######## pipe_stage ########
pipe_stage, the metal 3 layer:
Scale bar: 20 µm.
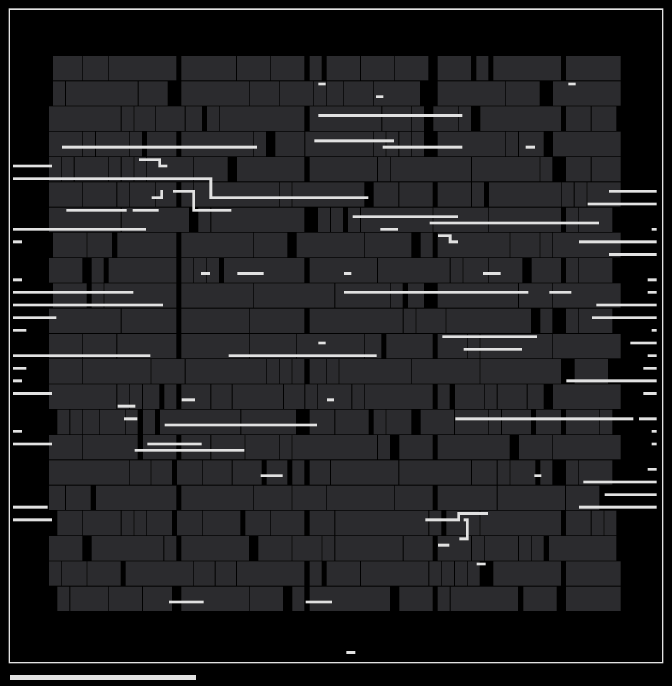

<file path="config.mk">
export PLATFORM = sky130hd
export DESIGN_NAME = pipe_stage
export DESIGN_NICKNAME = d
export VERILOG_FILES = /design/src/rtl/pipe_stage_pkg.sv /design/src/rtl/pipe_skid_buf.sv /design/src/rtl/pipe_stage.sv
export SDC_FILE = /design/constraint.sdc
export NUM_CORES = 1
export LEC_CHECK = 0
export ABC_AREA = 1
export CAP_MARGIN = 20
export CORE_MARGIN = 4
export CORE_UTILIZATION = 40
export DETAILED_ROUTE_END_ITERATION = 7
export PLACE_DENSITY = 0.8
export REMOVE_ABC_BUFFERS = 1
export SETUP_SLACK_MARGIN = 0.1
export SYNTH_ARGS = -nofsm -noshare
export SYNTH_HDL_FRONTEND = slang
export SYNTH_SLANG_ARGS = --single-unit
</file>
<file path="constraint.sdc">
create_clock -name clk -period 1 [get_ports clk]
set_input_delay 0.2 -clock clk [delete_from_list [all_inputs] [get_ports clk]]
set_output_delay 0.2 -clock clk [all_outputs]
set_load 0.05 [all_outputs]
</file>
<file path="src/rtl/pipe_stage_pkg.sv">
// Shared types for the MINA2000 inter-stage pipeline registers.
// pipe_stage uses pipe_state_t when built with MINA_PIPE_SKID_EN.
// The *_PARAMS_W constants size the pipe_stage instance at each boundary.
package pipe_stage_pkg;

  // Occupancy of a skid-buffered stage
  typedef enum logic [1:0] {
    PIPE_EMPTY = 2'd0,
    PIPE_FULL  = 2'd1,
    PIPE_SKID  = 2'd2
  } pipe_state_t;

  // IF/ID boundary payload
  typedef struct packed {
    logic [31:0] pc;
    logic [31:0] instr;
  } if_params_t;

  // ID/EX boundary payload
  typedef struct packed {
    logic [31:0] pc;
    logic [31:0] rs1_val;
    logic [31:0] rs2_val;
    logic [31:0] imm;
    logic [4:0]  rd;
    logic [3:0]  alu_op;
    logic        mem_rd;
    logic        mem_wr;
    logic        reg_wr;
  } ex_params_t;

  // EX/MEM boundary payload
  typedef struct packed {
    logic [31:0] alu_res;
    logic [31:0] store_val;
    logic [4:0]  rd;
    logic        mem_rd;
    logic        mem_wr;
    logic        reg_wr;
  } mem_params_t;

  // MEM/WB boundary payload
  typedef struct packed {
    logic [31:0] wb_val;
    logic [4:0]  rd;
    logic        reg_wr;
  } wb_params_t;

  localparam int unsigned IF_PARAMS_W  = $bits(if_params_t);
  localparam int unsigned EX_PARAMS_W  = $bits(ex_params_t);
  localparam int unsigned MEM_PARAMS_W = $bits(mem_params_t);
  localparam int unsigned WB_PARAMS_W  = $bits(wb_params_t);

  // A stage presents data downstream whenever its main entry is occupied
  function automatic logic pipe_state_valid(pipe_state_t state);
    return state != PIPE_EMPTY;
  endfunction

endpackage

</file>
<file path="src/rtl/pipe_skid_buf.sv">
// Skid register plus its valid flag for pipe_stage.
// It is instantiated only when MINA_PIPE_SKID_EN is defined.
// It catches the one payload accepted while downstream was stalled.
module pipe_skid_buf
  import pipe_stage_pkg::*;
#(
  parameter int unsigned WIDTH          = 32,
  parameter bit          CLEAR_ON_FLUSH = 1'b1
) (
  input  logic             clk,
  input  logic             rst_n,
  input  logic             flush,
  input  logic             load,
  input  logic             unload,
  input  logic [WIDTH-1:0] load_data,
  output logic             skid_valid,
  output logic [WIDTH-1:0] skid_data
);

  logic             valid_q;
  logic [WIDTH-1:0] data_q;

  // Capture on load, release on unload; reset and flush empty the entry
  always_ff @(posedge clk) begin
    if (!rst_n) begin
      valid_q <= 1'b0;
      data_q  <= '0;
    end else if (flush) begin
      valid_q <= 1'b0;
      if (CLEAR_ON_FLUSH) data_q <= '0;
    end else if (load) begin
      valid_q <= 1'b1;
      data_q  <= load_data;
    end else if (unload) begin
      valid_q <= 1'b0;
    end
  end

  assign skid_valid = valid_q;
  assign skid_data  = data_q;

endmodule

</file>
<file path="src/rtl/pipe_stage.sv">
// Generic valid/ready pipeline register for the MINA2000 stage boundaries.
// MINA_PIPE_SKID_EN adds a skid entry so that in_ready comes from a flop.
// Without the macro, in_ready is combinational from out_ready.
module pipe_stage
  import pipe_stage_pkg::*;
#(
  parameter int unsigned      WIDTH          = 32,
  parameter bit               CLEAR_ON_FLUSH = 1'b1,
  parameter logic [WIDTH-1:0] RESET_VALUE    = '0
) (
  input  logic             clk,
  input  logic             rst_n,
  input  logic             flush,
  input  logic             in_valid,
  output logic             in_ready,
  input  logic [WIDTH-1:0] in_data,
  output logic             out_valid,
  input  logic             out_ready,
  output logic [WIDTH-1:0] out_data
);

`ifdef MINA_PIPE_SKID_EN

  pipe_state_t      state_q;
  logic [WIDTH-1:0] data_q;
  logic             skid_valid;
  logic [WIDTH-1:0] skid_data;
  logic             skid_load;
  logic             skid_unload;
  logic             in_xfer;

  assign out_valid = pipe_state_valid(state_q);
  assign out_data  = data_q;
  assign in_ready  = !skid_valid;
  assign in_xfer   = in_valid && in_ready;

  // An input that arrives while main is held goes to the skid entry
  assign skid_load   = (state_q == PIPE_FULL) && in_xfer && !out_ready;
  assign skid_unload = (state_q == PIPE_SKID) && out_ready;

  pipe_skid_buf #(
    .WIDTH          (WIDTH),
    .CLEAR_ON_FLUSH (CLEAR_ON_FLUSH)
  ) u_skid (
    .clk        (clk),
    .rst_n      (rst_n),
    .flush      (flush),
    .load       (skid_load),
    .unload     (skid_unload),
    .load_data  (in_data),
    .skid_valid (skid_valid),
    .skid_data  (skid_data)
  );

  // Occupancy FSM and main payload register
  always_ff @(posedge clk) begin
    if (!rst_n) begin
      state_q <= PIPE_EMPTY;
      data_q  <= RESET_VALUE;
    end else if (flush) begin
      state_q <= PIPE_EMPTY;
      if (CLEAR_ON_FLUSH) data_q <= '0;
    end else begin
      unique case (state_q)
        PIPE_EMPTY: begin
          if (in_xfer) begin
            state_q <= PIPE_FULL;
            data_q  <= in_data;
          end
        end
        PIPE_FULL: begin
          if (in_xfer && out_ready) begin
            data_q <= in_data;
          end else if (in_xfer) begin
            state_q <= PIPE_SKID;
          end else if (out_ready) begin
            state_q <= PIPE_EMPTY;
          end
        end
        PIPE_SKID: begin
          if (out_ready) begin
            state_q <= PIPE_FULL;
            data_q  <= skid_data;
          end
        end
        default: state_q <= PIPE_EMPTY;
      endcase
    end
  end

`else

  logic             valid_q;
  logic [WIDTH-1:0] data_q;
  logic             in_xfer;
  logic             out_xfer;

  assign in_ready  = !valid_q || out_ready;
  assign in_xfer   = in_valid && in_ready;
  assign out_xfer  = valid_q && out_ready;
  assign out_valid = valid_q;
  assign out_data  = data_q;

  // Single entry: a new input replaces the departing one in the same cycle
  always_ff @(posedge clk) begin
    if (!rst_n) begin
      valid_q <= 1'b0;
      data_q  <= RESET_VALUE;
    end else if (flush) begin
      valid_q <= 1'b0;
      if (CLEAR_ON_FLUSH) data_q <= '0;
    end else if (in_xfer) begin
      valid_q <= 1'b1;
      data_q  <= in_data;
    end else if (out_xfer) begin
      valid_q <= 1'b0;
    end
  end

`endif

endmodule

</file>
######## strl_fifo_slice ########
[config.mk]
export PLATFORM = sky130hd
export DESIGN_NAME = strl_fifo_slice
export DESIGN_NICKNAME = d
export VERILOG_FILES = /design/src/rtl/strl_pkg.sv /design/src/rtl/strl_burst_cnt.sv /design/src/rtl/strl_fifo_slice.sv
export SDC_FILE = /design/constraint.sdc
export NUM_CORES = 1
export LEC_CHECK = 0
export CORE_ASPECT_RATIO = 0.5
export CORE_MARGIN = 2
export CORE_UTILIZATION = 30
export CTS_CLUSTER_SIZE = 40
export DETAILED_ROUTE_END_ITERATION = 10
export GPL_ROUTABILITY_DRIVEN = 0
export GPL_TIMING_DRIVEN = 1
export HOLD_SLACK_MARGIN = 0.03
export PLACE_DENSITY = 0.54
export SETUP_SLACK_MARGIN = 0.2
export SLEW_MARGIN = 5
export SYNTH_ARGS = -nofsm -noshare
export SYNTH_HDL_FRONTEND = slang
export SYNTH_HIERARCHICAL = 1
export SYNTH_SLANG_ARGS = --single-unit
export TNS_END_PERCENT = 20
[constraint.sdc]
create_clock -name clk -period 2.66 [get_ports clk]
set_clock_uncertainty 0.2 [all_clocks]
set_input_delay 0.266 -clock clk [delete_from_list [all_inputs] [get_ports clk]]
set_output_delay 0.266 -clock clk [all_outputs]
set_load 0.02 [all_outputs]
[src/rtl/strl_pkg.sv]
// Shared constants for the strl FIFO slice: operating modes and level-width helper.
package strl_pkg;
  localparam int MODE_REG    = 0;
  localparam int MODE_BYPASS = 1;

  function automatic int lvl_w(input int depth);
    return $clog2(depth + 1);
  endfunction
endpackage

[src/rtl/strl_burst_cnt.sv]
// Consecutive-transfer counter (saturating, clears on any idle cycle) and a registered
// sustained-burst flag; 1-cycle latency from sflag to count/flag, no backpressure.
module strl_burst_cnt #(
  parameter int CNT_W    = 16,
  parameter int BURST_TH = 4
) (
  input  logic             clk,
  input  logic             rst,
  input  logic             sflag,
  output logic [CNT_W-1:0] burst_cnt,
  output logic             const_flag
);
  localparam logic [CNT_W-1:0] CNT_MAX = '1;
  localparam logic [CNT_W-1:0] TH      = CNT_W'(BURST_TH);

  logic [CNT_W-1:0] cnt_q, cnt_d;
  logic             flag_q, flag_d;

  // The flag is judged on the updated count so it rises together with count == TH.
  always_comb begin
    cnt_d = '0;
    if (sflag) cnt_d = (cnt_q == CNT_MAX) ? cnt_q : cnt_q + 1'b1;
    flag_d = (cnt_d >= TH);
  end

  always_ff @(posedge clk) begin
    if (rst) begin
      cnt_q  <= '0;
      flag_q <= 1'b0;
    end else begin
      cnt_q  <= cnt_d;
      flag_q <= flag_d;
    end
  end

  assign burst_cnt  = cnt_q;
  assign const_flag = flag_q;
endmodule

[src/rtl/strl_fifo_slice.sv]
// Circular-buffer FIFO slice: MODE 0 registered (1-cycle), MODE 1 bypasses when empty (0-cycle);
// ready_s depends only on the registered level, so backpressure never ripples combinationally.
module strl_fifo_slice
  import strl_pkg::*;
#(
  parameter int DW       = 32,
  parameter int DEPTH    = 4,
  parameter int MODE     = 0,
  parameter int CNT_W    = 16,
  parameter int BURST_TH = 4
) (
  input  logic                      clk,
  input  logic                      rst,
  input  logic [DW-1:0]             data_s,
  input  logic                      vld_s,
  output logic                      ready_s,
  output logic [DW-1:0]             data_m,
  output logic                      vld_m,
  input  logic                      ready_m,
  output logic [lvl_w(DEPTH)-1:0]   level,
  output logic [CNT_W-1:0]          burst_cnt,
  output logic                      const_flag
);
  localparam int                PW      = $clog2(DEPTH);
  localparam int                LW      = lvl_w(DEPTH);
  localparam logic [LW-1:0]     DEPTH_L = LW'(DEPTH);
  localparam bit                BYP     = (MODE == MODE_BYPASS);

  logic [DW-1:0] mem_q [DEPTH];
  logic [PW-1:0] wr_ptr_q, wr_ptr_d;
  logic [PW-1:0] rd_ptr_q, rd_ptr_d;
  logic [LW-1:0] level_q, level_d;

  logic empty, bypass, sflag, mflag, push, pop;

  assign empty   = (level_q == '0);
  assign bypass  = BYP && empty;
  assign ready_s = (level_q != DEPTH_L);
  assign sflag   = vld_s & ready_s;
  assign vld_m   = bypass ? sflag : !empty;
  assign data_m  = bypass ? data_s : mem_q[rd_ptr_q];
  assign mflag   = vld_m & ready_m;

  // A beat that passes straight through on an empty bypass slice is never stored.
  assign push = sflag & !(bypass & mflag);
  assign pop  = mflag & !bypass;

  always_comb begin
    wr_ptr_d = wr_ptr_q;
    rd_ptr_d = rd_ptr_q;
    level_d  = level_q;
    if (push) wr_ptr_d = wr_ptr_q + 1'b1;
    if (pop)  rd_ptr_d = rd_ptr_q + 1'b1;
    case ({push, pop})
      2'b10:   level_d = level_q + 1'b1;
      2'b01:   level_d = level_q - 1'b1;
      default: level_d = level_q;
    endcase
  end

  always_ff @(posedge clk) begin
    if (rst) begin
      wr_ptr_q <= '0;
      rd_ptr_q <= '0;
      level_q  <= '0;
    end else begin
      wr_ptr_q <= wr_ptr_d;
      rd_ptr_q <= rd_ptr_d;
      level_q  <= level_d;
    end
  end

  always_ff @(posedge clk) begin
    if (push) mem_q[wr_ptr_q] <= data_s;
  end

  assign level = level_q;

  strl_burst_cnt #(
    .CNT_W    (CNT_W),
    .BURST_TH (BURST_TH)
  ) u_burst (
    .clk        (clk),
    .rst        (rst),
    .sflag      (sflag),
    .burst_cnt  (burst_cnt),
    .const_flag (const_flag)
  );
endmodule

######## hps_alarm_timer ########
$ cat config.mk
export PLATFORM = sky130hd
export DESIGN_NAME = hps_alarm_timer
export DESIGN_NICKNAME = d
export VERILOG_FILES = /design/src/rtl/hps_alarm_timer.sv
export SDC_FILE = /design/constraint.sdc
export NUM_CORES = 1
export LEC_CHECK = 0
export ABC_CLOCK_PERIOD_IN_PS = 3770
export CORE_MARGIN = 4
export CORE_UTILIZATION = 53
export CTS_CLUSTER_DIAMETER = 40
export DETAILED_ROUTE_END_ITERATION = 12
export PLACE_DENSITY = 0.81
export SLEW_MARGIN = 20
export SYNTH_ARGS = -nofsm -noshare
export SYNTH_HDL_FRONTEND = slang
export SYNTH_SLANG_ARGS = --single-unit
$ cat constraint.sdc
create_clock -name i_clk -period 3.77 [get_ports i_clk]
set_input_delay 0.5655 -clock i_clk [delete_from_list [all_inputs] [get_ports i_clk]]
set_output_delay 0.5655 -clock i_clk [all_outputs]
set_load 0.1 [all_outputs]
$ cat src/rtl/hps_alarm_timer.sv
// HPS alarm timer: commanded one-shot/periodic countdown on the shared tick base,
// raising a sticky level interrupt (with overrun flag) on each expiry.
module hps_alarm_timer #(
  parameter int TICK_DIV = 5000,
  parameter int WIDTH    = 32
) (
  input  logic             i_clk,
  input  logic             i_reset,
  input  logic             i_cmd_valid,
  output logic             o_cmd_ready,
  input  logic [1:0]       i_cmd_mode,
  input  logic [WIDTH-1:0] i_cmd_period,
  input  logic             i_irq_ack,
  output logic             o_irq,
  output logic             o_overrun,
  output logic [WIDTH-1:0] o_remaining,
  output logic             o_busy
);

  localparam int              PW   = (TICK_DIV > 0) ? $clog2(TICK_DIV + 1) : 1;
  localparam logic [PW-1:0]   TDIV = PW'(TICK_DIV);
  localparam logic [WIDTH-1:0] ONE = WIDTH'(1);

  typedef enum logic [1:0] {IDLE, LOAD, RUN} state_t;

  state_t           r_state, w_state_nxt;
  logic [PW-1:0]    r_presc;
  logic [WIDTH-1:0] r_remaining;
  logic [WIDTH-1:0] r_period;
  logic             r_periodic;
  logic             r_irq;
  logic             r_overrun;

  logic w_accept, w_stop, w_tick, w_expire;

  assign o_cmd_ready = (r_state != LOAD);
  assign o_busy      = (r_state != IDLE);
  assign o_remaining = r_remaining;
  assign o_irq       = r_irq;
  assign o_overrun   = r_overrun;

  assign w_accept = i_cmd_valid & o_cmd_ready;
  assign w_stop   = (i_cmd_mode == 2'b00) || (i_cmd_mode == 2'b11);
  assign w_tick   = (r_state == RUN) && (r_presc == TDIV);
  // A command accepted on the expiry edge pre-empts the expiry entirely.
  assign w_expire = w_tick && (r_remaining == ONE) && !w_accept;

  always_ff @(posedge i_clk) begin
    if (i_reset) r_state <= IDLE;
    else         r_state <= w_state_nxt;
  end

  always_comb begin
    w_state_nxt = r_state;
    if (w_accept) begin
      w_state_nxt = w_stop ? IDLE : LOAD;
    end else begin
      case (r_state)
        LOAD:    w_state_nxt = RUN;
        RUN:     if (w_expire && !r_periodic) w_state_nxt = IDLE;
        default: w_state_nxt = r_state;
      endcase
    end
  end

  always_ff @(posedge i_clk) begin
    if (i_reset) begin
      r_presc     <= '0;
      r_remaining <= '0;
      r_period    <= '0;
      r_periodic  <= 1'b0;
    end else if (w_accept) begin
      if (w_stop) begin
        r_remaining <= '0;
        r_presc     <= '0;
      end else begin
        r_period   <= (i_cmd_period == '0) ? ONE : i_cmd_period;
        r_periodic <= (i_cmd_mode == 2'b10);
      end
    end else if (r_state == LOAD) begin
      r_remaining <= r_period;
      r_presc     <= '0;
    end else if (r_state == RUN) begin
      r_presc <= w_tick ? '0 : r_presc + 1'b1;
      // Reload replaces the final decrement so the count never passes through 0.
      if (w_tick) begin
        if (r_remaining > ONE) r_remaining <= r_remaining - ONE;
        else                   r_remaining <= r_periodic ? r_period : '0;
      end
    end
  end

  always_ff @(posedge i_clk) begin
    if (i_reset) begin
      r_irq     <= 1'b0;
      r_overrun <= 1'b0;
    end else begin
      if (w_expire)       r_irq <= 1'b1;
      else if (i_irq_ack) r_irq <= 1'b0;
      // An ack in the expiry cycle consumes the earlier alarm, so no overrun.
      if (i_irq_ack)               r_overrun <= 1'b0;
      else if (w_expire && r_irq)  r_overrun <= 1'b1;
    end
  end

endmodule

######## branch_predictor ########
## src/rtl/branch_predictor.sv

```systemverilog
`default_nettype none
// ============================================================================
// Module  : branch_predictor
// Brief   : IF-stage 2-bit counter direction predictor with tagged BTB and
//           EX-stage resolution (flush/redirect, statistics counters).
//           Optional gshare counter hashing: BRANCH_PREDICTOR_GSHARE_EN.
// Rev     : 1.0  initial release
// ============================================================================
module branch_predictor #(
    parameter int         INDEX_BITS = 6,
    parameter int         TAG_BITS   = 8,
    parameter logic [1:0] CNT_INIT   = 2'b01
) (
    input  logic        clk,
    input  logic        rst,
    input  logic [31:0] pc_if,
    output logic        predict_taken,
    output logic [31:0] predict_target,
    input  logic        ex_valid,
    input  logic [31:0] ex_pc4,
    input  logic        ex_taken,
    input  logic [31:0] ex_target,
    input  logic        ex_predicted,
    input  logic [31:0] ex_pred_target,
    output logic        miss_prediction,
    output logic [31:0] correct_pc,
    output logic [15:0] branch_cnt,
    output logic [15:0] miss_cnt
);

    localparam int          ENTRIES = 1 << INDEX_BITS;
    localparam int          TAG_LO  = INDEX_BITS + 2;
    localparam int          TAG_HI  = INDEX_BITS + TAG_BITS + 1;
    localparam logic [15:0] C_STAT_MAX = 16'hFFFF;

    logic [ENTRIES-1:0][1:0]   r_cnt;
    logic [ENTRIES-1:0]        r_valid;
    logic [TAG_BITS-1:0]       r_tag    [ENTRIES];
    logic [31:0]               r_target [ENTRIES];

    logic [INDEX_BITS-1:0]     w_lk_idx;
    logic [INDEX_BITS-1:0]     w_lk_cidx;
    logic [INDEX_BITS-1:0]     w_up_idx;
    logic [INDEX_BITS-1:0]     w_up_cidx;
    logic [TAG_BITS-1:0]       w_lk_tag;
    logic [TAG_BITS-1:0]       w_up_tag;
    logic [31:0]               w_bpc;
    logic                      w_hit;
    logic [1:0]                w_cnt_old;
    logic [1:0]                w_cnt_new;
    logic                      w_unused_bits;

    assign w_bpc    = ex_pc4 - 32'd4;
    assign w_lk_idx = pc_if[INDEX_BITS+1:2];
    assign w_lk_tag = pc_if[TAG_HI:TAG_LO];
    assign w_up_idx = w_bpc[INDEX_BITS+1:2];
    assign w_up_tag = w_bpc[TAG_HI:TAG_LO];

    assign w_unused_bits = ^{pc_if[31:TAG_HI+1], pc_if[1:0], w_bpc[31:TAG_HI+1], w_bpc[1:0]};

`ifdef BRANCH_PREDICTOR_GSHARE_EN
    logic [INDEX_BITS-1:0] r_ghr;

    // Counters are hashed with history; the BTB keeps the plain PC index.
    assign w_lk_cidx = w_lk_idx ^ r_ghr;
    assign w_up_cidx = w_up_idx ^ r_ghr;

    always_ff @(posedge clk or posedge rst) begin
        if (rst) begin
            r_ghr <= '0;
        end else if (ex_valid) begin
            r_ghr <= {r_ghr[INDEX_BITS-2:0], ex_taken};
        end
    end
`else
    assign w_lk_cidx = w_lk_idx;
    assign w_up_cidx = w_up_idx;
`endif

    // Lookup reads registered state only, so a same-cycle update is not visible.
    assign w_hit          = r_valid[w_lk_idx] && (r_tag[w_lk_idx] == w_lk_tag);
    assign predict_taken  = w_hit && r_cnt[w_lk_cidx][1];
    assign predict_target = w_hit ? r_target[w_lk_idx] : 32'd0;

    assign miss_prediction = !rst && ex_valid &&
                             ((ex_taken != ex_predicted) ||
                              (ex_taken && ex_predicted && (ex_target != ex_pred_target)));
    assign correct_pc      = (ex_valid && ex_taken) ? ex_target : ex_pc4;

    assign w_cnt_old = r_cnt[w_up_cidx];

    always_comb begin
        w_cnt_new = w_cnt_old;
        if (ex_taken) begin
            if (w_cnt_old != 2'd3) w_cnt_new = w_cnt_old + 2'd1;
        end else begin
            if (w_cnt_old != 2'd0) w_cnt_new = w_cnt_old - 2'd1;
        end
    end

    always_ff @(posedge clk or posedge rst) begin
        if (rst) begin
            r_cnt      <= {ENTRIES{CNT_INIT}};
            r_valid    <= '0;
            branch_cnt <= '0;
            miss_cnt   <= '0;
        end else if (ex_valid) begin
            r_cnt[w_up_cidx] <= w_cnt_new;
            if (ex_taken) r_valid[w_up_idx] <= 1'b1;
            if (branch_cnt != C_STAT_MAX) branch_cnt <= branch_cnt + 16'd1;
            if (miss_prediction && (miss_cnt != C_STAT_MAX)) miss_cnt <= miss_cnt + 16'd1;
        end
    end

    // Tag/target need no reset: r_valid gates every use of them.
    always_ff @(posedge clk) begin
        if (!rst && ex_valid && ex_taken) begin
            r_tag[w_up_idx]    <= w_up_tag;
            r_target[w_up_idx] <= ex_target;
        end
    end

endmodule
`default_nettype wire

```

## config.mk

```make
export PLATFORM = sky130hd
export DESIGN_NAME = branch_predictor
export DESIGN_NICKNAME = d
export VERILOG_FILES = /design/src/rtl/branch_predictor.sv
export SDC_FILE = /design/constraint.sdc
export NUM_CORES = 2
export LEC_CHECK = 0
export CAP_MARGIN = 20
export CELL_PAD_IN_SITES_DETAIL_PLACEMENT = 0
export CELL_PAD_IN_SITES_GLOBAL_PLACEMENT = 1
export CORE_MARGIN = 2
export CORE_UTILIZATION = 50
export DETAILED_ROUTE_END_ITERATION = 16
export PLACE_DENSITY = 0.82
export SYNTH_ARGS = -nofsm -noshare
export SYNTH_HDL_FRONTEND = slang
export SYNTH_SLANG_ARGS = --single-unit
```

## constraint.sdc

```tcl
create_clock -name clk -period 9.2 [get_ports clk]
set_clock_uncertainty 0.15 [all_clocks]
set_input_delay 1.84 -clock clk [delete_from_list [all_inputs] [get_ports clk]]
set_output_delay 1.84 -clock clk [all_outputs]
set_load 0.01 [all_outputs]
```

######## alu8_sequencer ########
<file path="config.mk">
export PLATFORM = sky130hd
export DESIGN_NAME = alu8_sequencer
export DESIGN_NICKNAME = d
export VERILOG_FILES = /design/src/rtl/alu8_sequencer.sv
export SDC_FILE = /design/constraint.sdc
export NUM_CORES = 1
export LEC_CHECK = 0
export ABC_AREA = 1
export CORE_ASPECT_RATIO = 1.1
export CORE_UTILIZATION = 34
export CTS_CLUSTER_DIAMETER = 100
export DETAILED_ROUTE_END_ITERATION = 16
export GPL_ROUTABILITY_DRIVEN = 0
export PLACE_DENSITY_LB_ADDON = 0.25
export SLEW_MARGIN = 20
export SYNTH_ARGS = -nofsm -noshare
export SYNTH_HDL_FRONTEND = slang
export SYNTH_SLANG_ARGS = --single-unit
</file>
<file path="constraint.sdc">
create_clock -name CLK -period 1.2 [get_ports CLK]
set_clock_uncertainty 0.05 [all_clocks]
set_input_delay 0.24 -clock CLK [delete_from_list [all_inputs] [get_ports CLK]]
set_output_delay 0.24 -clock CLK [all_outputs]
set_load 0.01 [all_outputs]
</file>
<file path="src/rtl/alu8_sequencer.sv">
// ---------------------------------------------------------------------------
// alu8_sequencer : 8-bit add/sub/clear sequenced over a 4-bit registered unit.
// Optional status outputs ZERO/OVF enabled by defining ALU8_STATUS_EN.
// Revision: 1.0
// ---------------------------------------------------------------------------
`default_nettype none

module alu8_sequencer (
  input  logic       CLK,
  input  logic       RST,
  input  logic       START,
  input  logic [1:0] OP,
  input  logic [7:0] A8,
  input  logic [7:0] B8,
  input  logic       CIN,
  output logic       BUSY,
  output logic       DONE,
  output logic [7:0] R8,
  output logic       COUT,
`ifdef ALU8_STATUS_EN
  output logic       ZERO,
  output logic       OVF,
`endif
  output logic [3:0] A,
  output logic [3:0] B,
  output logic [1:0] MODO,
  output logic       ENB,
  output logic       RCI,
  input  logic [3:0] Q,
  input  logic       RCO
);

  localparam logic [1:0] C_OP_ADD = 2'b01;
  localparam logic [1:0] C_OP_SUB = 2'b10;
  localparam logic [1:0] C_OP_CLR = 2'b11;

  typedef enum logic [1:0] {
    S_IDLE = 2'd0,
    S_LO   = 2'd1,
    S_HI   = 2'd2,
    S_FIN  = 2'd3
  } state_t;

  state_t     r_state;
  logic [7:0] r_a;
  logic [7:0] r_b;
  logic       r_cin;
  logic [1:0] r_op;

`ifdef ALU8_STATUS_EN
  // Sign of the result is the high nibble's top bit, available from Q at FIN exit.
  logic w_ovf;
  always_comb begin
    w_ovf = 1'b0;
    if (r_op == C_OP_ADD)
      w_ovf = (r_a[7] == r_b[7]) && (Q[3] != r_a[7]);
    else if (r_op == C_OP_SUB)
      w_ovf = (r_a[7] != r_b[7]) && (Q[3] != r_a[7]);
  end
`endif

  always_ff @(posedge CLK) begin
    if (RST) begin
      r_state <= S_IDLE;
      r_a     <= 8'h00;
      r_b     <= 8'h00;
      r_cin   <= 1'b0;
      r_op    <= 2'b00;
      BUSY    <= 1'b0;
      DONE    <= 1'b0;
      R8      <= 8'h00;
      COUT    <= 1'b0;
`ifdef ALU8_STATUS_EN
      ZERO    <= 1'b0;
      OVF     <= 1'b0;
`endif
    end else begin
      DONE <= 1'b0;
      case (r_state)
        S_IDLE: begin
          if (START && (OP != 2'b00)) begin
            r_a     <= A8;
            r_b     <= B8;
            r_cin   <= CIN;
            r_op    <= OP;
            BUSY    <= 1'b1;
            r_state <= S_LO;
          end
        end
        S_LO: r_state <= S_HI;
        S_HI: begin
          R8[3:0] <= Q;
          r_state <= S_FIN;
        end
        S_FIN: begin
          R8[7:4] <= Q;
          COUT    <= RCO;
          DONE    <= 1'b1;
          BUSY    <= 1'b0;
          r_state <= S_IDLE;
`ifdef ALU8_STATUS_EN
          ZERO    <= ({Q, R8[3:0]} == 8'h00);
          OVF     <= w_ovf;
`endif
        end
        default: r_state <= S_IDLE;
      endcase
    end
  end

  // Unit drive is decoded from state; reset forces a clear so the unit's Q/RCO
  // are zeroed on the same edge as this controller.
  always_comb begin
    A    = 4'h0;
    B    = 4'h0;
    MODO = 2'b00;
    ENB  = 1'b0;
    RCI  = 1'b0;
    if (RST) begin
      MODO = C_OP_CLR;
      ENB  = 1'b1;
    end else begin
      case (r_state)
        S_LO: begin
          A    = r_a[3:0];
          B    = r_b[3:0];
          MODO = r_op;
          ENB  = 1'b1;
          RCI  = r_cin;
        end
        S_HI: begin
          A    = r_a[7:4];
          B    = r_b[7:4];
          MODO = r_op;
          ENB  = 1'b1;
          RCI  = RCO;
        end
        default: ;
      endcase
    end
  end

  // C_OP_SUB is referenced only by the status logic; keep it used in all builds.
  logic w_unused;
  assign w_unused = ^C_OP_SUB;

endmodule

`default_nettype wire

</file>

==> layout pictures side by side <==
The metal 4 layer.
(a)
Scale bar: 20 µm.
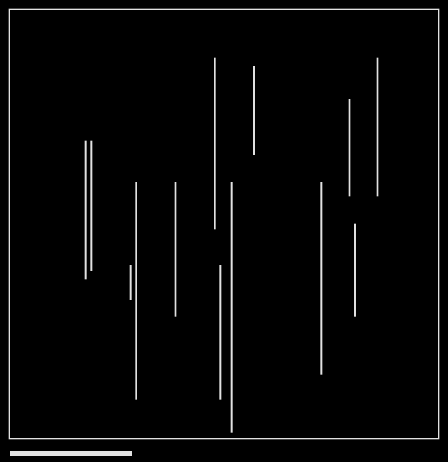
(b)
Scale bar: 100 µm.
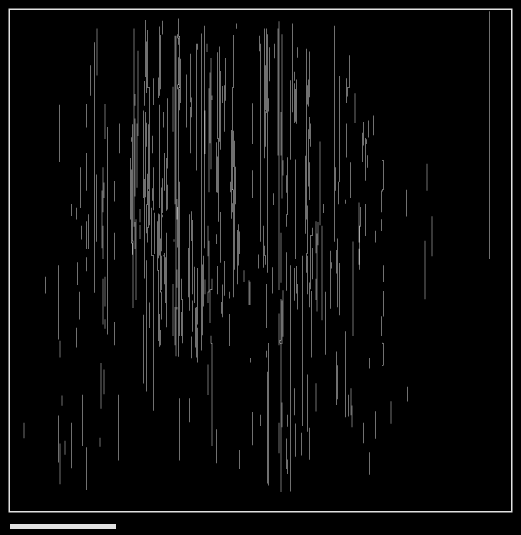
(c)
Scale bar: 20 µm.
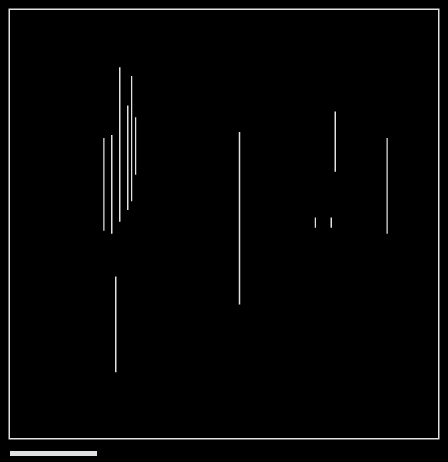
(a) -> pipe_stage
(b) -> branch_predictor
(c) -> hps_alarm_timer
The one with the largest die is (b).

Key to (c):
The layer holds 1.9% of the routed length. 12 nets have wire on it. The longest straight run is 39.4 µm.

pipe_stage, congestion heat map:
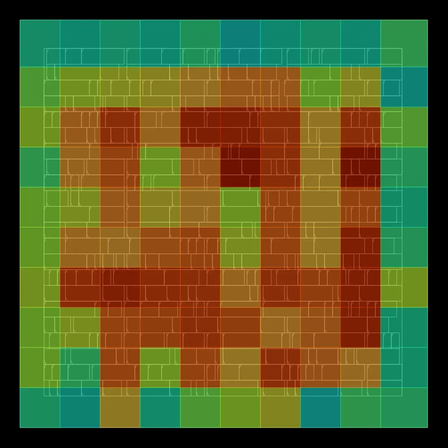
GRT Overall Usage: 19.76%
M1 GR Usage: 22.16%
Avg WL per Cell: 20.42 µm

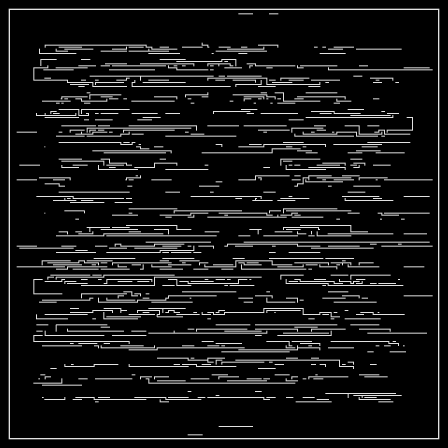
pipe_stage: signal wires on met1
The layer carries 2670 µm of wire. The longest straight run is 30.4 µm.

## Picture notes: 'the metal 3 layer' of pipe_stage
The wires run mostly horizontal. The layer holds 6.0% of the routed length. The layer carries 448 µm of wire. 66 nets have wire on it. The longest straight run is 21.2 µm.

==> impl_metrics.ini, pipe_stage <==
; physical design summary
[flow_run]
warnings = 27

[pwr]
ir_drop_mv = 0.8244
p_total_mw = 3.675

[synthesis]
top_cells_by_area = dfxtp_1 43%, a21oi_1 11%, inv_1 8.0%
ys_types = 13
yosysChipArea_um2 = 1546
avgSynthCellArea_um2 = 7.160
synth.top_cell.area_share_pct = 42.72

[final_timing]
hold_viol_final = 0
setup_ws_ns = -0.2441
final-setup-viol-count = 37

[outcome]
violations = negative setup slack
status = finished, violations left

[critical_path]
worstPathMaxFanout = 7

[routing]
met3WireLength_um = 447

[clock_tree]
worstSkewPairLatency_ns = 0.29

[layout]
finalNonFillerCells = 366
fin_util_pct = 95.42
## pipe_stage: report_power, final
part / internal, mW / switching, mW
sequential: 1.37 / 0.0753
clock: 0.495 / 0.491
combinational: 0.631 / 0.617
## pipe_stage: logic make-up after synthesis
kind of cell,count (synthesis)
DFF,33
AOI/OAI and AO/OA,33
buffers and inverters,51
and+or+nand+nor,99
## pipe_stage: state kept, by name (all words and copies together) (netlist names)
signal / cells
out_data: 32
out_valid: 1
## pipe_stage: synth_stat cells (all sizes together)
cell type,number
nand3,32
a21oi,33
buf,17
nor3,1
nor2,33
inv,34
dfxtp,33
nand2,33
## pipe_stage: final timing paths
| check | from | endpoint | slack [ns] | cells after the start |
|---|---|---|---|---|
| worst max-delay path | out_valid | out_data[4] | -0.24 | 7 |
| worst min-delay path | in_valid | out_data[5] | 0.50 | 4 |
| worst max register to register | out_valid | out_data[4] | -0.24 | 7 |
| worst min register to register | out_data[14] | out_data[14] | 0.52 | 2 |
## pipe_stage: cell type report
class,count,area [µm²]
Timing Repair Buffer,111,1554
Fill cell,91,168.9
Sequential cell,33,732.0
Tap cell,48,60.06
Multi-Input combinational cell,132,965.9
Clock buffer,8,80.08
Inverter,34,127.6
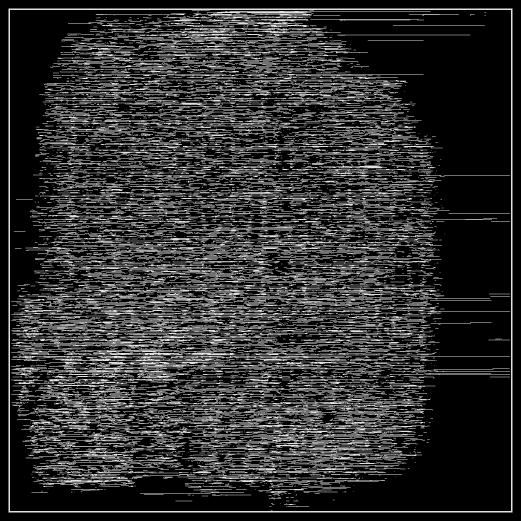
branch_predictor: signal wires on met1
The wires run mostly horizontal. 5477 nets have wire on it. The layer holds 35% of the routed length. The layer carries 110 mm of wire. The longest straight run is 190 µm.

==> impl_metrics.ini, branch_predictor <==
; physical design summary
[placed_design]
dp_cells = 8125
port_buffers = 212

[floorplanning]
coreArea_um2 = 219500

[synthesis]
ys_cells = 5138
synth.top_cell.area_share_pct = 69.71
ys_types = 81
synth_seq_share_pct = 74.87
ys.flop_type = edfxtp_1
top_cells_by_area = edfxtp_1 70%, mux4_2 16%, dfrtp_1 3.6%
top_cell = edfxtp_1

[layout]
finalNonFillerCells = 8630
buffer_area_share_pct = 3.378
fillers = 15400
nNetsFinal = 5684
comb_share_pct = 21.21
signal_buffers = 431

[flow_run]
warnings = 65

[hold_path]
worstHoldStart = r_valid[27]

[critical_path]
critPathBufInv = 3
arrival_ns = 6.51

[final_timing]
finalCritPeriodShare_pct = 92.36

[clock_tree]
cts_buffers = 285
tritoncts = yes
cts_buffer_depth = 4

[outcome]
status = complete, no violations

[routing]
drtIter0Drc = 8904

[pwr]
comb_cell_power_mw = 1.90
-- branch_predictor: stage by stage --
stage | worst slack (ns) | power, mW | hold WS (ns)
floorplan | 1.390 | 15.60 | 0.2877
global placement | 0.8391 | 16.31 | 0.3025
detailed placement | 0.8713 | 16.37 | 0.3064
CTS | 0.7940 | 27.38 | 0.3226
global route | 0.6287 | 27.99 | 0.3390
finish | 0.7028 | 27.32 | 0.3219
-- branch_predictor: flip-flops by register name (all words and copies together) (netlist names) --
| signal | count |
|---|---|
| r_target | 2048 |
| r_valid | 64 |
| r_tag | 512 |
| miss_cnt | 16 |
| branch_cnt | 16 |
| r_cnt | 128 |
-- branch_predictor: routing by layer --
layer / wire length [µm] / global-route usage, %
met2: 150300 / 44.39
met3: 37950 / 7.558
met5: 67 / 0
met4: 16260 / 12.52
met1: 109700 / 36.70
-- branch_predictor: worst paths after layout --
path,cells past startpoint,to
worst max-delay path,11,predict_target[13]
worst min-delay path,1,r_valid[27]
worst max register to register,8,r_cnt[52]
worst min register to register,1,r_valid[27]
max in group asynchronous,4,branch_cnt[15]
min in group asynchronous,3,r_valid[27]
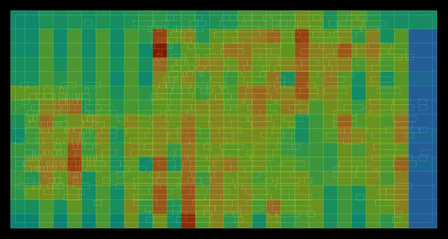
strl_fifo_slice: congestion heat map
GR peak layer: met2
met3 usage: 3.525%

==> impl_metrics.ini, strl_fifo_slice <==
; physical design summary
[layout]
finalNonFillerCells = 735
logic_area_um2 = 1629
comb_share_pct = 20.29
clockNetworkAreaShare_pct = 7.310

[outcome]
status = complete, no violations

[floorplanning]
fp_util_pct = 30.34
well_tap_count = 273

[routing]
route.detailed.drc = 0
met1_length_mm = 5.619
highest_layer = met5

[critical_path]
r2r_end = u_burst/const_flag

[final_timing]
finalCritPeriodShare_pct = 95.64
rsz0062_at_grt = yes
final-setup-viol-count = 0
setup_ws_ns = 0.1160
slew_viol_final = 0

[clock_tree]
clk_pin_slew_worst_paths_ns = 0.07

[placed_design]
placed_area_um2 = 7436
==> strl_fifo_slice: cell usage in the layout (no fill, tap or decap), types with 3 or more instances in the layout <==
cell type        synthesis  layout
a21oi_1                 10      10
a31oi_1                  4       4
and2_2                   0       4
buf_12                   3       4
buf_4                    1      13
clkbuf_16                0      17
clkdlybuf4s50_1          0      78
clkinvlp_4               0       4
dfxtp_1                 26      24
dlygate4sd2_1            0       6
dlymetal6s2s_1           0       5
edfxtp_1               128     128
ha_1                     6       6
inv_1                    8       8
inv_6                    0       5
mux2i_1                  4       4
mux4_2                  30      30
nand2_1                  7       7
nand2b_1                 3       3
nand3_1                  9       9
nand4_1                  5       5
nor2_1                  25      25
nor3_1                   9       9
o21ai_0                  6       6
or3_1                    3       3
xnor2_1                  6       6
xor2_1                   7       7
==> strl_fifo_slice: report_power, final <==
group,total (mW),internal [mW],switching [mW]
Sequential,2.95,2.86,0.0896
Combinational,1.89,0.959,0.930
Clock,2.37,1.32,1.05
==> strl_fifo_slice: registers in the layout, indices dropped and copies added (netlist names), named ones only <==
register,cells
mem_q,128
wr_ptr_q,2
level,3
rd_ptr_q,2
u_burst/const_flag,1
u_burst/burst_cnt,16
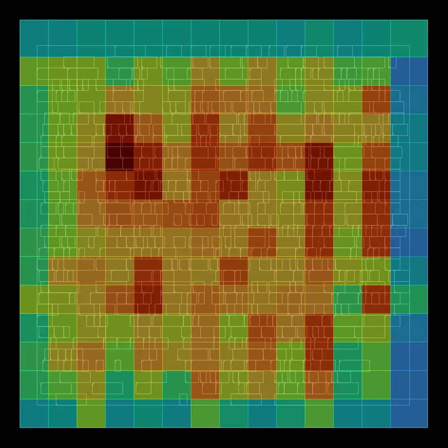
hps_alarm_timer: congestion heat map
Final Core Density: 67.92%
M1 GR Usage: 33.52%
met2 usage: 43.11%
Avg WL per Cell: 18.02 µm
GRT Overall Usage: 26.05%

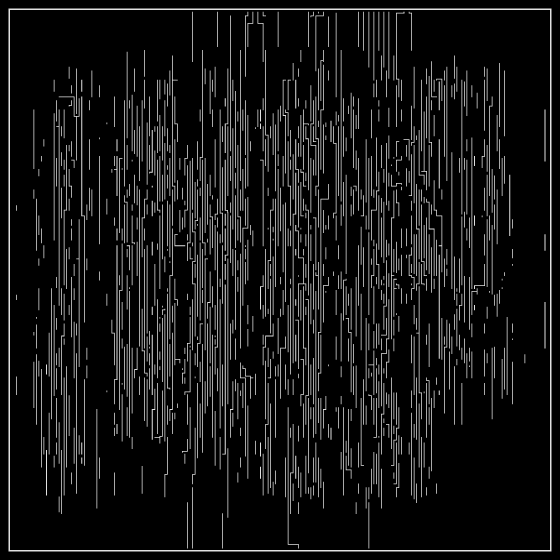
hps_alarm_timer: signal wires on met2
The longest straight run is 35.7 µm. The wires run mostly vertical.

==> impl_metrics.ini, hps_alarm_timer <==
; physical design summary
[synthesis]
synth_nets = 587
largest_area_cell = dfxtp_1
fa_ha_area_share_pct = 1.436
synth_flops = 82
synth_seq_share_pct = 37.68
yosysChipArea_um2 = 4357

[final_timing]
setup_ws_ns = 0.5118
maxSlewHeadroom_pct = 32.98
final-setup-viol-count = 0

[critical_path]
critPathBufInv = 0
reg2reg_from = o_remaining[26]
worstPathMaxFanout = 10
path_cells = or3_4, or4_4, or4_1, o31ai_4, and2_1, a221o_2

[routing]
vias_per_cell = 6.188

[pwr]
comb_cell_power_mw = 0.940
pg_seq_mw = 0.990
powerDensity_nw_per_um2 = 496.0
power.internal_mw = 1.619

[clock_tree]
cts_buffers = 9
cts.sinks = 82
postCtsHoldBufs = 0
worstSkewPairLatency_ns = 0.35

[layout]
syn2layout_area_growth_pct = 22.34
inv_count = 8
buffer_area_share_pct = 15.54
seq_area_share_pct = 30.80
layout_top_cells = 92 x nand2_1, 82 x dfxtp_1, 71 x clkdlybuf4s50_1

[placed_design]
placed_area_um2 = 5102

[floorplanning]
die.size.y_um = 98.67

[outcome]
status = complete, no violations

[global_routing]
grt_max_degree = 53
grt_overflow = 0
-- hps_alarm_timer: cell usage after synthesis (4+ instances only) --
library cell and instances:
ha_1 5, o211ai_1 8, a211o_1 4, nand2_1 92
xnor2_1 8, nand4_1 16, nor4b_1 4, o21bai_1 6
clkbuf_1 21, nand3_1 15, buf_6 4, o21ai_0 11
or4_1 4, clkbuf_8 4, or3_2 4, xor2_1 15
or3_1 6, nor4_1 18, or2_2 7, a221oi_1 7
inv_1 7, a211oi_1 5, a31oi_1 8, nor3_1 18
nand2b_1 5, nor2b_1 5, dfxtp_1 82, nor2_1 36
a21oi_1 65, a221o_2 7
-- hps_alarm_timer: routing by layer --
metal | wire, µm | part of all wire, % | global-route usage [%]
met5 | 0 | 0 | 0
met1 | 5389 | 42 | 33.52
met4 | 244 | 1.9 | 6.513
met3 | 1165 | 9.1 | 7.573
met2 | 6070 | 47 | 43.11
-- hps_alarm_timer: stage by stage --
step,std cells,utilization (%)
6_report,714,67.92
5_1_grt,714,67.92
4_1_cts,714,67.92
3_5_place_dp,698,65.02
3_3_place_gp,698,65.02
2_1_floorplan,544,-
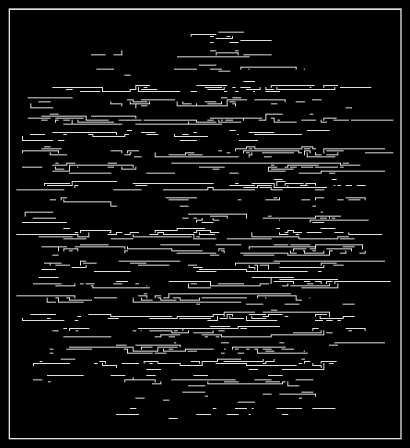
alu8_sequencer: signal wires on met1
The longest straight run is 28.1 µm. The layer holds 43% of the routed length. The wires run mostly horizontal. The layer carries 1850 µm of wire.

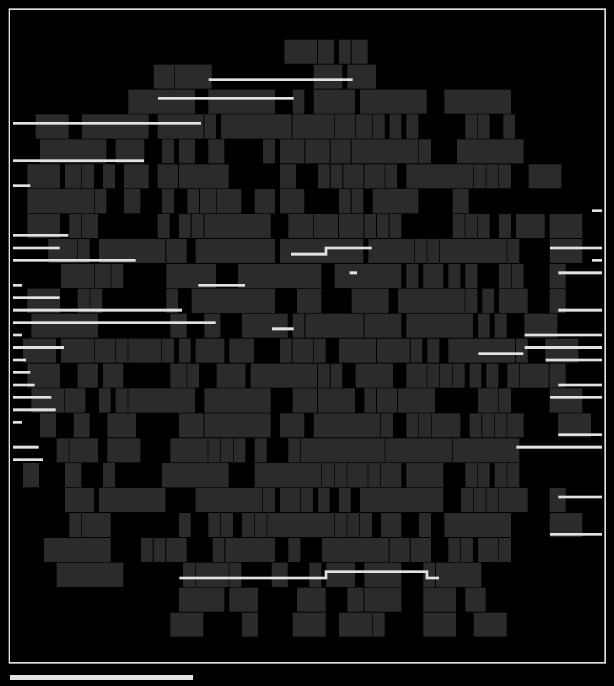
alu8_sequencer: the metal 3 layer
Scale bar: 20 µm.
The layer carries 282 µm of wire. The layer holds 6.6% of the routed length.

==> impl_metrics.ini, alu8_sequencer <==
; physical design summary
[outcome]
status = finished, violations left
violations = negative setup slack

[routing]
drtIter0Drc = 99
route.detailed.drc = 0
vias_per_cell = 4.446
route.vias.total = 1565
wire_per_inst_um = 12.12

[placed_design]
dpl.hpwl_mm = 2.572

[pwr]
p_total_mw = 5.283
powerDensity_nw_per_um2 = 2106
leakage_nw = 1.185

[final_timing]
tightest_slew_ns = 0.1790
tns_ns = -6.128
setup_ws_ns = -0.4869
final-setup-viol-count = 33
hold_slack_ns = 0.2407
fin_crit_ns = 1.687

[hold_path]
whs_endpoint = r_op[1]

[critical_path]
worst_path_max_delay_cell = dfxtp_2
path_cells = buf_4, ha_4, buf_6, nand2_1, a21oi_2, buf_2
cp.depth = 6
cp_slowest_stage_delay_ns = 0.37
crit_required_ns = 0.91
cp_top_family = buffers and inverters

[synthesis]
top_cell = nand2_1
synth_flops = 32
synth.top_cell.area_share_pct = 43.28
ys.flop_type = dfxtp_1
async_flop_share_pct = 0
ys_cells = 226
simple_gate_share_pct = 34.07
largest_area_cell = dfxtp_1
synth_nets = 257
synth_seq_share_pct = 43.28
fa_ha_area_share_pct = 3.381

[flow_run]
drv_cap = 0

[layout]
logic_area_um2 = 887.1
nNetsFinal = 330
layout_top_cell = nor2_1
fillers = 370

[clock_tree]
postCtsHoldBufs = 0
cts_buffer_depth = 2
cts_setup_buffers = 6
cts_resized = 85
clk_pin_slew_worst_paths_ns = 0.06
ctsHtreeMaxLevel = 2

[floorplanning]
die.size.y_um = 71.20

[global_routing]
grt_max_degree = 28
antenna_found_initial = 0
grt_overflow = 0
alu8_sequencer: metal layers:
layer  global-route usage, %  wire [µm]
met2                   29.86       2046
met3                   5.968        282
met1                   23.22       1847
met5                       0          0
met4                   7.407         91
alu8_sequencer: layout make-up:
| cell class | instances | share of cell area [%] |
|---|---|---|
| sequential | 32 | 25.74 |
| clock buffer | 8 | 3.591 |
| timing repair buffer | 74 | 27.58 |
| multi-input combinational | 155 | 35.36 |
| tap | 52 | 2.594 |
| inverter | 31 | 5.137 |
alu8_sequencer: sequential cells by signal (all words and copies together), names as in the netlist:
signal,flops
BUSY,1
COUT,1
DONE,1
R8,8
r_a,8
r_b,8
r_cin,1
r_op,2
r_state,2
alu8_sequencer: power by group:
part | internal [mW] | leakage (nW) | switching [mW]
Sequential | 1.37 | 0.264 | 0.189
Clock | 0.467 | 0.0455 | 0.394
Combinational | 1.36 | 0.876 | 1.50
alu8_sequencer: tightest hold or removal path: cells and delay by family:
family        cells  cell delay (ns)
simple gates      2             0.13
buf+inv           2             0.17

######## hazard_ctrl ########
`src/rtl/hazard_ctrl.sv`:
```
// Pipeline sequencing controller: stage enables/flushes, the one-entry load-use
// lock register feeding EX forward select 3, and saturating stall/flush counters.
module hazard_ctrl #(
  parameter int XLEN  = 32,
  parameter int CNT_W = 32
) (
  input  logic             clk,
  input  logic             rst_n,
  input  logic             load_use_stall_flush,
  input  logic             load_use_wb_lock_signal,
  input  logic             load_use_rs_lock_num,
  input  logic [XLEN-1:0]  WB_rd_data,
  input  logic             EX_branch_taken,
  input  logic             IM_stall,
  input  logic             DM_stall,
  output logic             PC_en,
  output logic             IF_ID_en,
  output logic             ID_EX_en,
  output logic             EX_MEM_en,
  output logic             MEM_WB_en,
  output logic             IF_ID_flush,
  output logic             ID_EX_flush,
  output logic             EX_MEM_flush,
  output logic             lock_forward_signal,
  output logic             lock_forward_rs,
  output logic [XLEN-1:0]  lock_forward_data,
  output logic [CNT_W-1:0] stall_cycles,
  output logic [CNT_W-1:0] flush_count
);

  typedef enum logic {RUN, REPLAY} state_t;

  state_t state, state_next;
  logic   mem_stall;
  logic   lu;
  logic   branch_flush;
  logic   release_lock;

  always_comb begin
    mem_stall    = IM_stall | DM_stall;
    lu           = load_use_stall_flush & ~mem_stall;
    branch_flush = EX_branch_taken & ~mem_stall & ~lu;
    release_lock = (state == REPLAY) & ~mem_stall & ~lu;
  end

  always_ff @(posedge clk or negedge rst_n) begin
    if (!rst_n) state <= RUN;
    else        state <= state_next;
  end

  // Priority is mem_stall > load-use > branch; a load-use hides any branch
  // because the EX operands are not valid yet.
  always_comb begin
    state_next   = state;
    PC_en        = 1'b1;
    IF_ID_en     = 1'b1;
    ID_EX_en     = 1'b1;
    EX_MEM_en    = 1'b1;
    MEM_WB_en    = 1'b1;
    IF_ID_flush  = 1'b0;
    ID_EX_flush  = 1'b0;
    EX_MEM_flush = 1'b0;
    if (mem_stall) begin
      PC_en     = 1'b0;
      IF_ID_en  = 1'b0;
      ID_EX_en  = 1'b0;
      EX_MEM_en = 1'b0;
      MEM_WB_en = 1'b0;
    end else if (lu) begin
      PC_en        = 1'b0;
      IF_ID_en     = 1'b0;
      ID_EX_en     = 1'b0;
      EX_MEM_flush = 1'b1;
      state_next   = REPLAY;
    end else begin
      if (branch_flush) begin
        IF_ID_flush = 1'b1;
        ID_EX_flush = 1'b1;
      end
      state_next = RUN;
    end
  end

  // lock_forward_signal doubles as lock_valid: it is only ever set together
  // with the move into REPLAY and cleared when REPLAY retires.
  always_ff @(posedge clk or negedge rst_n) begin
    if (!rst_n) begin
      lock_forward_signal <= 1'b0;
      lock_forward_rs     <= 1'b0;
      lock_forward_data   <= '0;
    end else if (lu) begin
      lock_forward_signal <= load_use_wb_lock_signal;
      if (load_use_wb_lock_signal) begin
        lock_forward_rs   <= load_use_rs_lock_num;
        lock_forward_data <= WB_rd_data;
      end
    end else if (release_lock) begin
      lock_forward_signal <= 1'b0;
    end
  end

  always_ff @(posedge clk or negedge rst_n) begin
    if (!rst_n) begin
      stall_cycles <= '0;
      flush_count  <= '0;
    end else begin
      if (!PC_en && (stall_cycles != {CNT_W{1'b1}}))
        stall_cycles <= stall_cycles + CNT_W'(1);
      if (branch_flush && (flush_count != {CNT_W{1'b1}}))
        flush_count <= flush_count + CNT_W'(1);
    end
  end

endmodule

```
`config.mk`:
```
export PLATFORM = sky130hd
export DESIGN_NAME = hazard_ctrl
export DESIGN_NICKNAME = d
export VERILOG_FILES = /design/src/rtl/hazard_ctrl.sv
export SDC_FILE = /design/constraint.sdc
export NUM_CORES = 1
export LEC_CHECK = 0
export CELL_PAD_IN_SITES_DETAIL_PLACEMENT = 0
export CELL_PAD_IN_SITES_GLOBAL_PLACEMENT = 2
export CORE_ASPECT_RATIO = 1.75
export CORE_MARGIN = 5
export CORE_UTILIZATION = 31
export CTS_CLUSTER_SIZE = 25
export DETAILED_ROUTE_END_ITERATION = 10
export PLACE_DENSITY_LB_ADDON = 0.1
export SLEW_MARGIN = 0
export SYNTH_ARGS = -nofsm -noshare
export SYNTH_HDL_FRONTEND = slang
export SYNTH_SLANG_ARGS = --single-unit
```
`constraint.sdc`:
```
create_clock -name clk -period 3.5 [get_ports clk]
set_clock_uncertainty 0.05 [all_clocks]
set_input_delay 0.875 -clock clk [delete_from_list [all_inputs] [get_ports clk]]
set_output_delay 0.875 -clock clk [all_outputs]
set_load 0.01 [all_outputs]
```
######## req_encoder ########
**src/rtl/req_encoder.sv**
```systemverilog
// Registered 4-to-2 request encoder: captures request lines into pending flags and issues
// each pending index once on a valid/ready port, round-robin or fixed-priority.
module req_encoder #(
    parameter bit RR = 1'b1
) (
    input  logic       clk,
    input  logic       rst_n,
    input  logic       e,
    input  logic [3:0] i,
    input  logic       rdy,
    output logic [1:0] o,
    output logic       v,
    output logic [3:0] pend,
    output logic       ovf
);

    logic [3:0] pend_q, pend_d;
    logic [1:0] o_q, o_d;
    logic [1:0] ptr_q, ptr_d;
    logic       v_q, v_d;
    logic       ovf_q, ovf_d;

    logic       load;
    logic       any;
    logic       found;
    logic [1:0] sel;
    logic [1:0] idx;
    logic [3:0] served;
    logic [3:0] req;

    assign load = ~v_q | rdy;
    assign any  = |pend_q;
    assign req  = i & {4{e}};

    // Search upward from ptr with wrap; ptr stays 0 in fixed-priority mode, giving lowest-first.
    always_comb begin
        sel   = 2'd0;
        found = 1'b0;
        idx   = 2'd0;
        for (int k = 0; k < 4; k++) begin
            idx = ptr_q + 2'(k);
            if (!found && pend_q[idx]) begin
                sel   = idx;
                found = 1'b1;
            end
        end
    end

    always_comb begin
        o_d    = o_q;
        v_d    = v_q;
        ptr_d  = ptr_q;
        served = 4'b0000;
        if (load) begin
            if (any) begin
                o_d    = sel;
                v_d    = 1'b1;
                ptr_d  = RR ? sel + 2'd1 : 2'd0;
                served = 4'b0001 << sel;
            end else begin
                v_d = 1'b0;
            end
        end
    end

    // A bit served on this edge re-arms cleanly; only a still-pending bit overflows.
    always_comb begin
        pend_d = (pend_q & ~served) | req;
        ovf_d  = ovf_q | (|(req & pend_q & ~served));
    end

    always_ff @(posedge clk or negedge rst_n) begin
        if (!rst_n) begin
            pend_q <= 4'b0000;
            o_q    <= 2'd0;
            v_q    <= 1'b0;
            ptr_q  <= 2'd0;
            ovf_q  <= 1'b0;
        end else begin
            pend_q <= pend_d;
            o_q    <= o_d;
            v_q    <= v_d;
            ptr_q  <= ptr_d;
            ovf_q  <= ovf_d;
        end
    end

    assign o    = o_q;
    assign v    = v_q;
    assign pend = pend_q;
    assign ovf  = ovf_q;

endmodule
```
**config.mk**
```make
export PLATFORM = sky130hd
export DESIGN_NAME = req_encoder
export DESIGN_NICKNAME = d
export VERILOG_FILES = /design/src/rtl/req_encoder.sv
export SDC_FILE = /design/constraint.sdc
export NUM_CORES = 1
export LEC_CHECK = 0
export ABC_AREA = 1
export CAP_MARGIN = 20
export CORE_MARGIN = 1.5
export CORE_UTILIZATION = 50
export DETAILED_ROUTE_END_ITERATION = 16
export PLACE_DENSITY_LB_ADDON = 0.1
export SLEW_MARGIN = 20
export SYNTH_ARGS = -nofsm -noshare
export SYNTH_HDL_FRONTEND = slang
export SYNTH_SLANG_ARGS = --single-unit
```
**constraint.sdc**
```tcl
create_clock -name clk -period 2.2 [get_ports clk]
set_clock_uncertainty 0.2 [all_clocks]
set_input_delay 0.55 -clock clk [delete_from_list [all_inputs] [get_ports clk]]
set_output_delay 0.55 -clock clk [all_outputs]
set_load 0.005 [all_outputs]
```
######## uart_rx_fifo ########
File: src/rtl/uart_pkg.sv
// Shared types and constants for the UART receive FIFO.
// One stored entry is the received byte plus its two error flags.
package uart_pkg;

  typedef struct packed {
    logic [7:0] data;
    logic       par;
    logic       frm;
  } uart_entry_t;

  localparam int UART_FIFO_DEPTH = 8;
  localparam int UART_ENTRY_W    = $bits(uart_entry_t);

endpackage

File: src/rtl/uart_fifo_mem.sv
// FIFO storage: one synchronous write port and one asynchronous read port.
// There is no reset; validity of the contents is tracked by the controller.
module uart_fifo_mem
  import uart_pkg::*;
#(
  parameter int DEPTH = UART_FIFO_DEPTH,
  parameter int AW    = $clog2(DEPTH)
) (
  input  logic                    clk,
  input  logic                    i_we,
  input  logic [AW-1:0]           i_waddr,
  input  logic [UART_ENTRY_W-1:0] i_wdata,
  input  logic [AW-1:0]           i_raddr,
  output logic [UART_ENTRY_W-1:0] o_rdata
);

  logic [UART_ENTRY_W-1:0] r_mem [DEPTH];

  // Write port
  always_ff @(posedge clk) begin
    if (i_we) begin
      r_mem[i_waddr] <= i_wdata;
    end
  end

  assign o_rdata = r_mem[i_raddr];

endmodule

File: src/rtl/uart_rx_fifo.sv
// Receive FIFO behind a UART receiver: optional error-byte dropping,
// show-ahead head, overflow pulse, level threshold interrupt.
module uart_rx_fifo
  import uart_pkg::*;
#(
  parameter int DEPTH = UART_FIFO_DEPTH,
  parameter int LW    = $clog2(DEPTH) + 1
) (
  input  logic          clk,
  input  logic          rst,
  input  logic [7:0]    uart_rx_data,
  input  logic          uart_rx_new_it,
  input  logic          uart_rx_par_it,
  input  logic          uart_rx_frm_it,
  input  logic          cfg_drop_err,
  input  logic [LW-1:0] cfg_thresh,
  input  logic          fifo_clr,
  input  logic          fifo_pop,
  output logic [7:0]    fifo_rdata,
  output logic          fifo_rpar_err,
  output logic          fifo_rfrm_err,
  output logic          fifo_empty,
  output logic          fifo_full,
  output logic [LW-1:0] fifo_level,
  output logic          fifo_ovf_it,
  output logic          fifo_thr_it,
  output logic [7:0]    fifo_drop_cnt
);

  localparam int            AW       = $clog2(DEPTH);
  localparam logic [LW-1:0] FULL_LVL = LW'(DEPTH);

  logic [AW-1:0] r_wptr;
  logic [AW-1:0] r_rptr;
  logic [LW-1:0] r_level;
  logic          r_ovf;
  logic          r_thr;
  logic [7:0]    r_drop_cnt;

  logic          w_push_req;
  logic          w_drop;
  logic          w_empty;
  logic          w_full;
  logic          w_pop;
  logic          w_push;
  logic          w_we;
  logic [LW-1:0] w_level_nxt;
  logic          w_thr_nxt;
  uart_entry_t   w_wentry;
  uart_entry_t   w_head;
  logic [UART_ENTRY_W-1:0] w_head_raw;

  // Push/pop qualification and next level
  always_comb begin
    w_push_req = uart_rx_new_it & ~(cfg_drop_err & (uart_rx_par_it | uart_rx_frm_it));
    w_drop     = uart_rx_new_it & cfg_drop_err & (uart_rx_par_it | uart_rx_frm_it);
    w_empty    = (r_level == {LW{1'b0}});
    w_full     = (r_level == FULL_LVL);
    w_pop      = fifo_pop & ~w_empty;
    // A pop frees the slot in the same edge, so a full FIFO still accepts the push
    w_push     = w_push_req & (~w_full | w_pop);
    w_we       = w_push & ~rst & ~fifo_clr;
    if (fifo_clr) begin
      w_level_nxt = {LW{1'b0}};
    end else if (w_push && !w_pop) begin
      w_level_nxt = r_level + LW'(1);
    end else if (w_pop && !w_push) begin
      w_level_nxt = r_level - LW'(1);
    end else begin
      w_level_nxt = r_level;
    end
    w_thr_nxt = (cfg_thresh != {LW{1'b0}}) && (w_level_nxt >= cfg_thresh);
  end

  // Pointers, level, interrupts and drop counter
  always_ff @(posedge clk) begin
    if (rst) begin
      r_wptr     <= {AW{1'b0}};
      r_rptr     <= {AW{1'b0}};
      r_level    <= {LW{1'b0}};
      r_ovf      <= 1'b0;
      r_thr      <= 1'b0;
      r_drop_cnt <= 8'd0;
    end else if (fifo_clr) begin
      r_wptr     <= {AW{1'b0}};
      r_rptr     <= {AW{1'b0}};
      r_level    <= {LW{1'b0}};
      r_ovf      <= 1'b0;
      r_thr      <= w_thr_nxt;
      r_drop_cnt <= 8'd0;
    end else begin
      if (w_push) begin
        r_wptr <= r_wptr + AW'(1);
      end
      if (w_pop) begin
        r_rptr <= r_rptr + AW'(1);
      end
      r_level <= w_level_nxt;
      r_ovf   <= w_push_req & w_full & ~w_pop;
      r_thr   <= w_thr_nxt;
      if (w_drop && r_drop_cnt != 8'hFF) begin
        r_drop_cnt <= r_drop_cnt + 8'd1;
      end
    end
  end

  always_comb begin
    w_wentry.data = uart_rx_data;
    w_wentry.par  = uart_rx_par_it;
    w_wentry.frm  = uart_rx_frm_it;
    w_head        = uart_entry_t'(w_head_raw);
  end

  uart_fifo_mem #(
    .DEPTH (DEPTH),
    .AW    (AW)
  ) u_mem (
    .clk     (clk),
    .i_we    (w_we),
    .i_waddr (r_wptr),
    .i_wdata (w_wentry),
    .i_raddr (r_rptr),
    .o_rdata (w_head_raw)
  );

  // Head is masked while empty so stale storage never reaches the outputs
  assign fifo_rdata    = w_empty ? 8'h00 : w_head.data;
  assign fifo_rpar_err = w_empty ? 1'b0  : w_head.par;
  assign fifo_rfrm_err = w_empty ? 1'b0  : w_head.frm;
  assign fifo_empty    = w_empty;
  assign fifo_full     = w_full;
  assign fifo_level    = r_level;
  assign fifo_ovf_it   = r_ovf;
  assign fifo_thr_it   = r_thr;
  assign fifo_drop_cnt = r_drop_cnt;

endmodule

File: config.mk
export PLATFORM = sky130hd
export DESIGN_NAME = uart_rx_fifo
export DESIGN_NICKNAME = d
export VERILOG_FILES = /design/src/rtl/uart_pkg.sv /design/src/rtl/uart_fifo_mem.sv /design/src/rtl/uart_rx_fifo.sv
export SDC_FILE = /design/constraint.sdc
export NUM_CORES = 1
export LEC_CHECK = 0
export CAP_MARGIN = 20
export CORE_ASPECT_RATIO = 1.25
export CORE_MARGIN = 2
export CORE_UTILIZATION = 30
export DETAILED_ROUTE_END_ITERATION = 12
export PLACE_DENSITY = 0.47
export SLEW_MARGIN = 30
export SYNTH_ARGS = -nofsm -noshare
export SYNTH_HDL_FRONTEND = slang
export SYNTH_HIERARCHICAL = 1
export SYNTH_SLANG_ARGS = --single-unit
File: constraint.sdc
create_clock -name clk -period 3.3 [get_ports clk]
set_input_delay 0.495 -clock clk [delete_from_list [all_inputs] [get_ports clk]]
set_output_delay 0.495 -clock clk [all_outputs]
set_load 0.03 [all_outputs]
######## color_decoder ########
File: config.mk
export PLATFORM = sky130hd
export DESIGN_NAME = color_decoder
export DESIGN_NICKNAME = d
export VERILOG_FILES = /design/src/rtl/color_pkg.sv /design/src/rtl/pixel_packer.sv /design/src/rtl/color_decoder.sv
export SDC_FILE = /design/constraint.sdc
export NUM_CORES = 1
export LEC_CHECK = 0
export CAP_MARGIN = 20
export CORE_ASPECT_RATIO = 2
export CORE_MARGIN = 10
export CORE_UTILIZATION = 35
export DETAILED_ROUTE_END_ITERATION = 16
export SLEW_MARGIN = 15
export SYNTH_ARGS = -nofsm -noshare
export SYNTH_HDL_FRONTEND = slang
export SYNTH_HIERARCHICAL = 1
export SYNTH_SLANG_ARGS = --single-unit
File: constraint.sdc
create_clock -name clk -period 5.6 [get_ports clk]
set_input_delay 1.4 -clock clk [delete_from_list [all_inputs] [get_ports clk]]
set_output_delay 1.4 -clock clk [all_outputs]
set_load 0.02 [all_outputs]
File: src/rtl/color_pkg.sv
// ---------------------------------------------------------------------------
// color_pkg
// Shared definitions for the 1-bit color encoder/decoder pair.
//   - RRRGGGBB field positions and widths
//   - default color codes for data bit 0 and data bit 1
//   - 8-bit color code type
//   - packer state encoding
//   - color_dist(): Manhattan distance between two codes, measured on the
//     quantized fields (|dR3| + |dG3| + |dB2|)
// ---------------------------------------------------------------------------
package color_pkg;

    localparam int CODE_W = 8;

    localparam int R_LSB = 5;
    localparam int R_W   = 3;
    localparam int G_LSB = 2;
    localparam int G_W   = 3;
    localparam int B_LSB = 0;
    localparam int B_W   = 2;

    typedef logic [CODE_W-1:0] color_code_t;

    localparam color_code_t COLOR_0_DEF = 8'h1C;
    localparam color_code_t COLOR_1_DEF = 8'hFF;

    typedef enum logic {
        PK_FILL = 1'b0,
        PK_HOLD = 1'b1
    } pack_state_t;

    // Fields are at most 3 bits wide, so each term fits in 3 bits and the
    // sum (max 7+7+3) fits in 5.
    function automatic logic [4:0] abs_diff(input logic [2:0] a, input logic [2:0] b);
        return (a > b) ? 5'(a - b) : 5'(b - a);
    endfunction

    function automatic logic [4:0] color_dist(input color_code_t a, input color_code_t b);
        return abs_diff(a[R_LSB +: R_W], b[R_LSB +: R_W])
             + abs_diff(a[G_LSB +: G_W], b[G_LSB +: G_W])
             + abs_diff(3'(a[B_LSB +: B_W]), 3'(b[B_LSB +: B_W]));
    endfunction

endpackage

File: src/rtl/pixel_packer.sv
// ---------------------------------------------------------------------------
// pixel_packer
// Packs a stream of decoded bits LSB-first into PACK_WIDTH-bit words and
// presents them on a valid/ready output register.
//
// state   | meaning
// --------+-----------------------------------------------------------------
// PK_FILL | bit_idx advancing; incoming bits are shifted into the word
// PK_HOLD | out_valid=1 and the completing bit is waiting for out_ready
//
// Ports
//   clk, reset            clock, asynchronous active-high reset
//   bit_valid/bit_accept  upstream handshake (bit_accept is combinational)
//   bit_value, bit_last   decoded bit and end-of-line marker
//   out_valid/out_ready   word handshake
//   out_data              packed bits, first bit in bit 0, unused bits 0
//   out_count             number of valid bits in out_data (1..PACK_WIDTH)
//   out_last              word ends a line
// ---------------------------------------------------------------------------
module pixel_packer
    import color_pkg::*;
#(
    parameter int PACK_WIDTH = 8
) (
    input  logic                  clk,
    input  logic                  reset,
    input  logic                  bit_valid,
    input  logic                  bit_value,
    input  logic                  bit_last,
    output logic                  bit_accept,
    output logic                  out_valid,
    input  logic                  out_ready,
    output logic [PACK_WIDTH-1:0] out_data,
    output logic [5:0]            out_count,
    output logic                  out_last
);

    localparam int IDX_W = $clog2(PACK_WIDTH);

    if (PACK_WIDTH < 2 || PACK_WIDTH > 32) begin : g_bad_width
        $error("pixel_packer: PACK_WIDTH must be in 2..32");
    end

    pack_state_t           state;
    logic [IDX_W-1:0]      bit_idx;
    logic [PACK_WIDTH-1:0] shift_q;
    logic [PACK_WIDTH-1:0] word_next;
    logic                  completing;
    logic                  out_free;

    // In HOLD the waiting bit is unchanged in S1, so it is still completing;
    // naming the state here keeps the stall sticky and explicit.
    assign completing = (bit_idx == IDX_W'(PACK_WIDTH - 1)) || bit_last || (state == PK_HOLD);
    assign out_free   = !out_valid || out_ready;
    assign bit_accept = bit_valid && (!completing || out_free);

    // shift_q is cleared after every word, so bits above bit_idx are zero.
    assign word_next = shift_q | ({{(PACK_WIDTH-1){1'b0}}, bit_value} << bit_idx);

    always_ff @(posedge clk or posedge reset) begin
        if (reset) begin
            state     <= PK_FILL;
            bit_idx   <= '0;
            shift_q   <= '0;
            out_valid <= 1'b0;
            out_data  <= '0;
            out_count <= '0;
            out_last  <= 1'b0;
        end else begin
            if (out_valid && out_ready) begin
                out_valid <= 1'b0;
            end

            if (bit_accept) begin
                if (completing) begin
                    // Overrides the drain above: drain and refill on one edge.
                    out_valid <= 1'b1;
                    out_data  <= word_next;
                    out_count <= 6'(bit_idx) + 6'd1;
                    out_last  <= bit_last;
                    shift_q   <= '0;
                    bit_idx   <= '0;
                end else begin
                    shift_q   <= word_next;
                    bit_idx   <= bit_idx + IDX_W'(1);
                end
            end

            if (bit_valid && completing && !out_free) begin
                state <= PK_HOLD;
            end else begin
                state <= PK_FILL;
            end
        end
    end

endmodule

File: src/rtl/color_decoder.sv
// ---------------------------------------------------------------------------
// color_decoder
// Receive-side counterpart of the 1-bit color encoder. Quantizes 24-bit RGB
// pixels to RRRGGGBB, classifies each code to one data bit and packs the bits
// LSB-first into PACK_WIDTH-bit words for the 1-bit frame buffer.
//
// Build option
//   COLOR_DECODER_NEAREST_EN  defined:   bit = 1 iff the code is strictly
//                                         closer to COLOR_1 than to COLOR_0
//                             undefined: bit = (code == COLOR_1)
//
// Ports
//   clk, reset                 clock, asynchronous active-high reset
//   in_valid/in_ready          pixel handshake (in_ready is combinational)
//   in_red, in_green, in_blue  8-bit pixel channels
//   in_last                    last pixel of a line, flushes a partial word
//   out_valid/out_ready        word handshake
//   out_data                   packed bits, first pixel in bit 0
//   out_count                  valid bits in out_data, 1..PACK_WIDTH
//   out_last                   word ends a line
// ---------------------------------------------------------------------------
module color_decoder
    import color_pkg::*;
#(
    parameter color_code_t COLOR_0    = COLOR_0_DEF,
    parameter color_code_t COLOR_1    = COLOR_1_DEF,
    parameter int          PACK_WIDTH = 8
) (
    input  logic                  clk,
    input  logic                  reset,
    input  logic                  in_valid,
    output logic                  in_ready,
    input  logic [7:0]            in_red,
    input  logic [7:0]            in_green,
    input  logic [7:0]            in_blue,
    input  logic                  in_last,
    output logic                  out_valid,
    input  logic                  out_ready,
    output logic [PACK_WIDTH-1:0] out_data,
    output logic [5:0]            out_count,
    output logic                  out_last
);

    color_code_t code_in;
    color_code_t s1_code;
    logic        s1_valid;
    logic        s1_last;
    logic        s1_bit;
    logic        pk_accept;
    logic        in_fire;
    logic        unused_pixel_lsbs;

    // Keeping only the channel MSBs is the exact inverse of the encoder's
    // 32*R, 32*G, 64*B expansion.
    assign code_in = {in_red[7 -: R_W], in_green[7 -: G_W], in_blue[7 -: B_W]};
    assign unused_pixel_lsbs = ^{in_red[7-R_W:0], in_green[7-G_W:0], in_blue[7-B_W:0]};

    // One-deep stage without a skid buffer: S1 takes a new pixel when it is
    // empty or is handing its pixel to the packer on this same edge.
    assign in_ready = !reset && (!s1_valid || pk_accept);
    assign in_fire  = in_valid && in_ready;

    always_ff @(posedge clk or posedge reset) begin
        if (reset) begin
            s1_valid <= 1'b0;
            s1_code  <= '0;
            s1_last  <= 1'b0;
        end else if (in_fire) begin
            s1_valid <= 1'b1;
            s1_code  <= code_in;
            s1_last  <= in_last;
        end else if (pk_accept) begin
            s1_valid <= 1'b0;
        end
    end

`ifdef COLOR_DECODER_NEAREST_EN
    // Tie goes to bit 0.
    assign s1_bit = color_dist(s1_code, COLOR_1) < color_dist(s1_code, COLOR_0);
`else
    logic unused_color_0;
    assign unused_color_0 = ^COLOR_0;
    assign s1_bit = (s1_code == COLOR_1);
`endif

    pixel_packer #(
        .PACK_WIDTH (PACK_WIDTH)
    ) u_packer (
        .clk        (clk),
        .reset      (reset),
        .bit_valid  (s1_valid),
        .bit_value  (s1_bit),
        .bit_last   (s1_last),
        .bit_accept (pk_accept),
        .out_valid  (out_valid),
        .out_ready  (out_ready),
        .out_data   (out_data),
        .out_count  (out_count),
        .out_last   (out_last)
    );

endmodule

color_decoder, the metal 3 layer:
Scale bar: 20 µm.
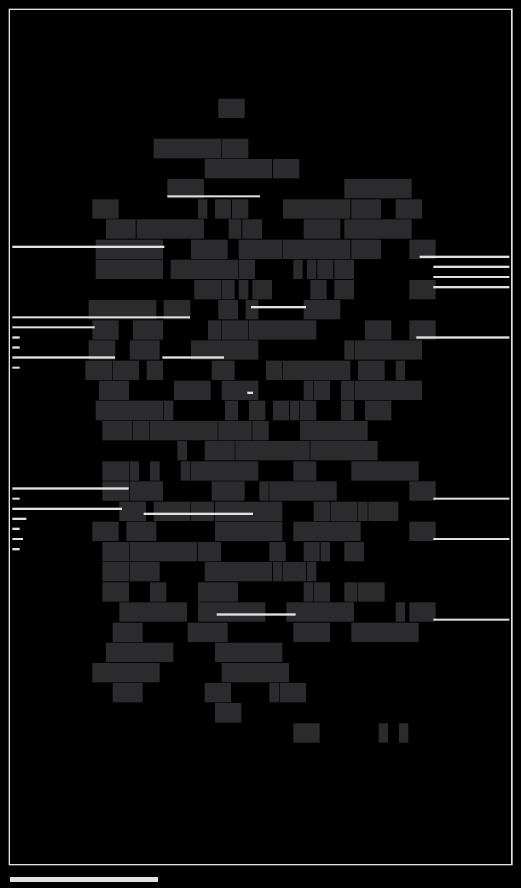
The wires run mostly horizontal. The layer holds 7.5% of the routed length. The longest straight run is 23.7 µm. The layer carries 241 µm of wire.

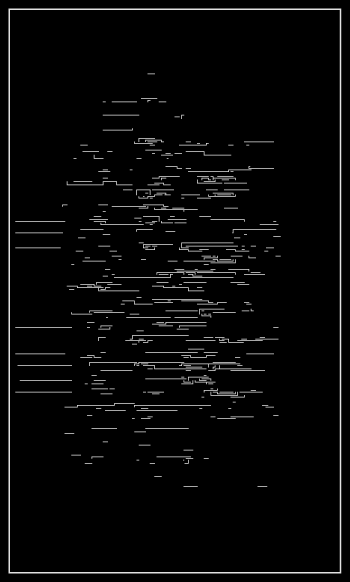
color_decoder: signal wires on met1
The longest straight run is 15.6 µm. The layer carries 1130 µm of wire. 149 nets have wire on it. The layer holds 35% of the routed length.

==> impl_metrics.ini, color_decoder <==
; physical design summary
[outcome]
status = complete, no violations

[clock_tree]
ctsHtreeMaxLevel = 2
clk_pin_slew_worst_paths_ns = 0.07
cts_setup_buffers = 0
cts_buffer_depth = 2
cts_buffers = 5
cts.sinks = 36

[routing]
route.detailed.drc = 0
wl_met2_mm = 1.781
highest_layer = met4

[critical_path]
critPathKind = input pin to output port
worstPathMaxFanout = 4
cp.depth = 7
worst_path_max_delay_cell = clkdlybuf4s50_1

[pwr]
powerDensity_nw_per_um2 = 423.4
pg_clk_mw = 0.197
power.internal_mw = 0.5684

[final_timing]
slew_viol_final = 0
final-setup-viol-count = 0
hold_slack_ns = 0.4970
finalClockSkew_ns = 0.006500
setup_ws_ns = 0.9743

[global_routing]
grt_max_degree = 27
grt_use_met2_pct = 15.88

[layout]
layout_top_cells = 36 x dfrtp_1, 27 x clkdlybuf4s50_1, 13 x mux2_2
stdcell_area_um2 = 2004
flop_area_um2 = 900.9

[synthesis]
largest_area_cell = dfrtp_1

[floorplanning]
die_area_um2 = 7794
## color_decoder: worst max path at each step
stage | slack [ns] | start | to
finish | 0.97 | out_ready | in_ready
global route | 0.82 | out_ready | in_ready
CTS | 0.94 | out_ready | in_ready
detailed placement | 0.95 | out_ready | in_ready
global placement | 1.0 | out_ready | in_ready
floorplan | 2.06 | out_ready | in_ready
## color_decoder: kinds of logic (layout without fill, tap and decap cells)
logic type                 Yosys count  count (layout)  share of synthesized area (%)
other                                1               2                         0.2362
adders and majority gates            2               2                          1.576
AOI/OAI and AO/OA                   24              24                          10.24
and+or+nand+nor                     29              29                          11.27
DFF                                 36              36                          56.74
buffers and inverters               19              45                          5.673
muxes                               20              20                          14.26
## color_decoder: state kept, by name, indices dropped and copies added (netlist names)
register	cells
u_packer/out_count	4
u_packer/out_data	8
s1_last	1
u_packer/shift_q	8
s1_valid	1
s1_code	8
u_packer/bit_idx	3
u_packer/out_last	1
u_packer/out_valid	1
u_packer/state	1
## color_decoder: worst register-to-register path, stage by stage, from the launching register on
cell,delay (ns)
dfrtp_1,0.49
ha_1,0.24
ha_1,0.21
nor4b_1,0.41
a21oi_1,0.16
inv_1,0.13
nor2b_4,0.06
nor3b_2,0.57
mux2_2,0.41
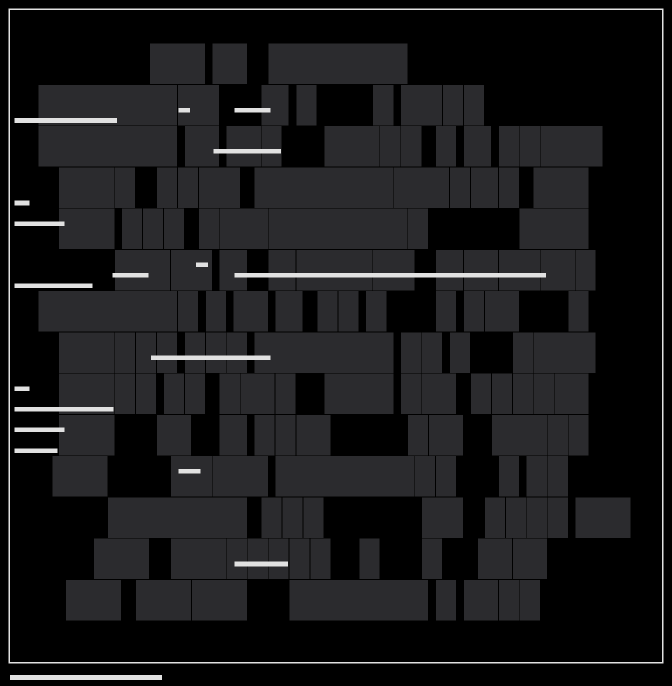
req_encoder: the metal 3 layer
Scale bar: 10 µm.
The wires run mostly horizontal. 13 nets have wire on it. The layer holds 3.5% of the routed length. The longest straight run is 20.2 µm. The layer carries 68.3 µm of wire.

==> impl_metrics.ini, req_encoder <==
; physical design summary
[floorplanning]
die_area_um2 = 1848
fp.dieW_um = 42.99

[critical_path]
worstPathMaxFanout = 6
arrival_ns = 2.00
critPathKind = register to register
path_cells = inv_2, nand2_1, nand2_2, nand2_2, nand2_2, nor2_4, nand3b_1, inv_1, nor2_2, nand4_1, nand2_1, nand2_1, inv_1, nand2_1

[global_routing]
grt_overflow = 0
grt_pass1_wl_mm = 3.125
track_usage_pct = 22.97

[outcome]
status = complete, no violations

[routing]
wl_mm = 1.958
postRouteAntennaNets = 0
drtIter0Drc = 21
highest_layer = met4
firstDrtPassIters = 5
met3WireLength_um = 68

[synthesis]
synth_nets = 131
ys_types = 20
synth.top_cell.area_share_pct = 31.30
yosys.area_share.xor_xnor_pct = 0
syn_inst = 123
ys.flop_type = dfrtp_1
fa_ha_area_share_pct = 0
top_cells_by_count = 56 x nand2_1, 13 x inv_1, 10 x dfrtp_1, 8 x nand2_2, 7 x nor2_1
simple_gate_share_pct = 54.93

[placed_design]
port_buffers = 15
dpl.hpwl_mm = 1.575

[clock_tree]
cts_buffer_depth = 2
cts_setup_buffers = 0
clk_pin_slew_worst_paths_ns = 0.07

[pwr]
power-top-group = combinational cells
ir_drop_mv = 0.7225
p_seq_share_pct = 20.3
powerDensity_nw_per_um2 = 1621
power_switching_mw = 0.8640

[hold_path]
hold_path_class = register to register

[layout]
drive_above_1_share_pct = 20.83
stdcell_area_um2 = 1020

[flow_run]
warnings = 26

[final_timing]
tns_ns = 0
fin_crit_ns = 2.038
-- req_encoder: layout make-up --
class                   instances  area, µm²
clock buffers                   4      36.28
fillers                       138      486.7
inverters                      15      56.30
multi-input cells              97      484.2
flip-flops and latches         10      250.2
well taps                      16      20.02
repair buffers                 18      172.7
-- req_encoder: final timing paths --
check,start,endpoint,slack (ns),cells past startpoint
setup reg to reg,ptr_q[1],ovf,0.16,14
setup / recovery,ptr_q[1],ovf,0.16,14
min in group asynchronous,rst_n,pend[0],0.40,1
hold / removal,o[1],o[1],0.30,2
max in group asynchronous,rst_n,ptr_q[0],1.08,1
hold reg to reg,o[1],o[1],0.30,2
-- req_encoder: metrics by stage --
step / instances / utilization (%) / power (mW)
floorplan: 123 / - / 1.154
global placement: 156 / 65.12 / 1.421
detailed placement: 156 / 65.12 / 1.465
CTS: 160 / 67.52 / 1.637
global route: 160 / 67.69 / 1.784
finish: 160 / 67.69 / 1.653
-- req_encoder: routing by layer --
| layer | vias up | global-route usage (%) |
|---|---|---|
| met2 | 21 | 39.39 |
| met3 | 7 | 1.702 |
| met5 | - | 0 |
| met4 | 0 | 13.94 |
| met1 | 364 | 27.69 |
| li1 | 428 | - |
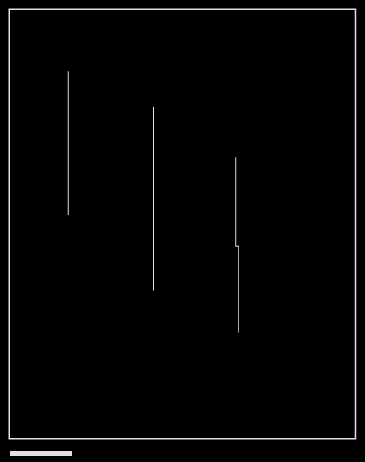
uart_rx_fifo: the metal 4 layer
Scale bar: 20 µm.
The layer carries 163 µm of wire. The layer holds 1.8% of the routed length. 2 nets have wire on it. The longest straight run is 59.2 µm.

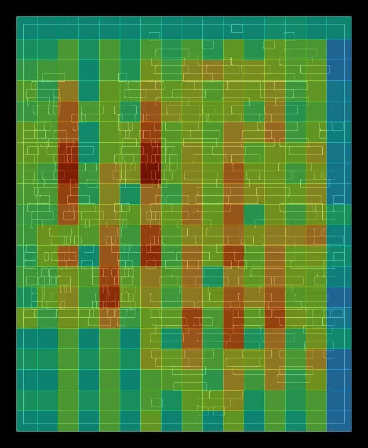
uart_rx_fifo: congestion heat map
Final Core Density: 37.82%
met3 usage: 3.059%

==> impl_metrics.ini, uart_rx_fifo <==
; physical design summary
[outcome]
status = complete, no violations

[synthesis]
async_flop_share_pct = 0
syn_area_um2 = 4352
ys_cells = 272
simple_gate_share_pct = 9.431
top_logic_kind = multiplexers
largest_area_cell = edfxtp_1

[floorplanning]
rows = 49
well_tap_count = 178

[critical_path]
worst_path_max_delay_cell = clkdlybuf4s50_1
critPathBufInv = 2

[pwr]
p_seq_share_pct = 52.9
powerDensity_nw_per_um2 = 480.5

[global_routing]
grt_pass1_vias = 2565

[clock_tree]
cts_buffers = 9
root_buffer = clkbuf_16
postCtsHoldBufs = 0

[routing]
route.detailed.drc = 0

[layout]
fillers = 1371

[final_timing]
tightest_slew_ns = 0.7166
hold_slack_ns = 0.5309
-- uart_rx_fifo: cell usage after synthesis (all sizes together) (3+ instances only) --
library cell and number:
xor2 7, edfxtp 80, o21ai 4, mux2 10, nand4 3, mux4 20
a21oi 7, inv 8, clkbuf 5, xnor2 3, ha 9, or3 3
dfxtp 20, nand2 12, nand2b 6, nor3 5, buf 4, o211ai 3
nor2 24, and2 12, nand3 7
-- uart_rx_fifo: registers in the layout, indices dropped and copies added (netlist names) --
name	count
u_mem/r_mem	80
fifo_drop_cnt	8
fifo_level	4
r_rptr	3
r_wptr	3
fifo_ovf_it	1
fifo_thr_it	1
-- uart_rx_fifo: path summary, 6_finish.rpt --
kind | startpoint | to | slack [ns]
setup / recovery | r_rptr[0] | fifo_rdata[5] | 0.23
hold / removal | fifo_drop_cnt[5] | fifo_drop_cnt[5] | 0.53
setup reg to reg | fifo_level[1] | fifo_thr_it | 0.32
hold reg to reg | fifo_drop_cnt[5] | fifo_drop_cnt[5] | 0.53
-- uart_rx_fifo: routing by layer --
metal	vias up	part of all wire [%]
li1	1190	-
met1	1267	45
met2	62	49
met3	10	4.7
met4	0	1.8
met5	-	0
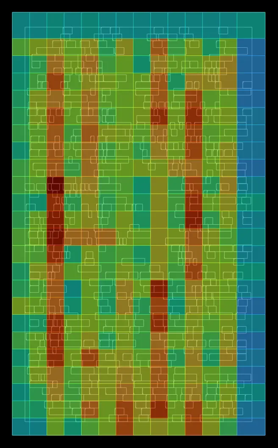
hazard_ctrl: congestion heat map
met2 usage: 31.22%
Final Core Density: 45.62%
met3 usage: 3.291%

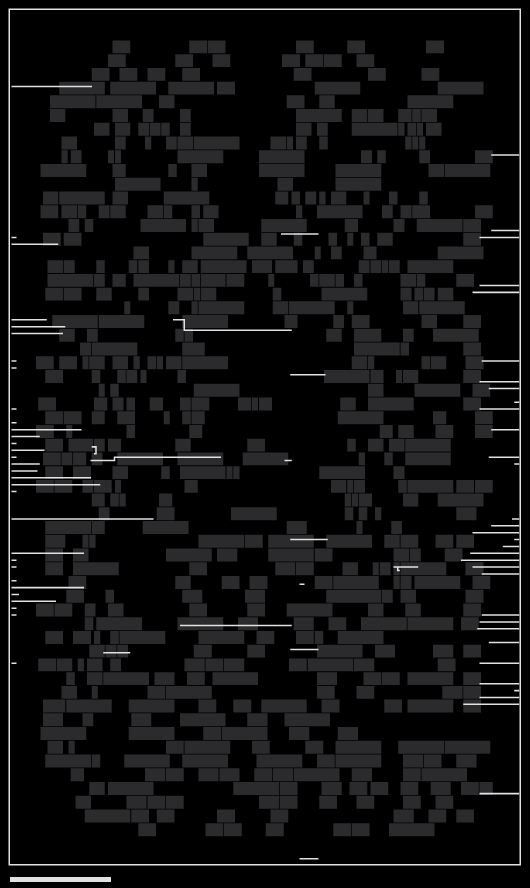
hazard_ctrl: the metal 3 layer
Scale bar: 20 µm.
68 nets have wire on it. The layer carries 514 µm of wire. The layer holds 3.9% of the routed length.

==> impl_metrics.ini, hazard_ctrl <==
; physical design summary
[outcome]
status = complete, no violations

[global_routing]
grt_max_degree = 55

[layout]
signal_buffers = 163
syn2layout_area_growth_pct = 45.34

[final_timing]
maxSlewHeadroom_pct = 54.27
setup_ws_ns = 0.1045

[critical_path]
endpoint_kind = output port
r2r_slack_ns = 1.05
path_cells = clkdlybuf4s50_1, or3_1, inv_2, clkdlybuf4s50_1

[floorplanning]
coreArea_um2 = 14300
fp.dieW_um = 100.9

[synthesis]
top_cells_by_count = 99 x dfrtp_1, 48 x xnor2_1, 35 x mux2_2, 31 x nand3_1
avgSynthCellArea_um2 = 11.56
top_cells_by_area = dfrtp_1 55%, xnor2_1 9.4%, mux2_2 8.8%

[clock_tree]
worstSkewPairLatency_ns = 0.34

[hold_path]
whs_endpoint = lock_forward_signal

[pwr]
pg_seq_mw = 1.45
p_comb_share_pct = 22.1

[routing]
met3WireLength_um = 513
hazard_ctrl: logic make-up after synthesis:
group / count (synthesis) / synth area share, %
buf+inv: 17 / 1.952
flops: 99 / 55.21
simple gates: 161 / 19.44
mux: 37 / 9.230
fa+ha+maj: 2 / 0.5576
xor+xnor: 59 / 11.52
compound gates: 13 / 2.091
hazard_ctrl: through the flow:
step	util, %	TNS, ns	hold slack [ns]
finish	45.62	0	0.4391
global route	45.62	0	0.4651
CTS	45.62	0	0.4416
detailed placement	43.51	-0.1687	0.4226
global placement	43.51	-0.08296	0.4107
floorplan	-	0	0.4108
hazard_ctrl: worst max-delay path by stage:
stage                            endpoint  slack, ns  cells after the start
after floorplan           flush_count[28]       0.68                      7
final                            IF_ID_en       0.10                      4
after detailed placement      IF_ID_flush      -0.03                      4
after global routing             ID_EX_en      0.002                      4
after global placement        IF_ID_flush      -0.03                      4
after CTS                        IF_ID_en       0.08                      4
hazard_ctrl: sequential cells by signal (all words and copies together), names as in the netlist:
signal	count
flush_count	32
lock_forward_data	32
stall_cycles	32
lock_forward_rs	1
lock_forward_signal	1
state	1

==> notes/layouts.md <==
Pictures saved along the way, in no particular order.

Signal wires on met2.
Plate I
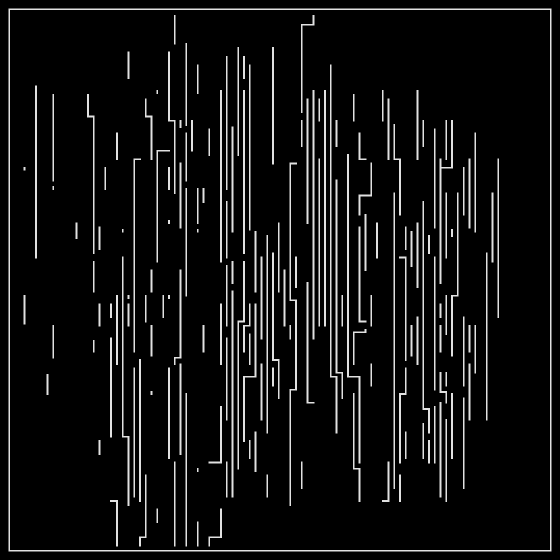
Plate II
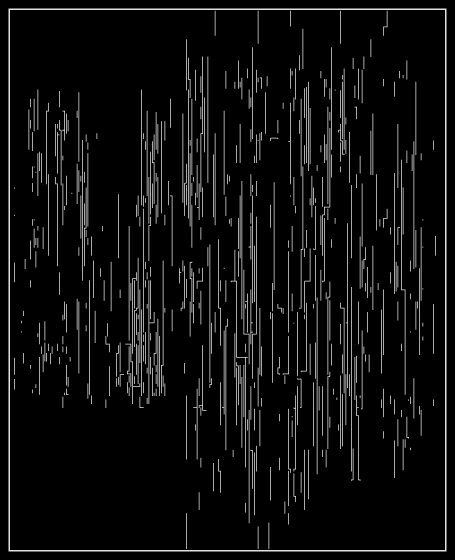
Plate III
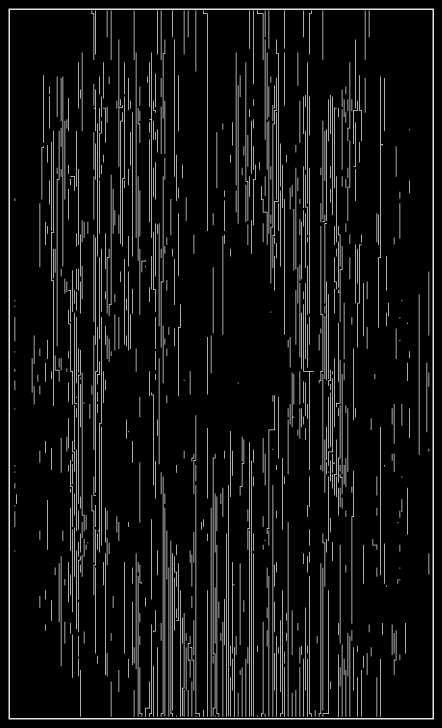
Plate IV
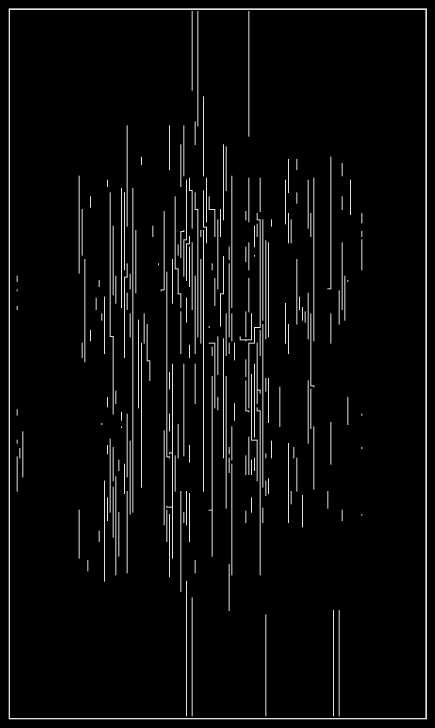
For hazard_ctrl, see Plate III.
For color_decoder, see Plate IV.
For uart_rx_fifo, see Plate II.
For req_encoder, see Plate I.

Key to Plate II:
The longest straight run is 47.3 µm. The layer carries 4450 µm of wire.


######## game_flow_ctrl ########
game_flow_ctrl, the metal 3 layer:
Scale bar: 20 µm.
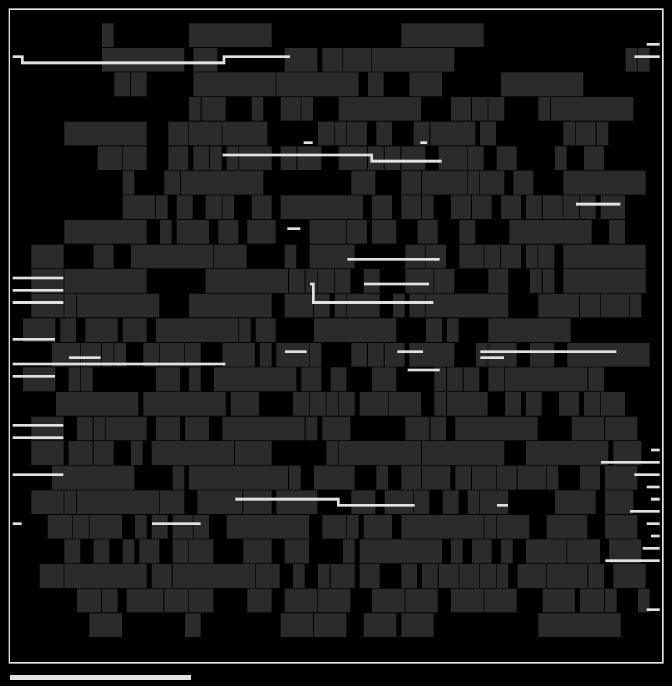

===== config.mk =====
export PLATFORM = sky130hd
export DESIGN_NAME = game_flow_ctrl
export DESIGN_NICKNAME = d
export VERILOG_FILES = /design/src/rtl/game_pkg.sv /design/src/rtl/game_flow_ctrl_board_rom.sv /design/src/rtl/game_flow_ctrl.sv
export SDC_FILE = /design/constraint.sdc
export NUM_CORES = 1
export LEC_CHECK = 0
export CAP_MARGIN = 40
export CORE_UTILIZATION = 55
export DETAILED_ROUTE_END_ITERATION = 6
export PLACE_DENSITY = 0.8
export SYNTH_ARGS = -nofsm -noshare
export SYNTH_HDL_FRONTEND = slang
export SYNTH_SLANG_ARGS = --single-unit

===== constraint.sdc =====
create_clock -name clk -period 2.61 [get_ports clk]
set_input_delay 0.522 -clock clk [delete_from_list [all_inputs] [get_ports clk]]
set_output_delay 0.522 -clock clk [all_outputs]
set_load 0.05 [all_outputs]

===== src/rtl/game_pkg.sv =====
// Shared definitions for the game sequencer: status encodings, board geometry
// and act bus bit positions common to game_flow_ctrl and playController.
package game_pkg;

  typedef enum logic [1:0] {
    CHOSE_BOARD  = 2'b00,
    GAMING       = 2'b01,
    GAME_INITIAL = 2'b10,
    WINNED       = 2'b11
  } status_t;

  localparam int CELL_W  = 3;
  localparam int BOARD_W = 4 * CELL_W;

  localparam int ACT_UP    = 0;
  localparam int ACT_DOWN  = 1;
  localparam int ACT_LEFT  = 2;
  localparam int ACT_RIGHT = 3;

endpackage


===== src/rtl/game_flow_ctrl_board_rom.sv =====
// Starting-board table; indices beyond the four stored boards alias modulo 4.
module board_rom
  import game_pkg::*;
(
  input  logic [2:0]         idx,
  output logic [BOARD_W-1:0] board
);

  always_comb begin
    board = 12'b001_011_000_010;
    case (idx)
      3'd0, 3'd4: board = 12'b001_011_000_010;
      3'd1, 3'd5: board = 12'b011_010_001_000;
      3'd2, 3'd6: board = 12'b000_001_011_010;
      3'd3, 3'd7: board = 12'b010_000_011_001;
      default:    board = 12'b001_011_000_010;
    endcase
  end

endmodule


===== src/rtl/game_flow_ctrl.sv =====
// Game sequencer: board selection, load window, move counting and win hold,
// feeding game_status and origin_bd to playController.
module game_flow_ctrl
  import game_pkg::*;
#(
  parameter int NUM_BOARDS  = 4,
  parameter int INIT_CYCLES = 4,
  parameter int WIN_HOLD    = 100_000_000,
  parameter int MOVE_W      = 10
) (
  input  logic               clk,
  input  logic               reset_n,
  input  logic [3:0]         act,
  input  logic               confirm,
  input  logic               quit,
  input  logic               win_flag,
  output logic [1:0]         game_status,
  output logic [BOARD_W-1:0] origin_bd,
  output logic [2:0]         board_idx,
  output logic [MOVE_W-1:0]  move_cnt
);

  localparam int INIT_W = $clog2(INIT_CYCLES + 1);
  localparam int HOLD_W = $clog2(WIN_HOLD);

  localparam logic [INIT_W-1:0] INIT_LAST = INIT_W'(INIT_CYCLES - 1);
  localparam logic [HOLD_W-1:0] HOLD_LAST = HOLD_W'(WIN_HOLD - 1);
  localparam logic [2:0]        IDX_LAST  = 3'(NUM_BOARDS - 1);
  localparam logic [3:0]        ACT_NEXT  = 4'b0001 << ACT_UP;
  localparam logic [3:0]        ACT_PREV  = 4'b0001 << ACT_DOWN;

  status_t             status_reg;
  logic [2:0]          board_idx_reg;
  logic [MOVE_W-1:0]   move_cnt_reg;
  logic [INIT_W-1:0]   init_cnt_reg;
  logic [HOLD_W-1:0]   hold_cnt_reg;
  logic [2:0]          idx_inc;
  logic [2:0]          idx_dec;

  assign idx_inc = (board_idx_reg == IDX_LAST) ? 3'd0 : board_idx_reg + 3'd1;
  assign idx_dec = (board_idx_reg == 3'd0) ? IDX_LAST : board_idx_reg - 3'd1;

  always_ff @(posedge clk or negedge reset_n) begin
    if (!reset_n) begin
      status_reg    <= CHOSE_BOARD;
      board_idx_reg <= 3'd0;
      move_cnt_reg  <= '0;
      init_cnt_reg  <= '0;
      hold_cnt_reg  <= '0;
    end else begin
      case (status_reg)
        CHOSE_BOARD: begin
          if (confirm) begin
            status_reg   <= GAME_INITIAL;
            move_cnt_reg <= '0;
            init_cnt_reg <= '0;
          end else if (act == ACT_NEXT) begin
            board_idx_reg <= idx_inc;
          end else if (act == ACT_PREV) begin
            board_idx_reg <= idx_dec;
          end
        end
        GAME_INITIAL: begin
          if (init_cnt_reg == INIT_LAST) begin
            status_reg <= GAMING;
          end else begin
            init_cnt_reg <= init_cnt_reg + 1'b1;
          end
        end
        GAMING: begin
          // A move landing on the winning cycle still counts.
          if ((|act) && (move_cnt_reg != '1)) begin
            move_cnt_reg <= move_cnt_reg + 1'b1;
          end
          if (win_flag) begin
            status_reg   <= WINNED;
            hold_cnt_reg <= '0;
          end else if (quit) begin
            status_reg <= CHOSE_BOARD;
          end
        end
        WINNED: begin
          if (confirm || (hold_cnt_reg == HOLD_LAST)) begin
            status_reg    <= CHOSE_BOARD;
            board_idx_reg <= idx_inc;
          end else begin
            hold_cnt_reg <= hold_cnt_reg + 1'b1;
          end
        end
        default: status_reg <= CHOSE_BOARD;
      endcase
    end
  end

  assign game_status = status_reg;
  assign board_idx   = board_idx_reg;
  assign move_cnt    = move_cnt_reg;

  board_rom u_board_rom (
    .idx   (board_idx_reg),
    .board (origin_bd)
  );

endmodule


######## gci_hub_smem_arbiter ########
File: src/rtl/gci_hub_pkg.sv
// Shared definitions for the hub special-memory read arbiter: sizes, FSM encoding and helpers.
// Purely declarative; no logic, latency or flow control of its own.
package gci_hub_pkg;

  localparam int GCI_NODE_NUM = 4;
  localparam int GCI_SMEM_AW  = 10;
  localparam int GCI_SMEM_DW  = 32;

  typedef enum logic [1:0] {
    GCI_SMEM_ARB_IDLE = 2'd0,
    GCI_SMEM_ARB_READ = 2'd1,
    GCI_SMEM_ARB_RESP = 2'd2
  } gci_smem_arb_state_e;

  // Special memory is word-addressed underneath; byte offsets other than 0 are rejected.
  function automatic logic gci_smem_misaligned(input logic [GCI_SMEM_AW-1:0] addr);
    return addr[1:0] != 2'b00;
  endfunction

endpackage

File: src/rtl/gci_hub_smem_rr_picker.sv
// Round-robin picker: first set pend bit at or above rr_ptr, wrapping 3->0.
// Combinational, zero latency; no flow control.
module gci_hub_smem_rr_picker
  import gci_hub_pkg::*;
(
  input  logic [GCI_NODE_NUM-1:0] pend,
  input  logic [1:0]              rr_ptr,
  output logic                    any,
  output logic [1:0]              grant
);

  logic [1:0] idx;

  always_comb begin
    any   = 1'b0;
    grant = rr_ptr;
    idx   = rr_ptr;
    for (int i = 0; i < GCI_NODE_NUM; i++) begin
      idx = rr_ptr + 2'(i);
      if (!any && pend[idx]) begin
        any   = 1'b1;
        grant = idx;
      end
    end
  end

endmodule

File: src/rtl/gci_hub_smem_arbiter.sv
// Serialises one outstanding read per node onto the special-memory port; 3 cycles accept->valid at zero wait.
// Requests seen while a node is busy are dropped; memory stalls are bounded by P_TIMEOUT.
module gci_hub_smem_arbiter
  import gci_hub_pkg::*;
#(
  parameter int P_TIMEOUT = 16
)(
  input  logic                   iCLOCK,
  input  logic                   iRESET_SYNC,
  input  logic                   iRD1_REQ,
  input  logic [GCI_SMEM_AW-1:0] iRD1_ADDR,
  output logic                   oRD1_BUSY,
  output logic                   oRD1_VALID,
  output logic                   oRD1_ERR,
  input  logic                   iRD2_REQ,
  input  logic [GCI_SMEM_AW-1:0] iRD2_ADDR,
  output logic                   oRD2_BUSY,
  output logic                   oRD2_VALID,
  output logic                   oRD2_ERR,
  input  logic                   iRD3_REQ,
  input  logic [GCI_SMEM_AW-1:0] iRD3_ADDR,
  output logic                   oRD3_BUSY,
  output logic                   oRD3_VALID,
  output logic                   oRD3_ERR,
  input  logic                   iRD4_REQ,
  input  logic [GCI_SMEM_AW-1:0] iRD4_ADDR,
  output logic                   oRD4_BUSY,
  output logic                   oRD4_VALID,
  output logic                   oRD4_ERR,
  output logic [GCI_SMEM_DW-1:0] oRD_DATA,
  output logic                   oSMEM_REQ,
  output logic [GCI_SMEM_AW-1:0] oSMEM_ADDR,
  input  logic                   iSMEM_VALID,
  input  logic [GCI_SMEM_DW-1:0] iSMEM_DATA
);

  localparam logic [7:0] TIMEOUT_LAST = 8'(P_TIMEOUT - 1);

  logic [GCI_NODE_NUM-1:0] req_in;
  logic [GCI_SMEM_AW-1:0]  addr_in [GCI_NODE_NUM];

  assign req_in     = {iRD4_REQ, iRD3_REQ, iRD2_REQ, iRD1_REQ};
  assign addr_in[0] = iRD1_ADDR;
  assign addr_in[1] = iRD2_ADDR;
  assign addr_in[2] = iRD3_ADDR;
  assign addr_in[3] = iRD4_ADDR;

  gci_smem_arb_state_e     state_q, state_d;
  logic [GCI_NODE_NUM-1:0] pend_q, pend_d;
  logic [GCI_SMEM_AW-1:0]  addr_q [GCI_NODE_NUM];
  logic [1:0]              rr_ptr_q, rr_ptr_d;
  logic [1:0]              grant_q, grant_d;
  logic [7:0]              cnt_q, cnt_d;
  logic [GCI_SMEM_DW-1:0]  data_q, data_d;
  logic                    err_q, err_d;

  logic                    pick_any;
  logic [1:0]              pick_grant;
  logic [GCI_NODE_NUM-1:0] resp_vld, resp_err;
  logic                    smem_req;
  logic [GCI_SMEM_AW-1:0]  smem_addr;

  gci_hub_smem_rr_picker u_picker (
    .pend   (pend_q),
    .rr_ptr (rr_ptr_q),
    .any    (pick_any),
    .grant  (pick_grant)
  );

  always_comb begin
    state_d   = state_q;
    pend_d    = pend_q;
    rr_ptr_d  = rr_ptr_q;
    grant_d   = grant_q;
    cnt_d     = cnt_q;
    data_d    = data_q;
    err_d     = err_q;
    resp_vld  = '0;
    resp_err  = '0;
    smem_req  = 1'b0;
    smem_addr = '0;

    for (int n = 0; n < GCI_NODE_NUM; n++) begin
      if (req_in[n] && !pend_q[n]) pend_d[n] = 1'b1;
    end

    case (state_q)
      GCI_SMEM_ARB_IDLE: begin
        if (pick_any) begin
          grant_d = pick_grant;
          if (gci_smem_misaligned(addr_q[pick_grant])) begin
            err_d   = 1'b1;
            data_d  = '0;
            state_d = GCI_SMEM_ARB_RESP;
          end else begin
            cnt_d   = '0;
            state_d = GCI_SMEM_ARB_READ;
          end
        end
      end
      GCI_SMEM_ARB_READ: begin
        smem_req  = 1'b1;
        smem_addr = addr_q[grant_q];
        // Data arriving on the last allowed cycle still counts as a hit.
        if (iSMEM_VALID) begin
          data_d  = iSMEM_DATA;
          err_d   = 1'b0;
          state_d = GCI_SMEM_ARB_RESP;
        end else if (cnt_q == TIMEOUT_LAST) begin
          data_d  = '0;
          err_d   = 1'b1;
          state_d = GCI_SMEM_ARB_RESP;
        end else begin
          cnt_d = cnt_q + 8'd1;
        end
      end
      GCI_SMEM_ARB_RESP: begin
        resp_vld[grant_q] = 1'b1;
        resp_err[grant_q] = err_q;
        pend_d[grant_q]   = 1'b0;
        rr_ptr_d          = grant_q + 2'd1;
        state_d           = GCI_SMEM_ARB_IDLE;
      end
      default: state_d = GCI_SMEM_ARB_IDLE;
    endcase
  end

  always_ff @(posedge iCLOCK) begin
    if (iRESET_SYNC) begin
      state_q  <= GCI_SMEM_ARB_IDLE;
      pend_q   <= '0;
      rr_ptr_q <= '0;
      grant_q  <= '0;
      cnt_q    <= '0;
      data_q   <= '0;
      err_q    <= 1'b0;
    end else begin
      state_q  <= state_d;
      pend_q   <= pend_d;
      rr_ptr_q <= rr_ptr_d;
      grant_q  <= grant_d;
      cnt_q    <= cnt_d;
      data_q   <= data_d;
      err_q    <= err_d;
    end
  end

  always_ff @(posedge iCLOCK) begin
    if (iRESET_SYNC) begin
      for (int n = 0; n < GCI_NODE_NUM; n++) addr_q[n] <= '0;
    end else begin
      for (int n = 0; n < GCI_NODE_NUM; n++) begin
        if (req_in[n] && !pend_q[n]) addr_q[n] <= addr_in[n];
      end
    end
  end

  assign oRD1_BUSY  = pend_q[0];
  assign oRD2_BUSY  = pend_q[1];
  assign oRD3_BUSY  = pend_q[2];
  assign oRD4_BUSY  = pend_q[3];
  assign oRD1_VALID = resp_vld[0];
  assign oRD2_VALID = resp_vld[1];
  assign oRD3_VALID = resp_vld[2];
  assign oRD4_VALID = resp_vld[3];
  assign oRD1_ERR   = resp_err[0];
  assign oRD2_ERR   = resp_err[1];
  assign oRD3_ERR   = resp_err[2];
  assign oRD4_ERR   = resp_err[3];
  assign oRD_DATA   = data_q;
  assign oSMEM_REQ  = smem_req;
  assign oSMEM_ADDR = smem_addr;

endmodule
File: config.mk
export PLATFORM = sky130hd
export DESIGN_NAME = gci_hub_smem_arbiter
export DESIGN_NICKNAME = d
export VERILOG_FILES = /design/src/rtl/gci_hub_pkg.sv /design/src/rtl/gci_hub_smem_rr_picker.sv /design/src/rtl/gci_hub_smem_arbiter.sv
export SDC_FILE = /design/constraint.sdc
export NUM_CORES = 1
export LEC_CHECK = 0
export ABC_AREA = 1
export CAP_MARGIN = 0
export CORE_MARGIN = 1.5
export CORE_UTILIZATION = 47
export CTS_CLUSTER_DIAMETER = 200
export DETAILED_ROUTE_END_ITERATION = 8
export HOLD_SLACK_MARGIN = 0.1
export PLACE_DENSITY = 0.85
export SKIP_CTS_REPAIR_TIMING = 1
export SLEW_MARGIN = 10
export SYNTH_ARGS = -nofsm -noshare
export SYNTH_HDL_FRONTEND = slang
export SYNTH_HIERARCHICAL = 1
export SYNTH_SLANG_ARGS = --single-unit
File: constraint.sdc
create_clock -name iCLOCK -period 3 [get_ports iCLOCK]
set_clock_uncertainty 0.15 [all_clocks]
set_input_delay 0.3 -clock iCLOCK [delete_from_list [all_inputs] [get_ports iCLOCK]]
set_output_delay 0.3 -clock iCLOCK [all_outputs]
set_load 0.1 [all_outputs]
######## uart_tx ########
File: config.mk
export PLATFORM = sky130hd
export DESIGN_NAME = uart_tx
export DESIGN_NICKNAME = d
export VERILOG_FILES = /design/src/rtl/uart_tx.sv
export SDC_FILE = /design/constraint.sdc
export NUM_CORES = 1
export LEC_CHECK = 0
export ABC_AREA = 1
export CAP_MARGIN = 20
export CORE_ASPECT_RATIO = 1.2
export CORE_MARGIN = 5
export CORE_UTILIZATION = 42
export CTS_BUF_LIST = sky130_fd_sc_hd__clkbuf_8
export DETAILED_ROUTE_END_ITERATION = 7
export GPL_TIMING_DRIVEN = 1
export REMOVE_ABC_BUFFERS = 1
export SETUP_SLACK_MARGIN = 0.2
export SLEW_MARGIN = 20
export SYNTH_ARGS = -nofsm -noshare
export SYNTH_HDL_FRONTEND = slang
export SYNTH_SLANG_ARGS = --single-unit
File: constraint.sdc
create_clock -name clk -period 3.8 [get_ports clk]
set_clock_uncertainty 0.05 [all_clocks]
set_input_delay 1.14 -clock clk [delete_from_list [all_inputs] [get_ports clk]]
set_output_delay 1.14 -clock clk [all_outputs]
set_load 0.02 [all_outputs]
File: src/rtl/uart_tx.sv
// uart_tx: byte-stream UART transmitter with a small FIFO and bus-configured baud rate and frame format
`timescale 1ns/1ps
module uart_tx #(
    parameter int CLK_FREQ   = 100_000_000,
    parameter int FIFO_DEPTH = 4
) (
    input  logic       clk,
    input  logic       rst,
    input  logic [7:0] in_data,
    input  logic       in_valid,
    output logic       in_ready,
    input  logic       c_valid,
    input  logic [3:0] c_addr,
    input  logic [7:0] c_data,
    output logic       c_ready,
    output logic       tx,
    output logic       busy
);
    localparam int AW = $clog2(FIFO_DEPTH);
    localparam logic [15:0] DIV_9600   = 16'(CLK_FREQ / 9600);
    localparam logic [15:0] DIV_19200  = 16'(CLK_FREQ / 19200);
    localparam logic [15:0] DIV_38400  = 16'(CLK_FREQ / 38400);
    localparam logic [15:0] DIV_57600  = 16'(CLK_FREQ / 57600);
    localparam logic [15:0] DIV_115200 = 16'(CLK_FREQ / 115200);

    typedef enum logic [2:0] {IDLE, START, DATA, PARITY, STOP} state_t;

    state_t        state, state_nx;
    logic [7:0]    mem [FIFO_DEPTH];
    logic [AW-1:0] wp, rp;
    logic [AW:0]   count;
    logic [2:0]    baud_sel;
    logic          parity_en, parity_odd, two_stop;
    logic [15:0]   div_q, div_sel, cnt;
    logic          par_en_q, two_stop_q, par_bit, stop_idx;
    logic [7:0]    shift;
    logic [2:0]    bit_idx;
    logic          push, pop, tick, cfg_we, empty;

    assign empty    = count == '0;
    assign in_ready = count != (AW+1)'(FIFO_DEPTH);
    assign c_ready  = state == IDLE && empty;
    assign busy     = state != IDLE || !empty;
    assign push     = in_valid && in_ready;
    assign cfg_we   = c_valid && c_ready;
    assign tick     = cnt == div_q - 16'd1;
    assign div_sel  = baud_sel == 3'd1 ? DIV_19200 :
                      baud_sel == 3'd2 ? DIV_38400 :
                      baud_sel == 3'd3 ? DIV_57600 :
                      baud_sel == 3'd4 ? DIV_115200 : DIV_9600;

    // FIFO storage: no reset needed, validity is tracked by count
    always_ff @(posedge clk)
        if (push) mem[wp] <= in_data;

    // FIFO pointers and occupancy
    always_ff @(posedge clk or posedge rst)
        if (rst) begin
            wp    <= '0;
            rp    <= '0;
            count <= '0;
        end else begin
            if (push) wp <= wp + AW'(1);
            if (pop) rp <= rp + AW'(1);
            count <= count + (AW+1)'(push) - (AW+1)'(pop);
        end

    // configuration registers, writable only while idle with nothing queued
    always_ff @(posedge clk or posedge rst)
        if (rst) begin
            baud_sel                           <= 3'd4;
            {two_stop, parity_odd, parity_en} <= 3'b000;
        end else begin
            if (cfg_we && c_addr == 4'hC) baud_sel <= c_data[2:0];
            if (cfg_we && c_addr == 4'hD) {two_stop, parity_odd, parity_en} <= c_data[2:0];
        end

    // next state and FIFO pop; a STOP that finds more data chains straight into START
    always_comb begin
        state_nx = state;
        pop      = 1'b0;
        case (state)
            IDLE:    if (!empty) begin
                         pop      = 1'b1;
                         state_nx = START;
                     end
            START:   if (tick) state_nx = DATA;
            DATA:    if (tick && bit_idx == 3'd7) state_nx = par_en_q ? PARITY : STOP;
            PARITY:  if (tick) state_nx = STOP;
            STOP:    if (tick && stop_idx == two_stop_q) begin
                         pop      = !empty;
                         state_nx = empty ? IDLE : START;
                     end
            default: state_nx = IDLE;
        endcase
    end

    // state register
    always_ff @(posedge clk or posedge rst)
        if (rst) state <= IDLE;
        else state <= state_nx;

    // bit timing, shifter and registered line; frame format is captured when a byte is popped
    always_ff @(posedge clk or posedge rst)
        if (rst) begin
            cnt        <= '0;
            div_q      <= DIV_115200;
            shift      <= '0;
            par_bit    <= 1'b0;
            par_en_q   <= 1'b0;
            two_stop_q <= 1'b0;
            bit_idx    <= '0;
            stop_idx   <= 1'b0;
            tx         <= 1'b1;
        end else begin
            cnt <= (state == IDLE || tick) ? 16'd0 : cnt + 16'd1;
            if (pop) begin
                shift      <= mem[rp];
                par_bit    <= ^mem[rp] ^ parity_odd;
                div_q      <= div_sel;
                par_en_q   <= parity_en;
                two_stop_q <= two_stop;
                bit_idx    <= '0;
                stop_idx   <= 1'b0;
            end else if (tick) begin
                if (state == DATA) begin
                    shift   <= shift >> 1;
                    bit_idx <= bit_idx + 3'd1;
                end
                if (state == STOP) stop_idx <= ~stop_idx;
            end
            tx <= state == START ? 1'b0 : state == DATA ? shift[0] : state == PARITY ? par_bit : 1'b1;
        end
endmodule
uart_tx, signal wires on met2:
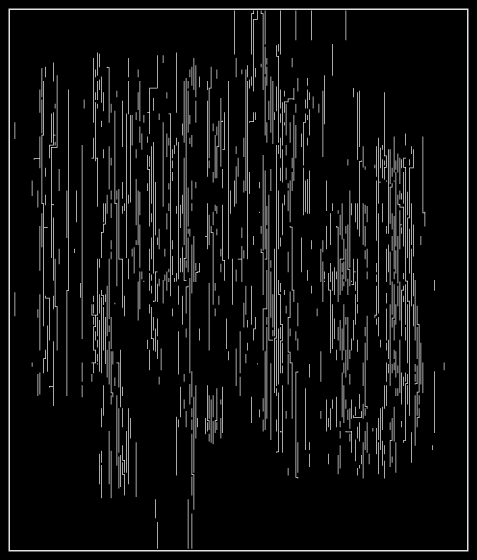
The wires run mostly vertical. The longest straight run is 47.9 µm. The layer carries 4990 µm of wire. The layer holds 53% of the routed length.

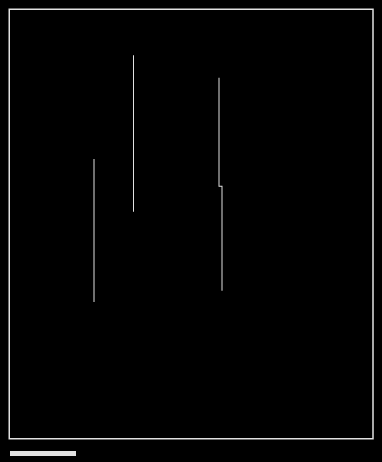
uart_tx: the metal 4 layer
Scale bar: 20 µm.
The wires run mostly vertical. 2 nets have wire on it. The layer holds 1.7% of the routed length.

==> impl_metrics.ini, uart_tx <==
; physical design summary
[pwr]
power_switching_mw = 1.805
power-top-group = combinational cells
p_clk_share_pct = 15.0

[layout]
drive_above_1_share_pct = 11.15
num-multi-input-gates = 411
stdcell_area_um2 = 5534
flop-count = 92
buffer_area_share_pct = 5.019

[global_routing]
grt_pass1_wl_mm = 16.21

[final_timing]
hold_slack_ns = 0.4279
fin_crit_ns = 3.308
slew_viol_final = 0

[placed_design]
dpl.hpwl_mm = 6.957
pre_cts_ws_ns = 0.4089

[routing]
drtIter0Drc = 122
highest_layer = met4
met1_length_mm = 3.965
wl_met2_mm = 4.988

[clock_tree]
cts_setup_buffers = 0
cts_buffer_depth = 2

[floorplanning]
fp_util_pct = 42.88
rows = 43
die.size.y_um = 129.0

[synthesis]
edf_count = 32
async_flop_share_pct = 65.22

[critical_path]
worst_path_max_delay_cell = dfstp_2

[outcome]
status = complete, no violations
==> uart_tx: state kept, by name, summed over array words and instances, names as in the netlist, 2 cells and up <==
| name | count |
|---|---|
| rp | 2 |
| wp | 2 |
| cnt | 16 |
| bit_idx | 3 |
| count | 3 |
| baud_sel | 3 |
| mem | 32 |
| div_q | 12 |
| state | 3 |
| shift | 8 |
==> uart_tx: worst max path at each step <==
stage | slack [ns] | from | end
6_report | 0.49 | div_q[2] | count[2]
3_3_place_gp | 0.48 | div_q[2] | count[2]
5_1_grt | 0.20 | div_q[2] | count[2]
2_1_floorplan | 0.53 | div_q[2] | count[2]
4_1_cts | 0.31 | count[1] | c_ready
3_5_place_dp | 0.41 | div_q[2] | count[2]
==> uart_tx: logic make-up after synthesis <==
kind of cell	share of synthesized area (%)
flip-flops	49.82
AND/OR/NAND/NOR	30.95
buffers and inverters	7.770
AND-OR/OR-AND	4.818
XOR/XNOR	3.708
adder cells (fa/ha/maj)	2.926
==> uart_tx: stage by stage <==
step | total power, mW | util [%]
after global routing | 4.500 | 47.84
after global placement | 3.447 | 46.27
after CTS | 4.120 | 47.78
after floorplan | 3.046 | -
after detailed placement | 3.512 | 46.27
final | 4.076 | 47.84
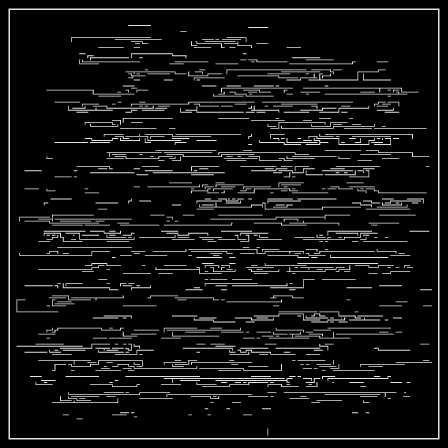
game_flow_ctrl: signal wires on met1
The longest straight run is 20.2 µm. The layer holds 47% of the routed length.

Notes on 'the metal 3 layer' of game_flow_ctrl above:
35 nets have wire on it. The layer holds 4.1% of the routed length.

==> impl_metrics.ini, game_flow_ctrl <==
; physical design summary
[placed_design]
gp_congestion = 0.7607
pre_cts_ws_ns = 0.2336
dp_cells = 393

[routing]
vias_per_cell = 5.885

[critical_path]
cp_slowest_stage_delay_ns = 0.80
cpMostUsedCell = inv_1
crit_path_start = board_idx[0]
worstPathMaxFanout = 5
arrival_ns = 1.92
endpoint_kind = output port

[final_timing]
fin_crit_ns = 2.443
slew_viol_final = 0
hold_slack_ns = 0.1320

[pwr]
pg_clk_mw = 0.564
leakage_nw = 1.438
power.internal_mw = 1.558
p_total_mw = 2.775
ir_drop_mv = 0.5758

[clock_tree]
cts_buffers = 5
cts_buffer_depth = 2

[layout]
finalNonFillerCells = 401
layout_top_cells = 45 x dfrtp_1, 35 x nand2_1, 28 x clkdlybuf4s50_1
fillers = 391

[global_routing]
grt_overflow = 0
grt-busiest-layer = met2
grt_max_degree = 17

[synthesis]
yosys_warnings = 0
yosysChipArea_um2 = 2706
edf_count = 0

[outcome]
status = complete, no violations

[floorplanning]
rows = 25
fp_util_pct = 57.30
coreArea_um2 = 4723
die.size.y_um = 72.15
fp.dieW_um = 72.15
ios = 36
## game_flow_ctrl: synth_stat cells, types with 2 or more instances
cell and count:
nand2_1 35, nand4_1 5, o211ai_1 2, inv_1 8
a21oi_1 18, nand3_1 21, or2_2 2, nor4_1 6
a22o_1 4, o31ai_1 3, o21a_1 6, and3_1 7
a41oi_1 4, mux2_2 2, nor2_1 16, and2_1 4
nor3_1 9, and4_1 2, o22ai_1 2, mux2i_1 9
nor2b_1 5, nor3b_1 4, clkbuf_1 9, buf_4 9
a21boi_0 2, ha_1 8, a21o_1 8, a31oi_1 11
dfrtp_1 45, o21ai_0 14
## game_flow_ctrl: area by class of cell
type / count / area [µm²] / area share (%)
Sequential cell: 45 / 1126 / 35.48
Tap cell: 67 / 83.83 / 2.641
Clock buffer: 6 / 82.58 / 2.602
Timing Repair Buffer: 40 / 370.4 / 11.67
Inverter: 8 / 30.03 / 0.9460
Multi-Input combinational cell: 233 / 1444 / 45.49
Clock inverter: 2 / 37.54 / 1.183
## game_flow_ctrl: critical path: cells and delay by family, from the launching register on
| family | cells | cell delay [ns] |
|---|---|---|
| adders and majority gates | 1 | 0.23 |
| buffers and inverters | 3 | 0.98 |
| DFF | 1 | 0.41 |
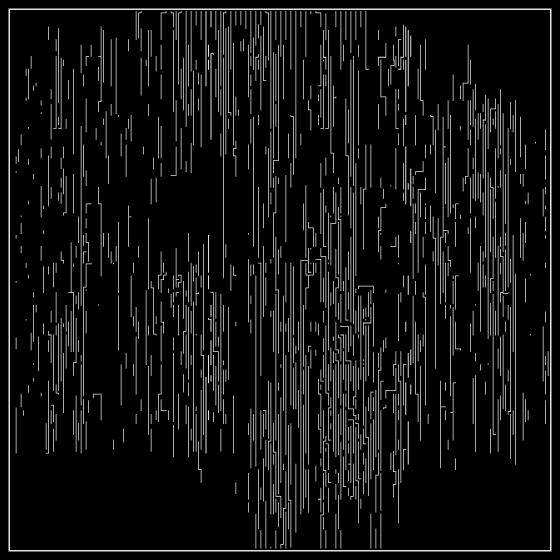
gci_hub_smem_arbiter: signal wires on met2
635 nets have wire on it. The layer carries 5480 µm of wire. The layer holds 50% of the routed length. The wires run mostly vertical. The longest straight run is 46.8 µm.

==> impl_metrics.ini, gci_hub_smem_arbiter <==
; physical design summary
[critical_path]
cp_slowest_stage_delay_ns = 0.49
arrival_ns = 2.79

[pwr]
leakage_nw = 2.598
power_switching_mw = 2.229
p_comb_share_pct = 47.3
power.internal_mw = 2.518

[synthesis]
top_cells_by_count = 140 x nand2_1, 97 x nor2_1, 75 x inv_1, 54 x a21oi_1, 53 x dfxtp_1
fa_ha_area_share_pct = 1.430
synth_flops = 93
largest_area_cell = edfxtp_1
top_logic_kind = simple AND/OR/NAND/NOR gates
synth.top_cell.area_share_pct = 27.45
synth_seq_share_pct = 51.70
syn_area_um2 = 4375
ys.flop_type = dfxtp_1

[floorplanning]
ios = 134
die.size.y_um = 99.49
die_area_um2 = 9897
coreArea_um2 = 9153

[layout]
drive_above_1_share_pct = 13.28
buffer_area_share_pct = 21.00
flop_area_um2 = 2263
finalNonFillerCells = 819
seq_area_share_pct = 38.45

[global_routing]
grt_overflow = 0
grt_pass1_vias = 3995

[clock_tree]
clk_pin_slew_worst_paths_ns = 0.09
cts_buffers = 9
cts.sinks = 93
cts_buffer_depth = 2
ctsHtreeMaxLevel = 3

[final_timing]
maxSlewHeadroom_pct = 61.16
setup_ws_ns = 0.2978

[routing]
vias_per_cell = 5.018
drtIter0Drc = 164

[placed_design]
dpl.hpwl_mm = 8.033

[hold_path]
hold_path_class = register to register

[flow_run]
warnings = 30

[outcome]
status = complete, no violations
[gci_hub_smem_arbiter: sequential cells by signal, indices dropped and copies added (netlist names), named ones only]
name	flops
cnt_q	8
err_q	1
state_q	2
oRD_DATA	32
grant_q	2
addr_q	40
pend_q	4
rr_ptr_q	2
[gci_hub_smem_arbiter: final timing paths]
| path | to | slack, ns | depth (start not counted) |
|---|---|---|---|
| setup reg to reg | err_q | 0.30 | 16 |
| hold reg to reg | oRD_DATA[11] | 0.32 | 2 |
| hold / removal | oRD_DATA[11] | 0.32 | 2 |
| setup / recovery | err_q | 0.30 | 16 |
[gci_hub_smem_arbiter: layer usage]
layer | share of wire (%) | GRT usage, % | routed length [µm]
met3 | 7.0 | 5.833 | 775
met2 | 50 | 40.36 | 5481
met1 | 42 | 27.52 | 4608
met5 | 0 | 0 | 0
met4 | 1.2 | 5.309 | 132
[gci_hub_smem_arbiter: worst min-delay path, stage by stage, from the launching register on]
cell and delay (ns):
dfxtp_1 0.33, nand2_1 0.06, a21oi_1 0.05

==> notes/layouts.md <==
Pictures saved along the way, in no particular order.

Congestion heat map.
image #1
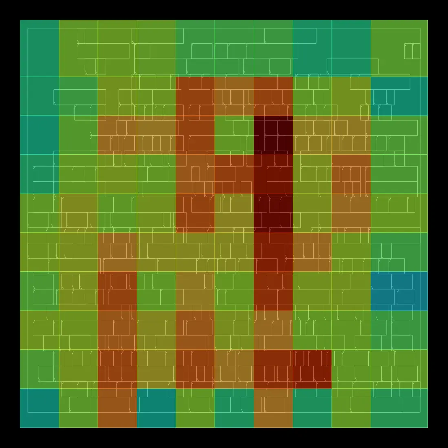
image #2
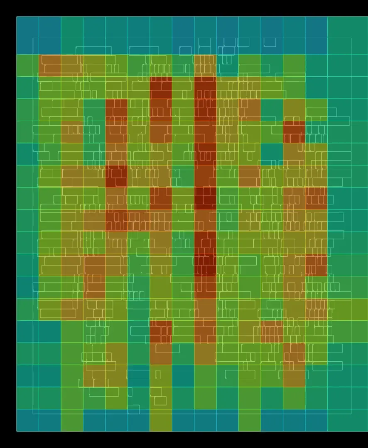
image #3
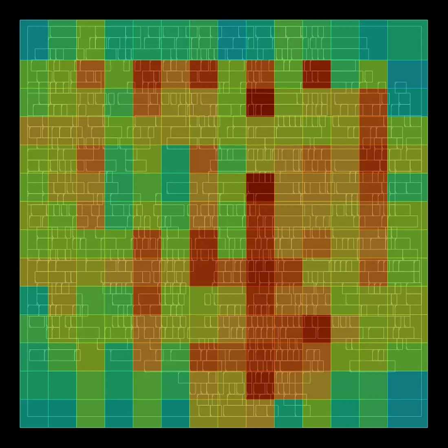
image #3: gci_hub_smem_arbiter
image #2: uart_tx
image #1: game_flow_ctrl



## Gallery

Signal wires on met2.
picture 1
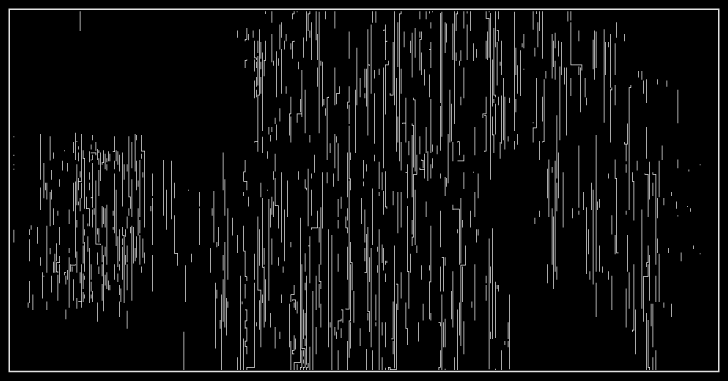
picture 2
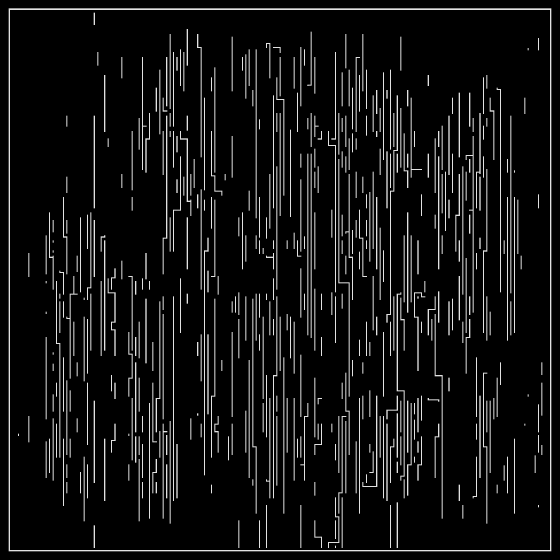
picture 3
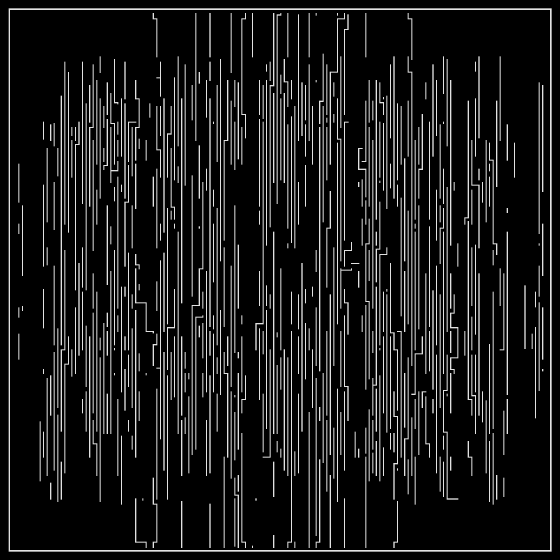
picture 4
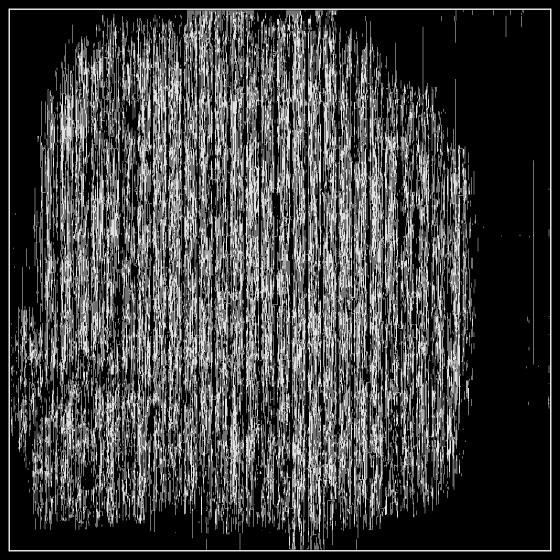
picture 5
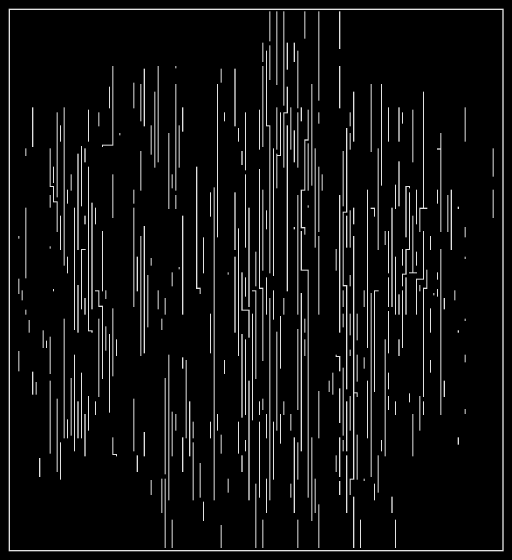
- game_flow_ctrl = picture 2
- alu8_sequencer = picture 5
- pipe_stage = picture 3
- branch_predictor = picture 4
- strl_fifo_slice = picture 1

Key to picture 3:
The longest straight run is 38.1 µm. The wires run mostly vertical. 331 nets have wire on it. The layer carries 4070 µm of wire. The layer holds 54% of the routed length.


==> gallery <==
Congestion heat map.
shot_01.png
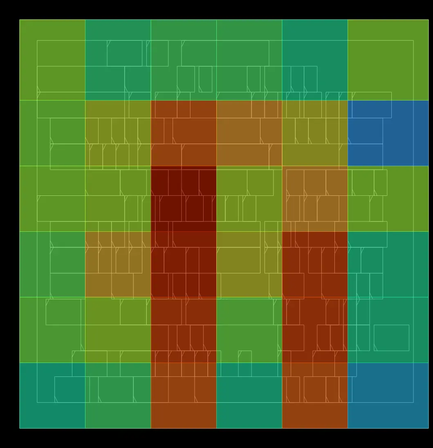
shot_02.png
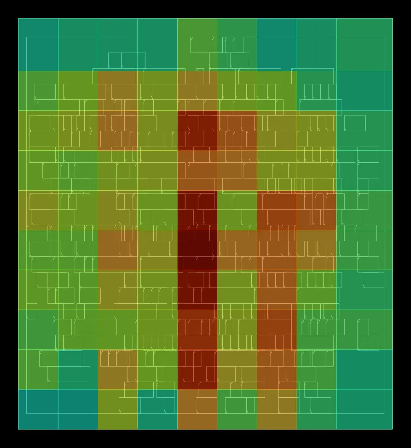
shot_03.png
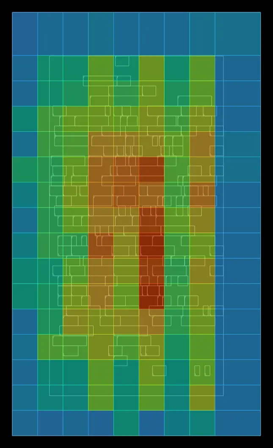
shot_04.png
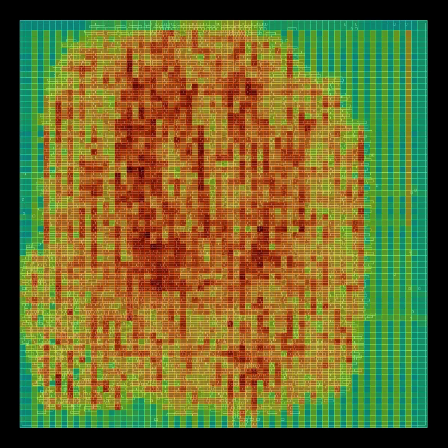
shot_04.png comes from branch_predictor.
shot_02.png comes from alu8_sequencer.
shot_03.png comes from color_decoder.
shot_01.png comes from req_encoder.

Power is estimated from default activity; no workload was simulated.
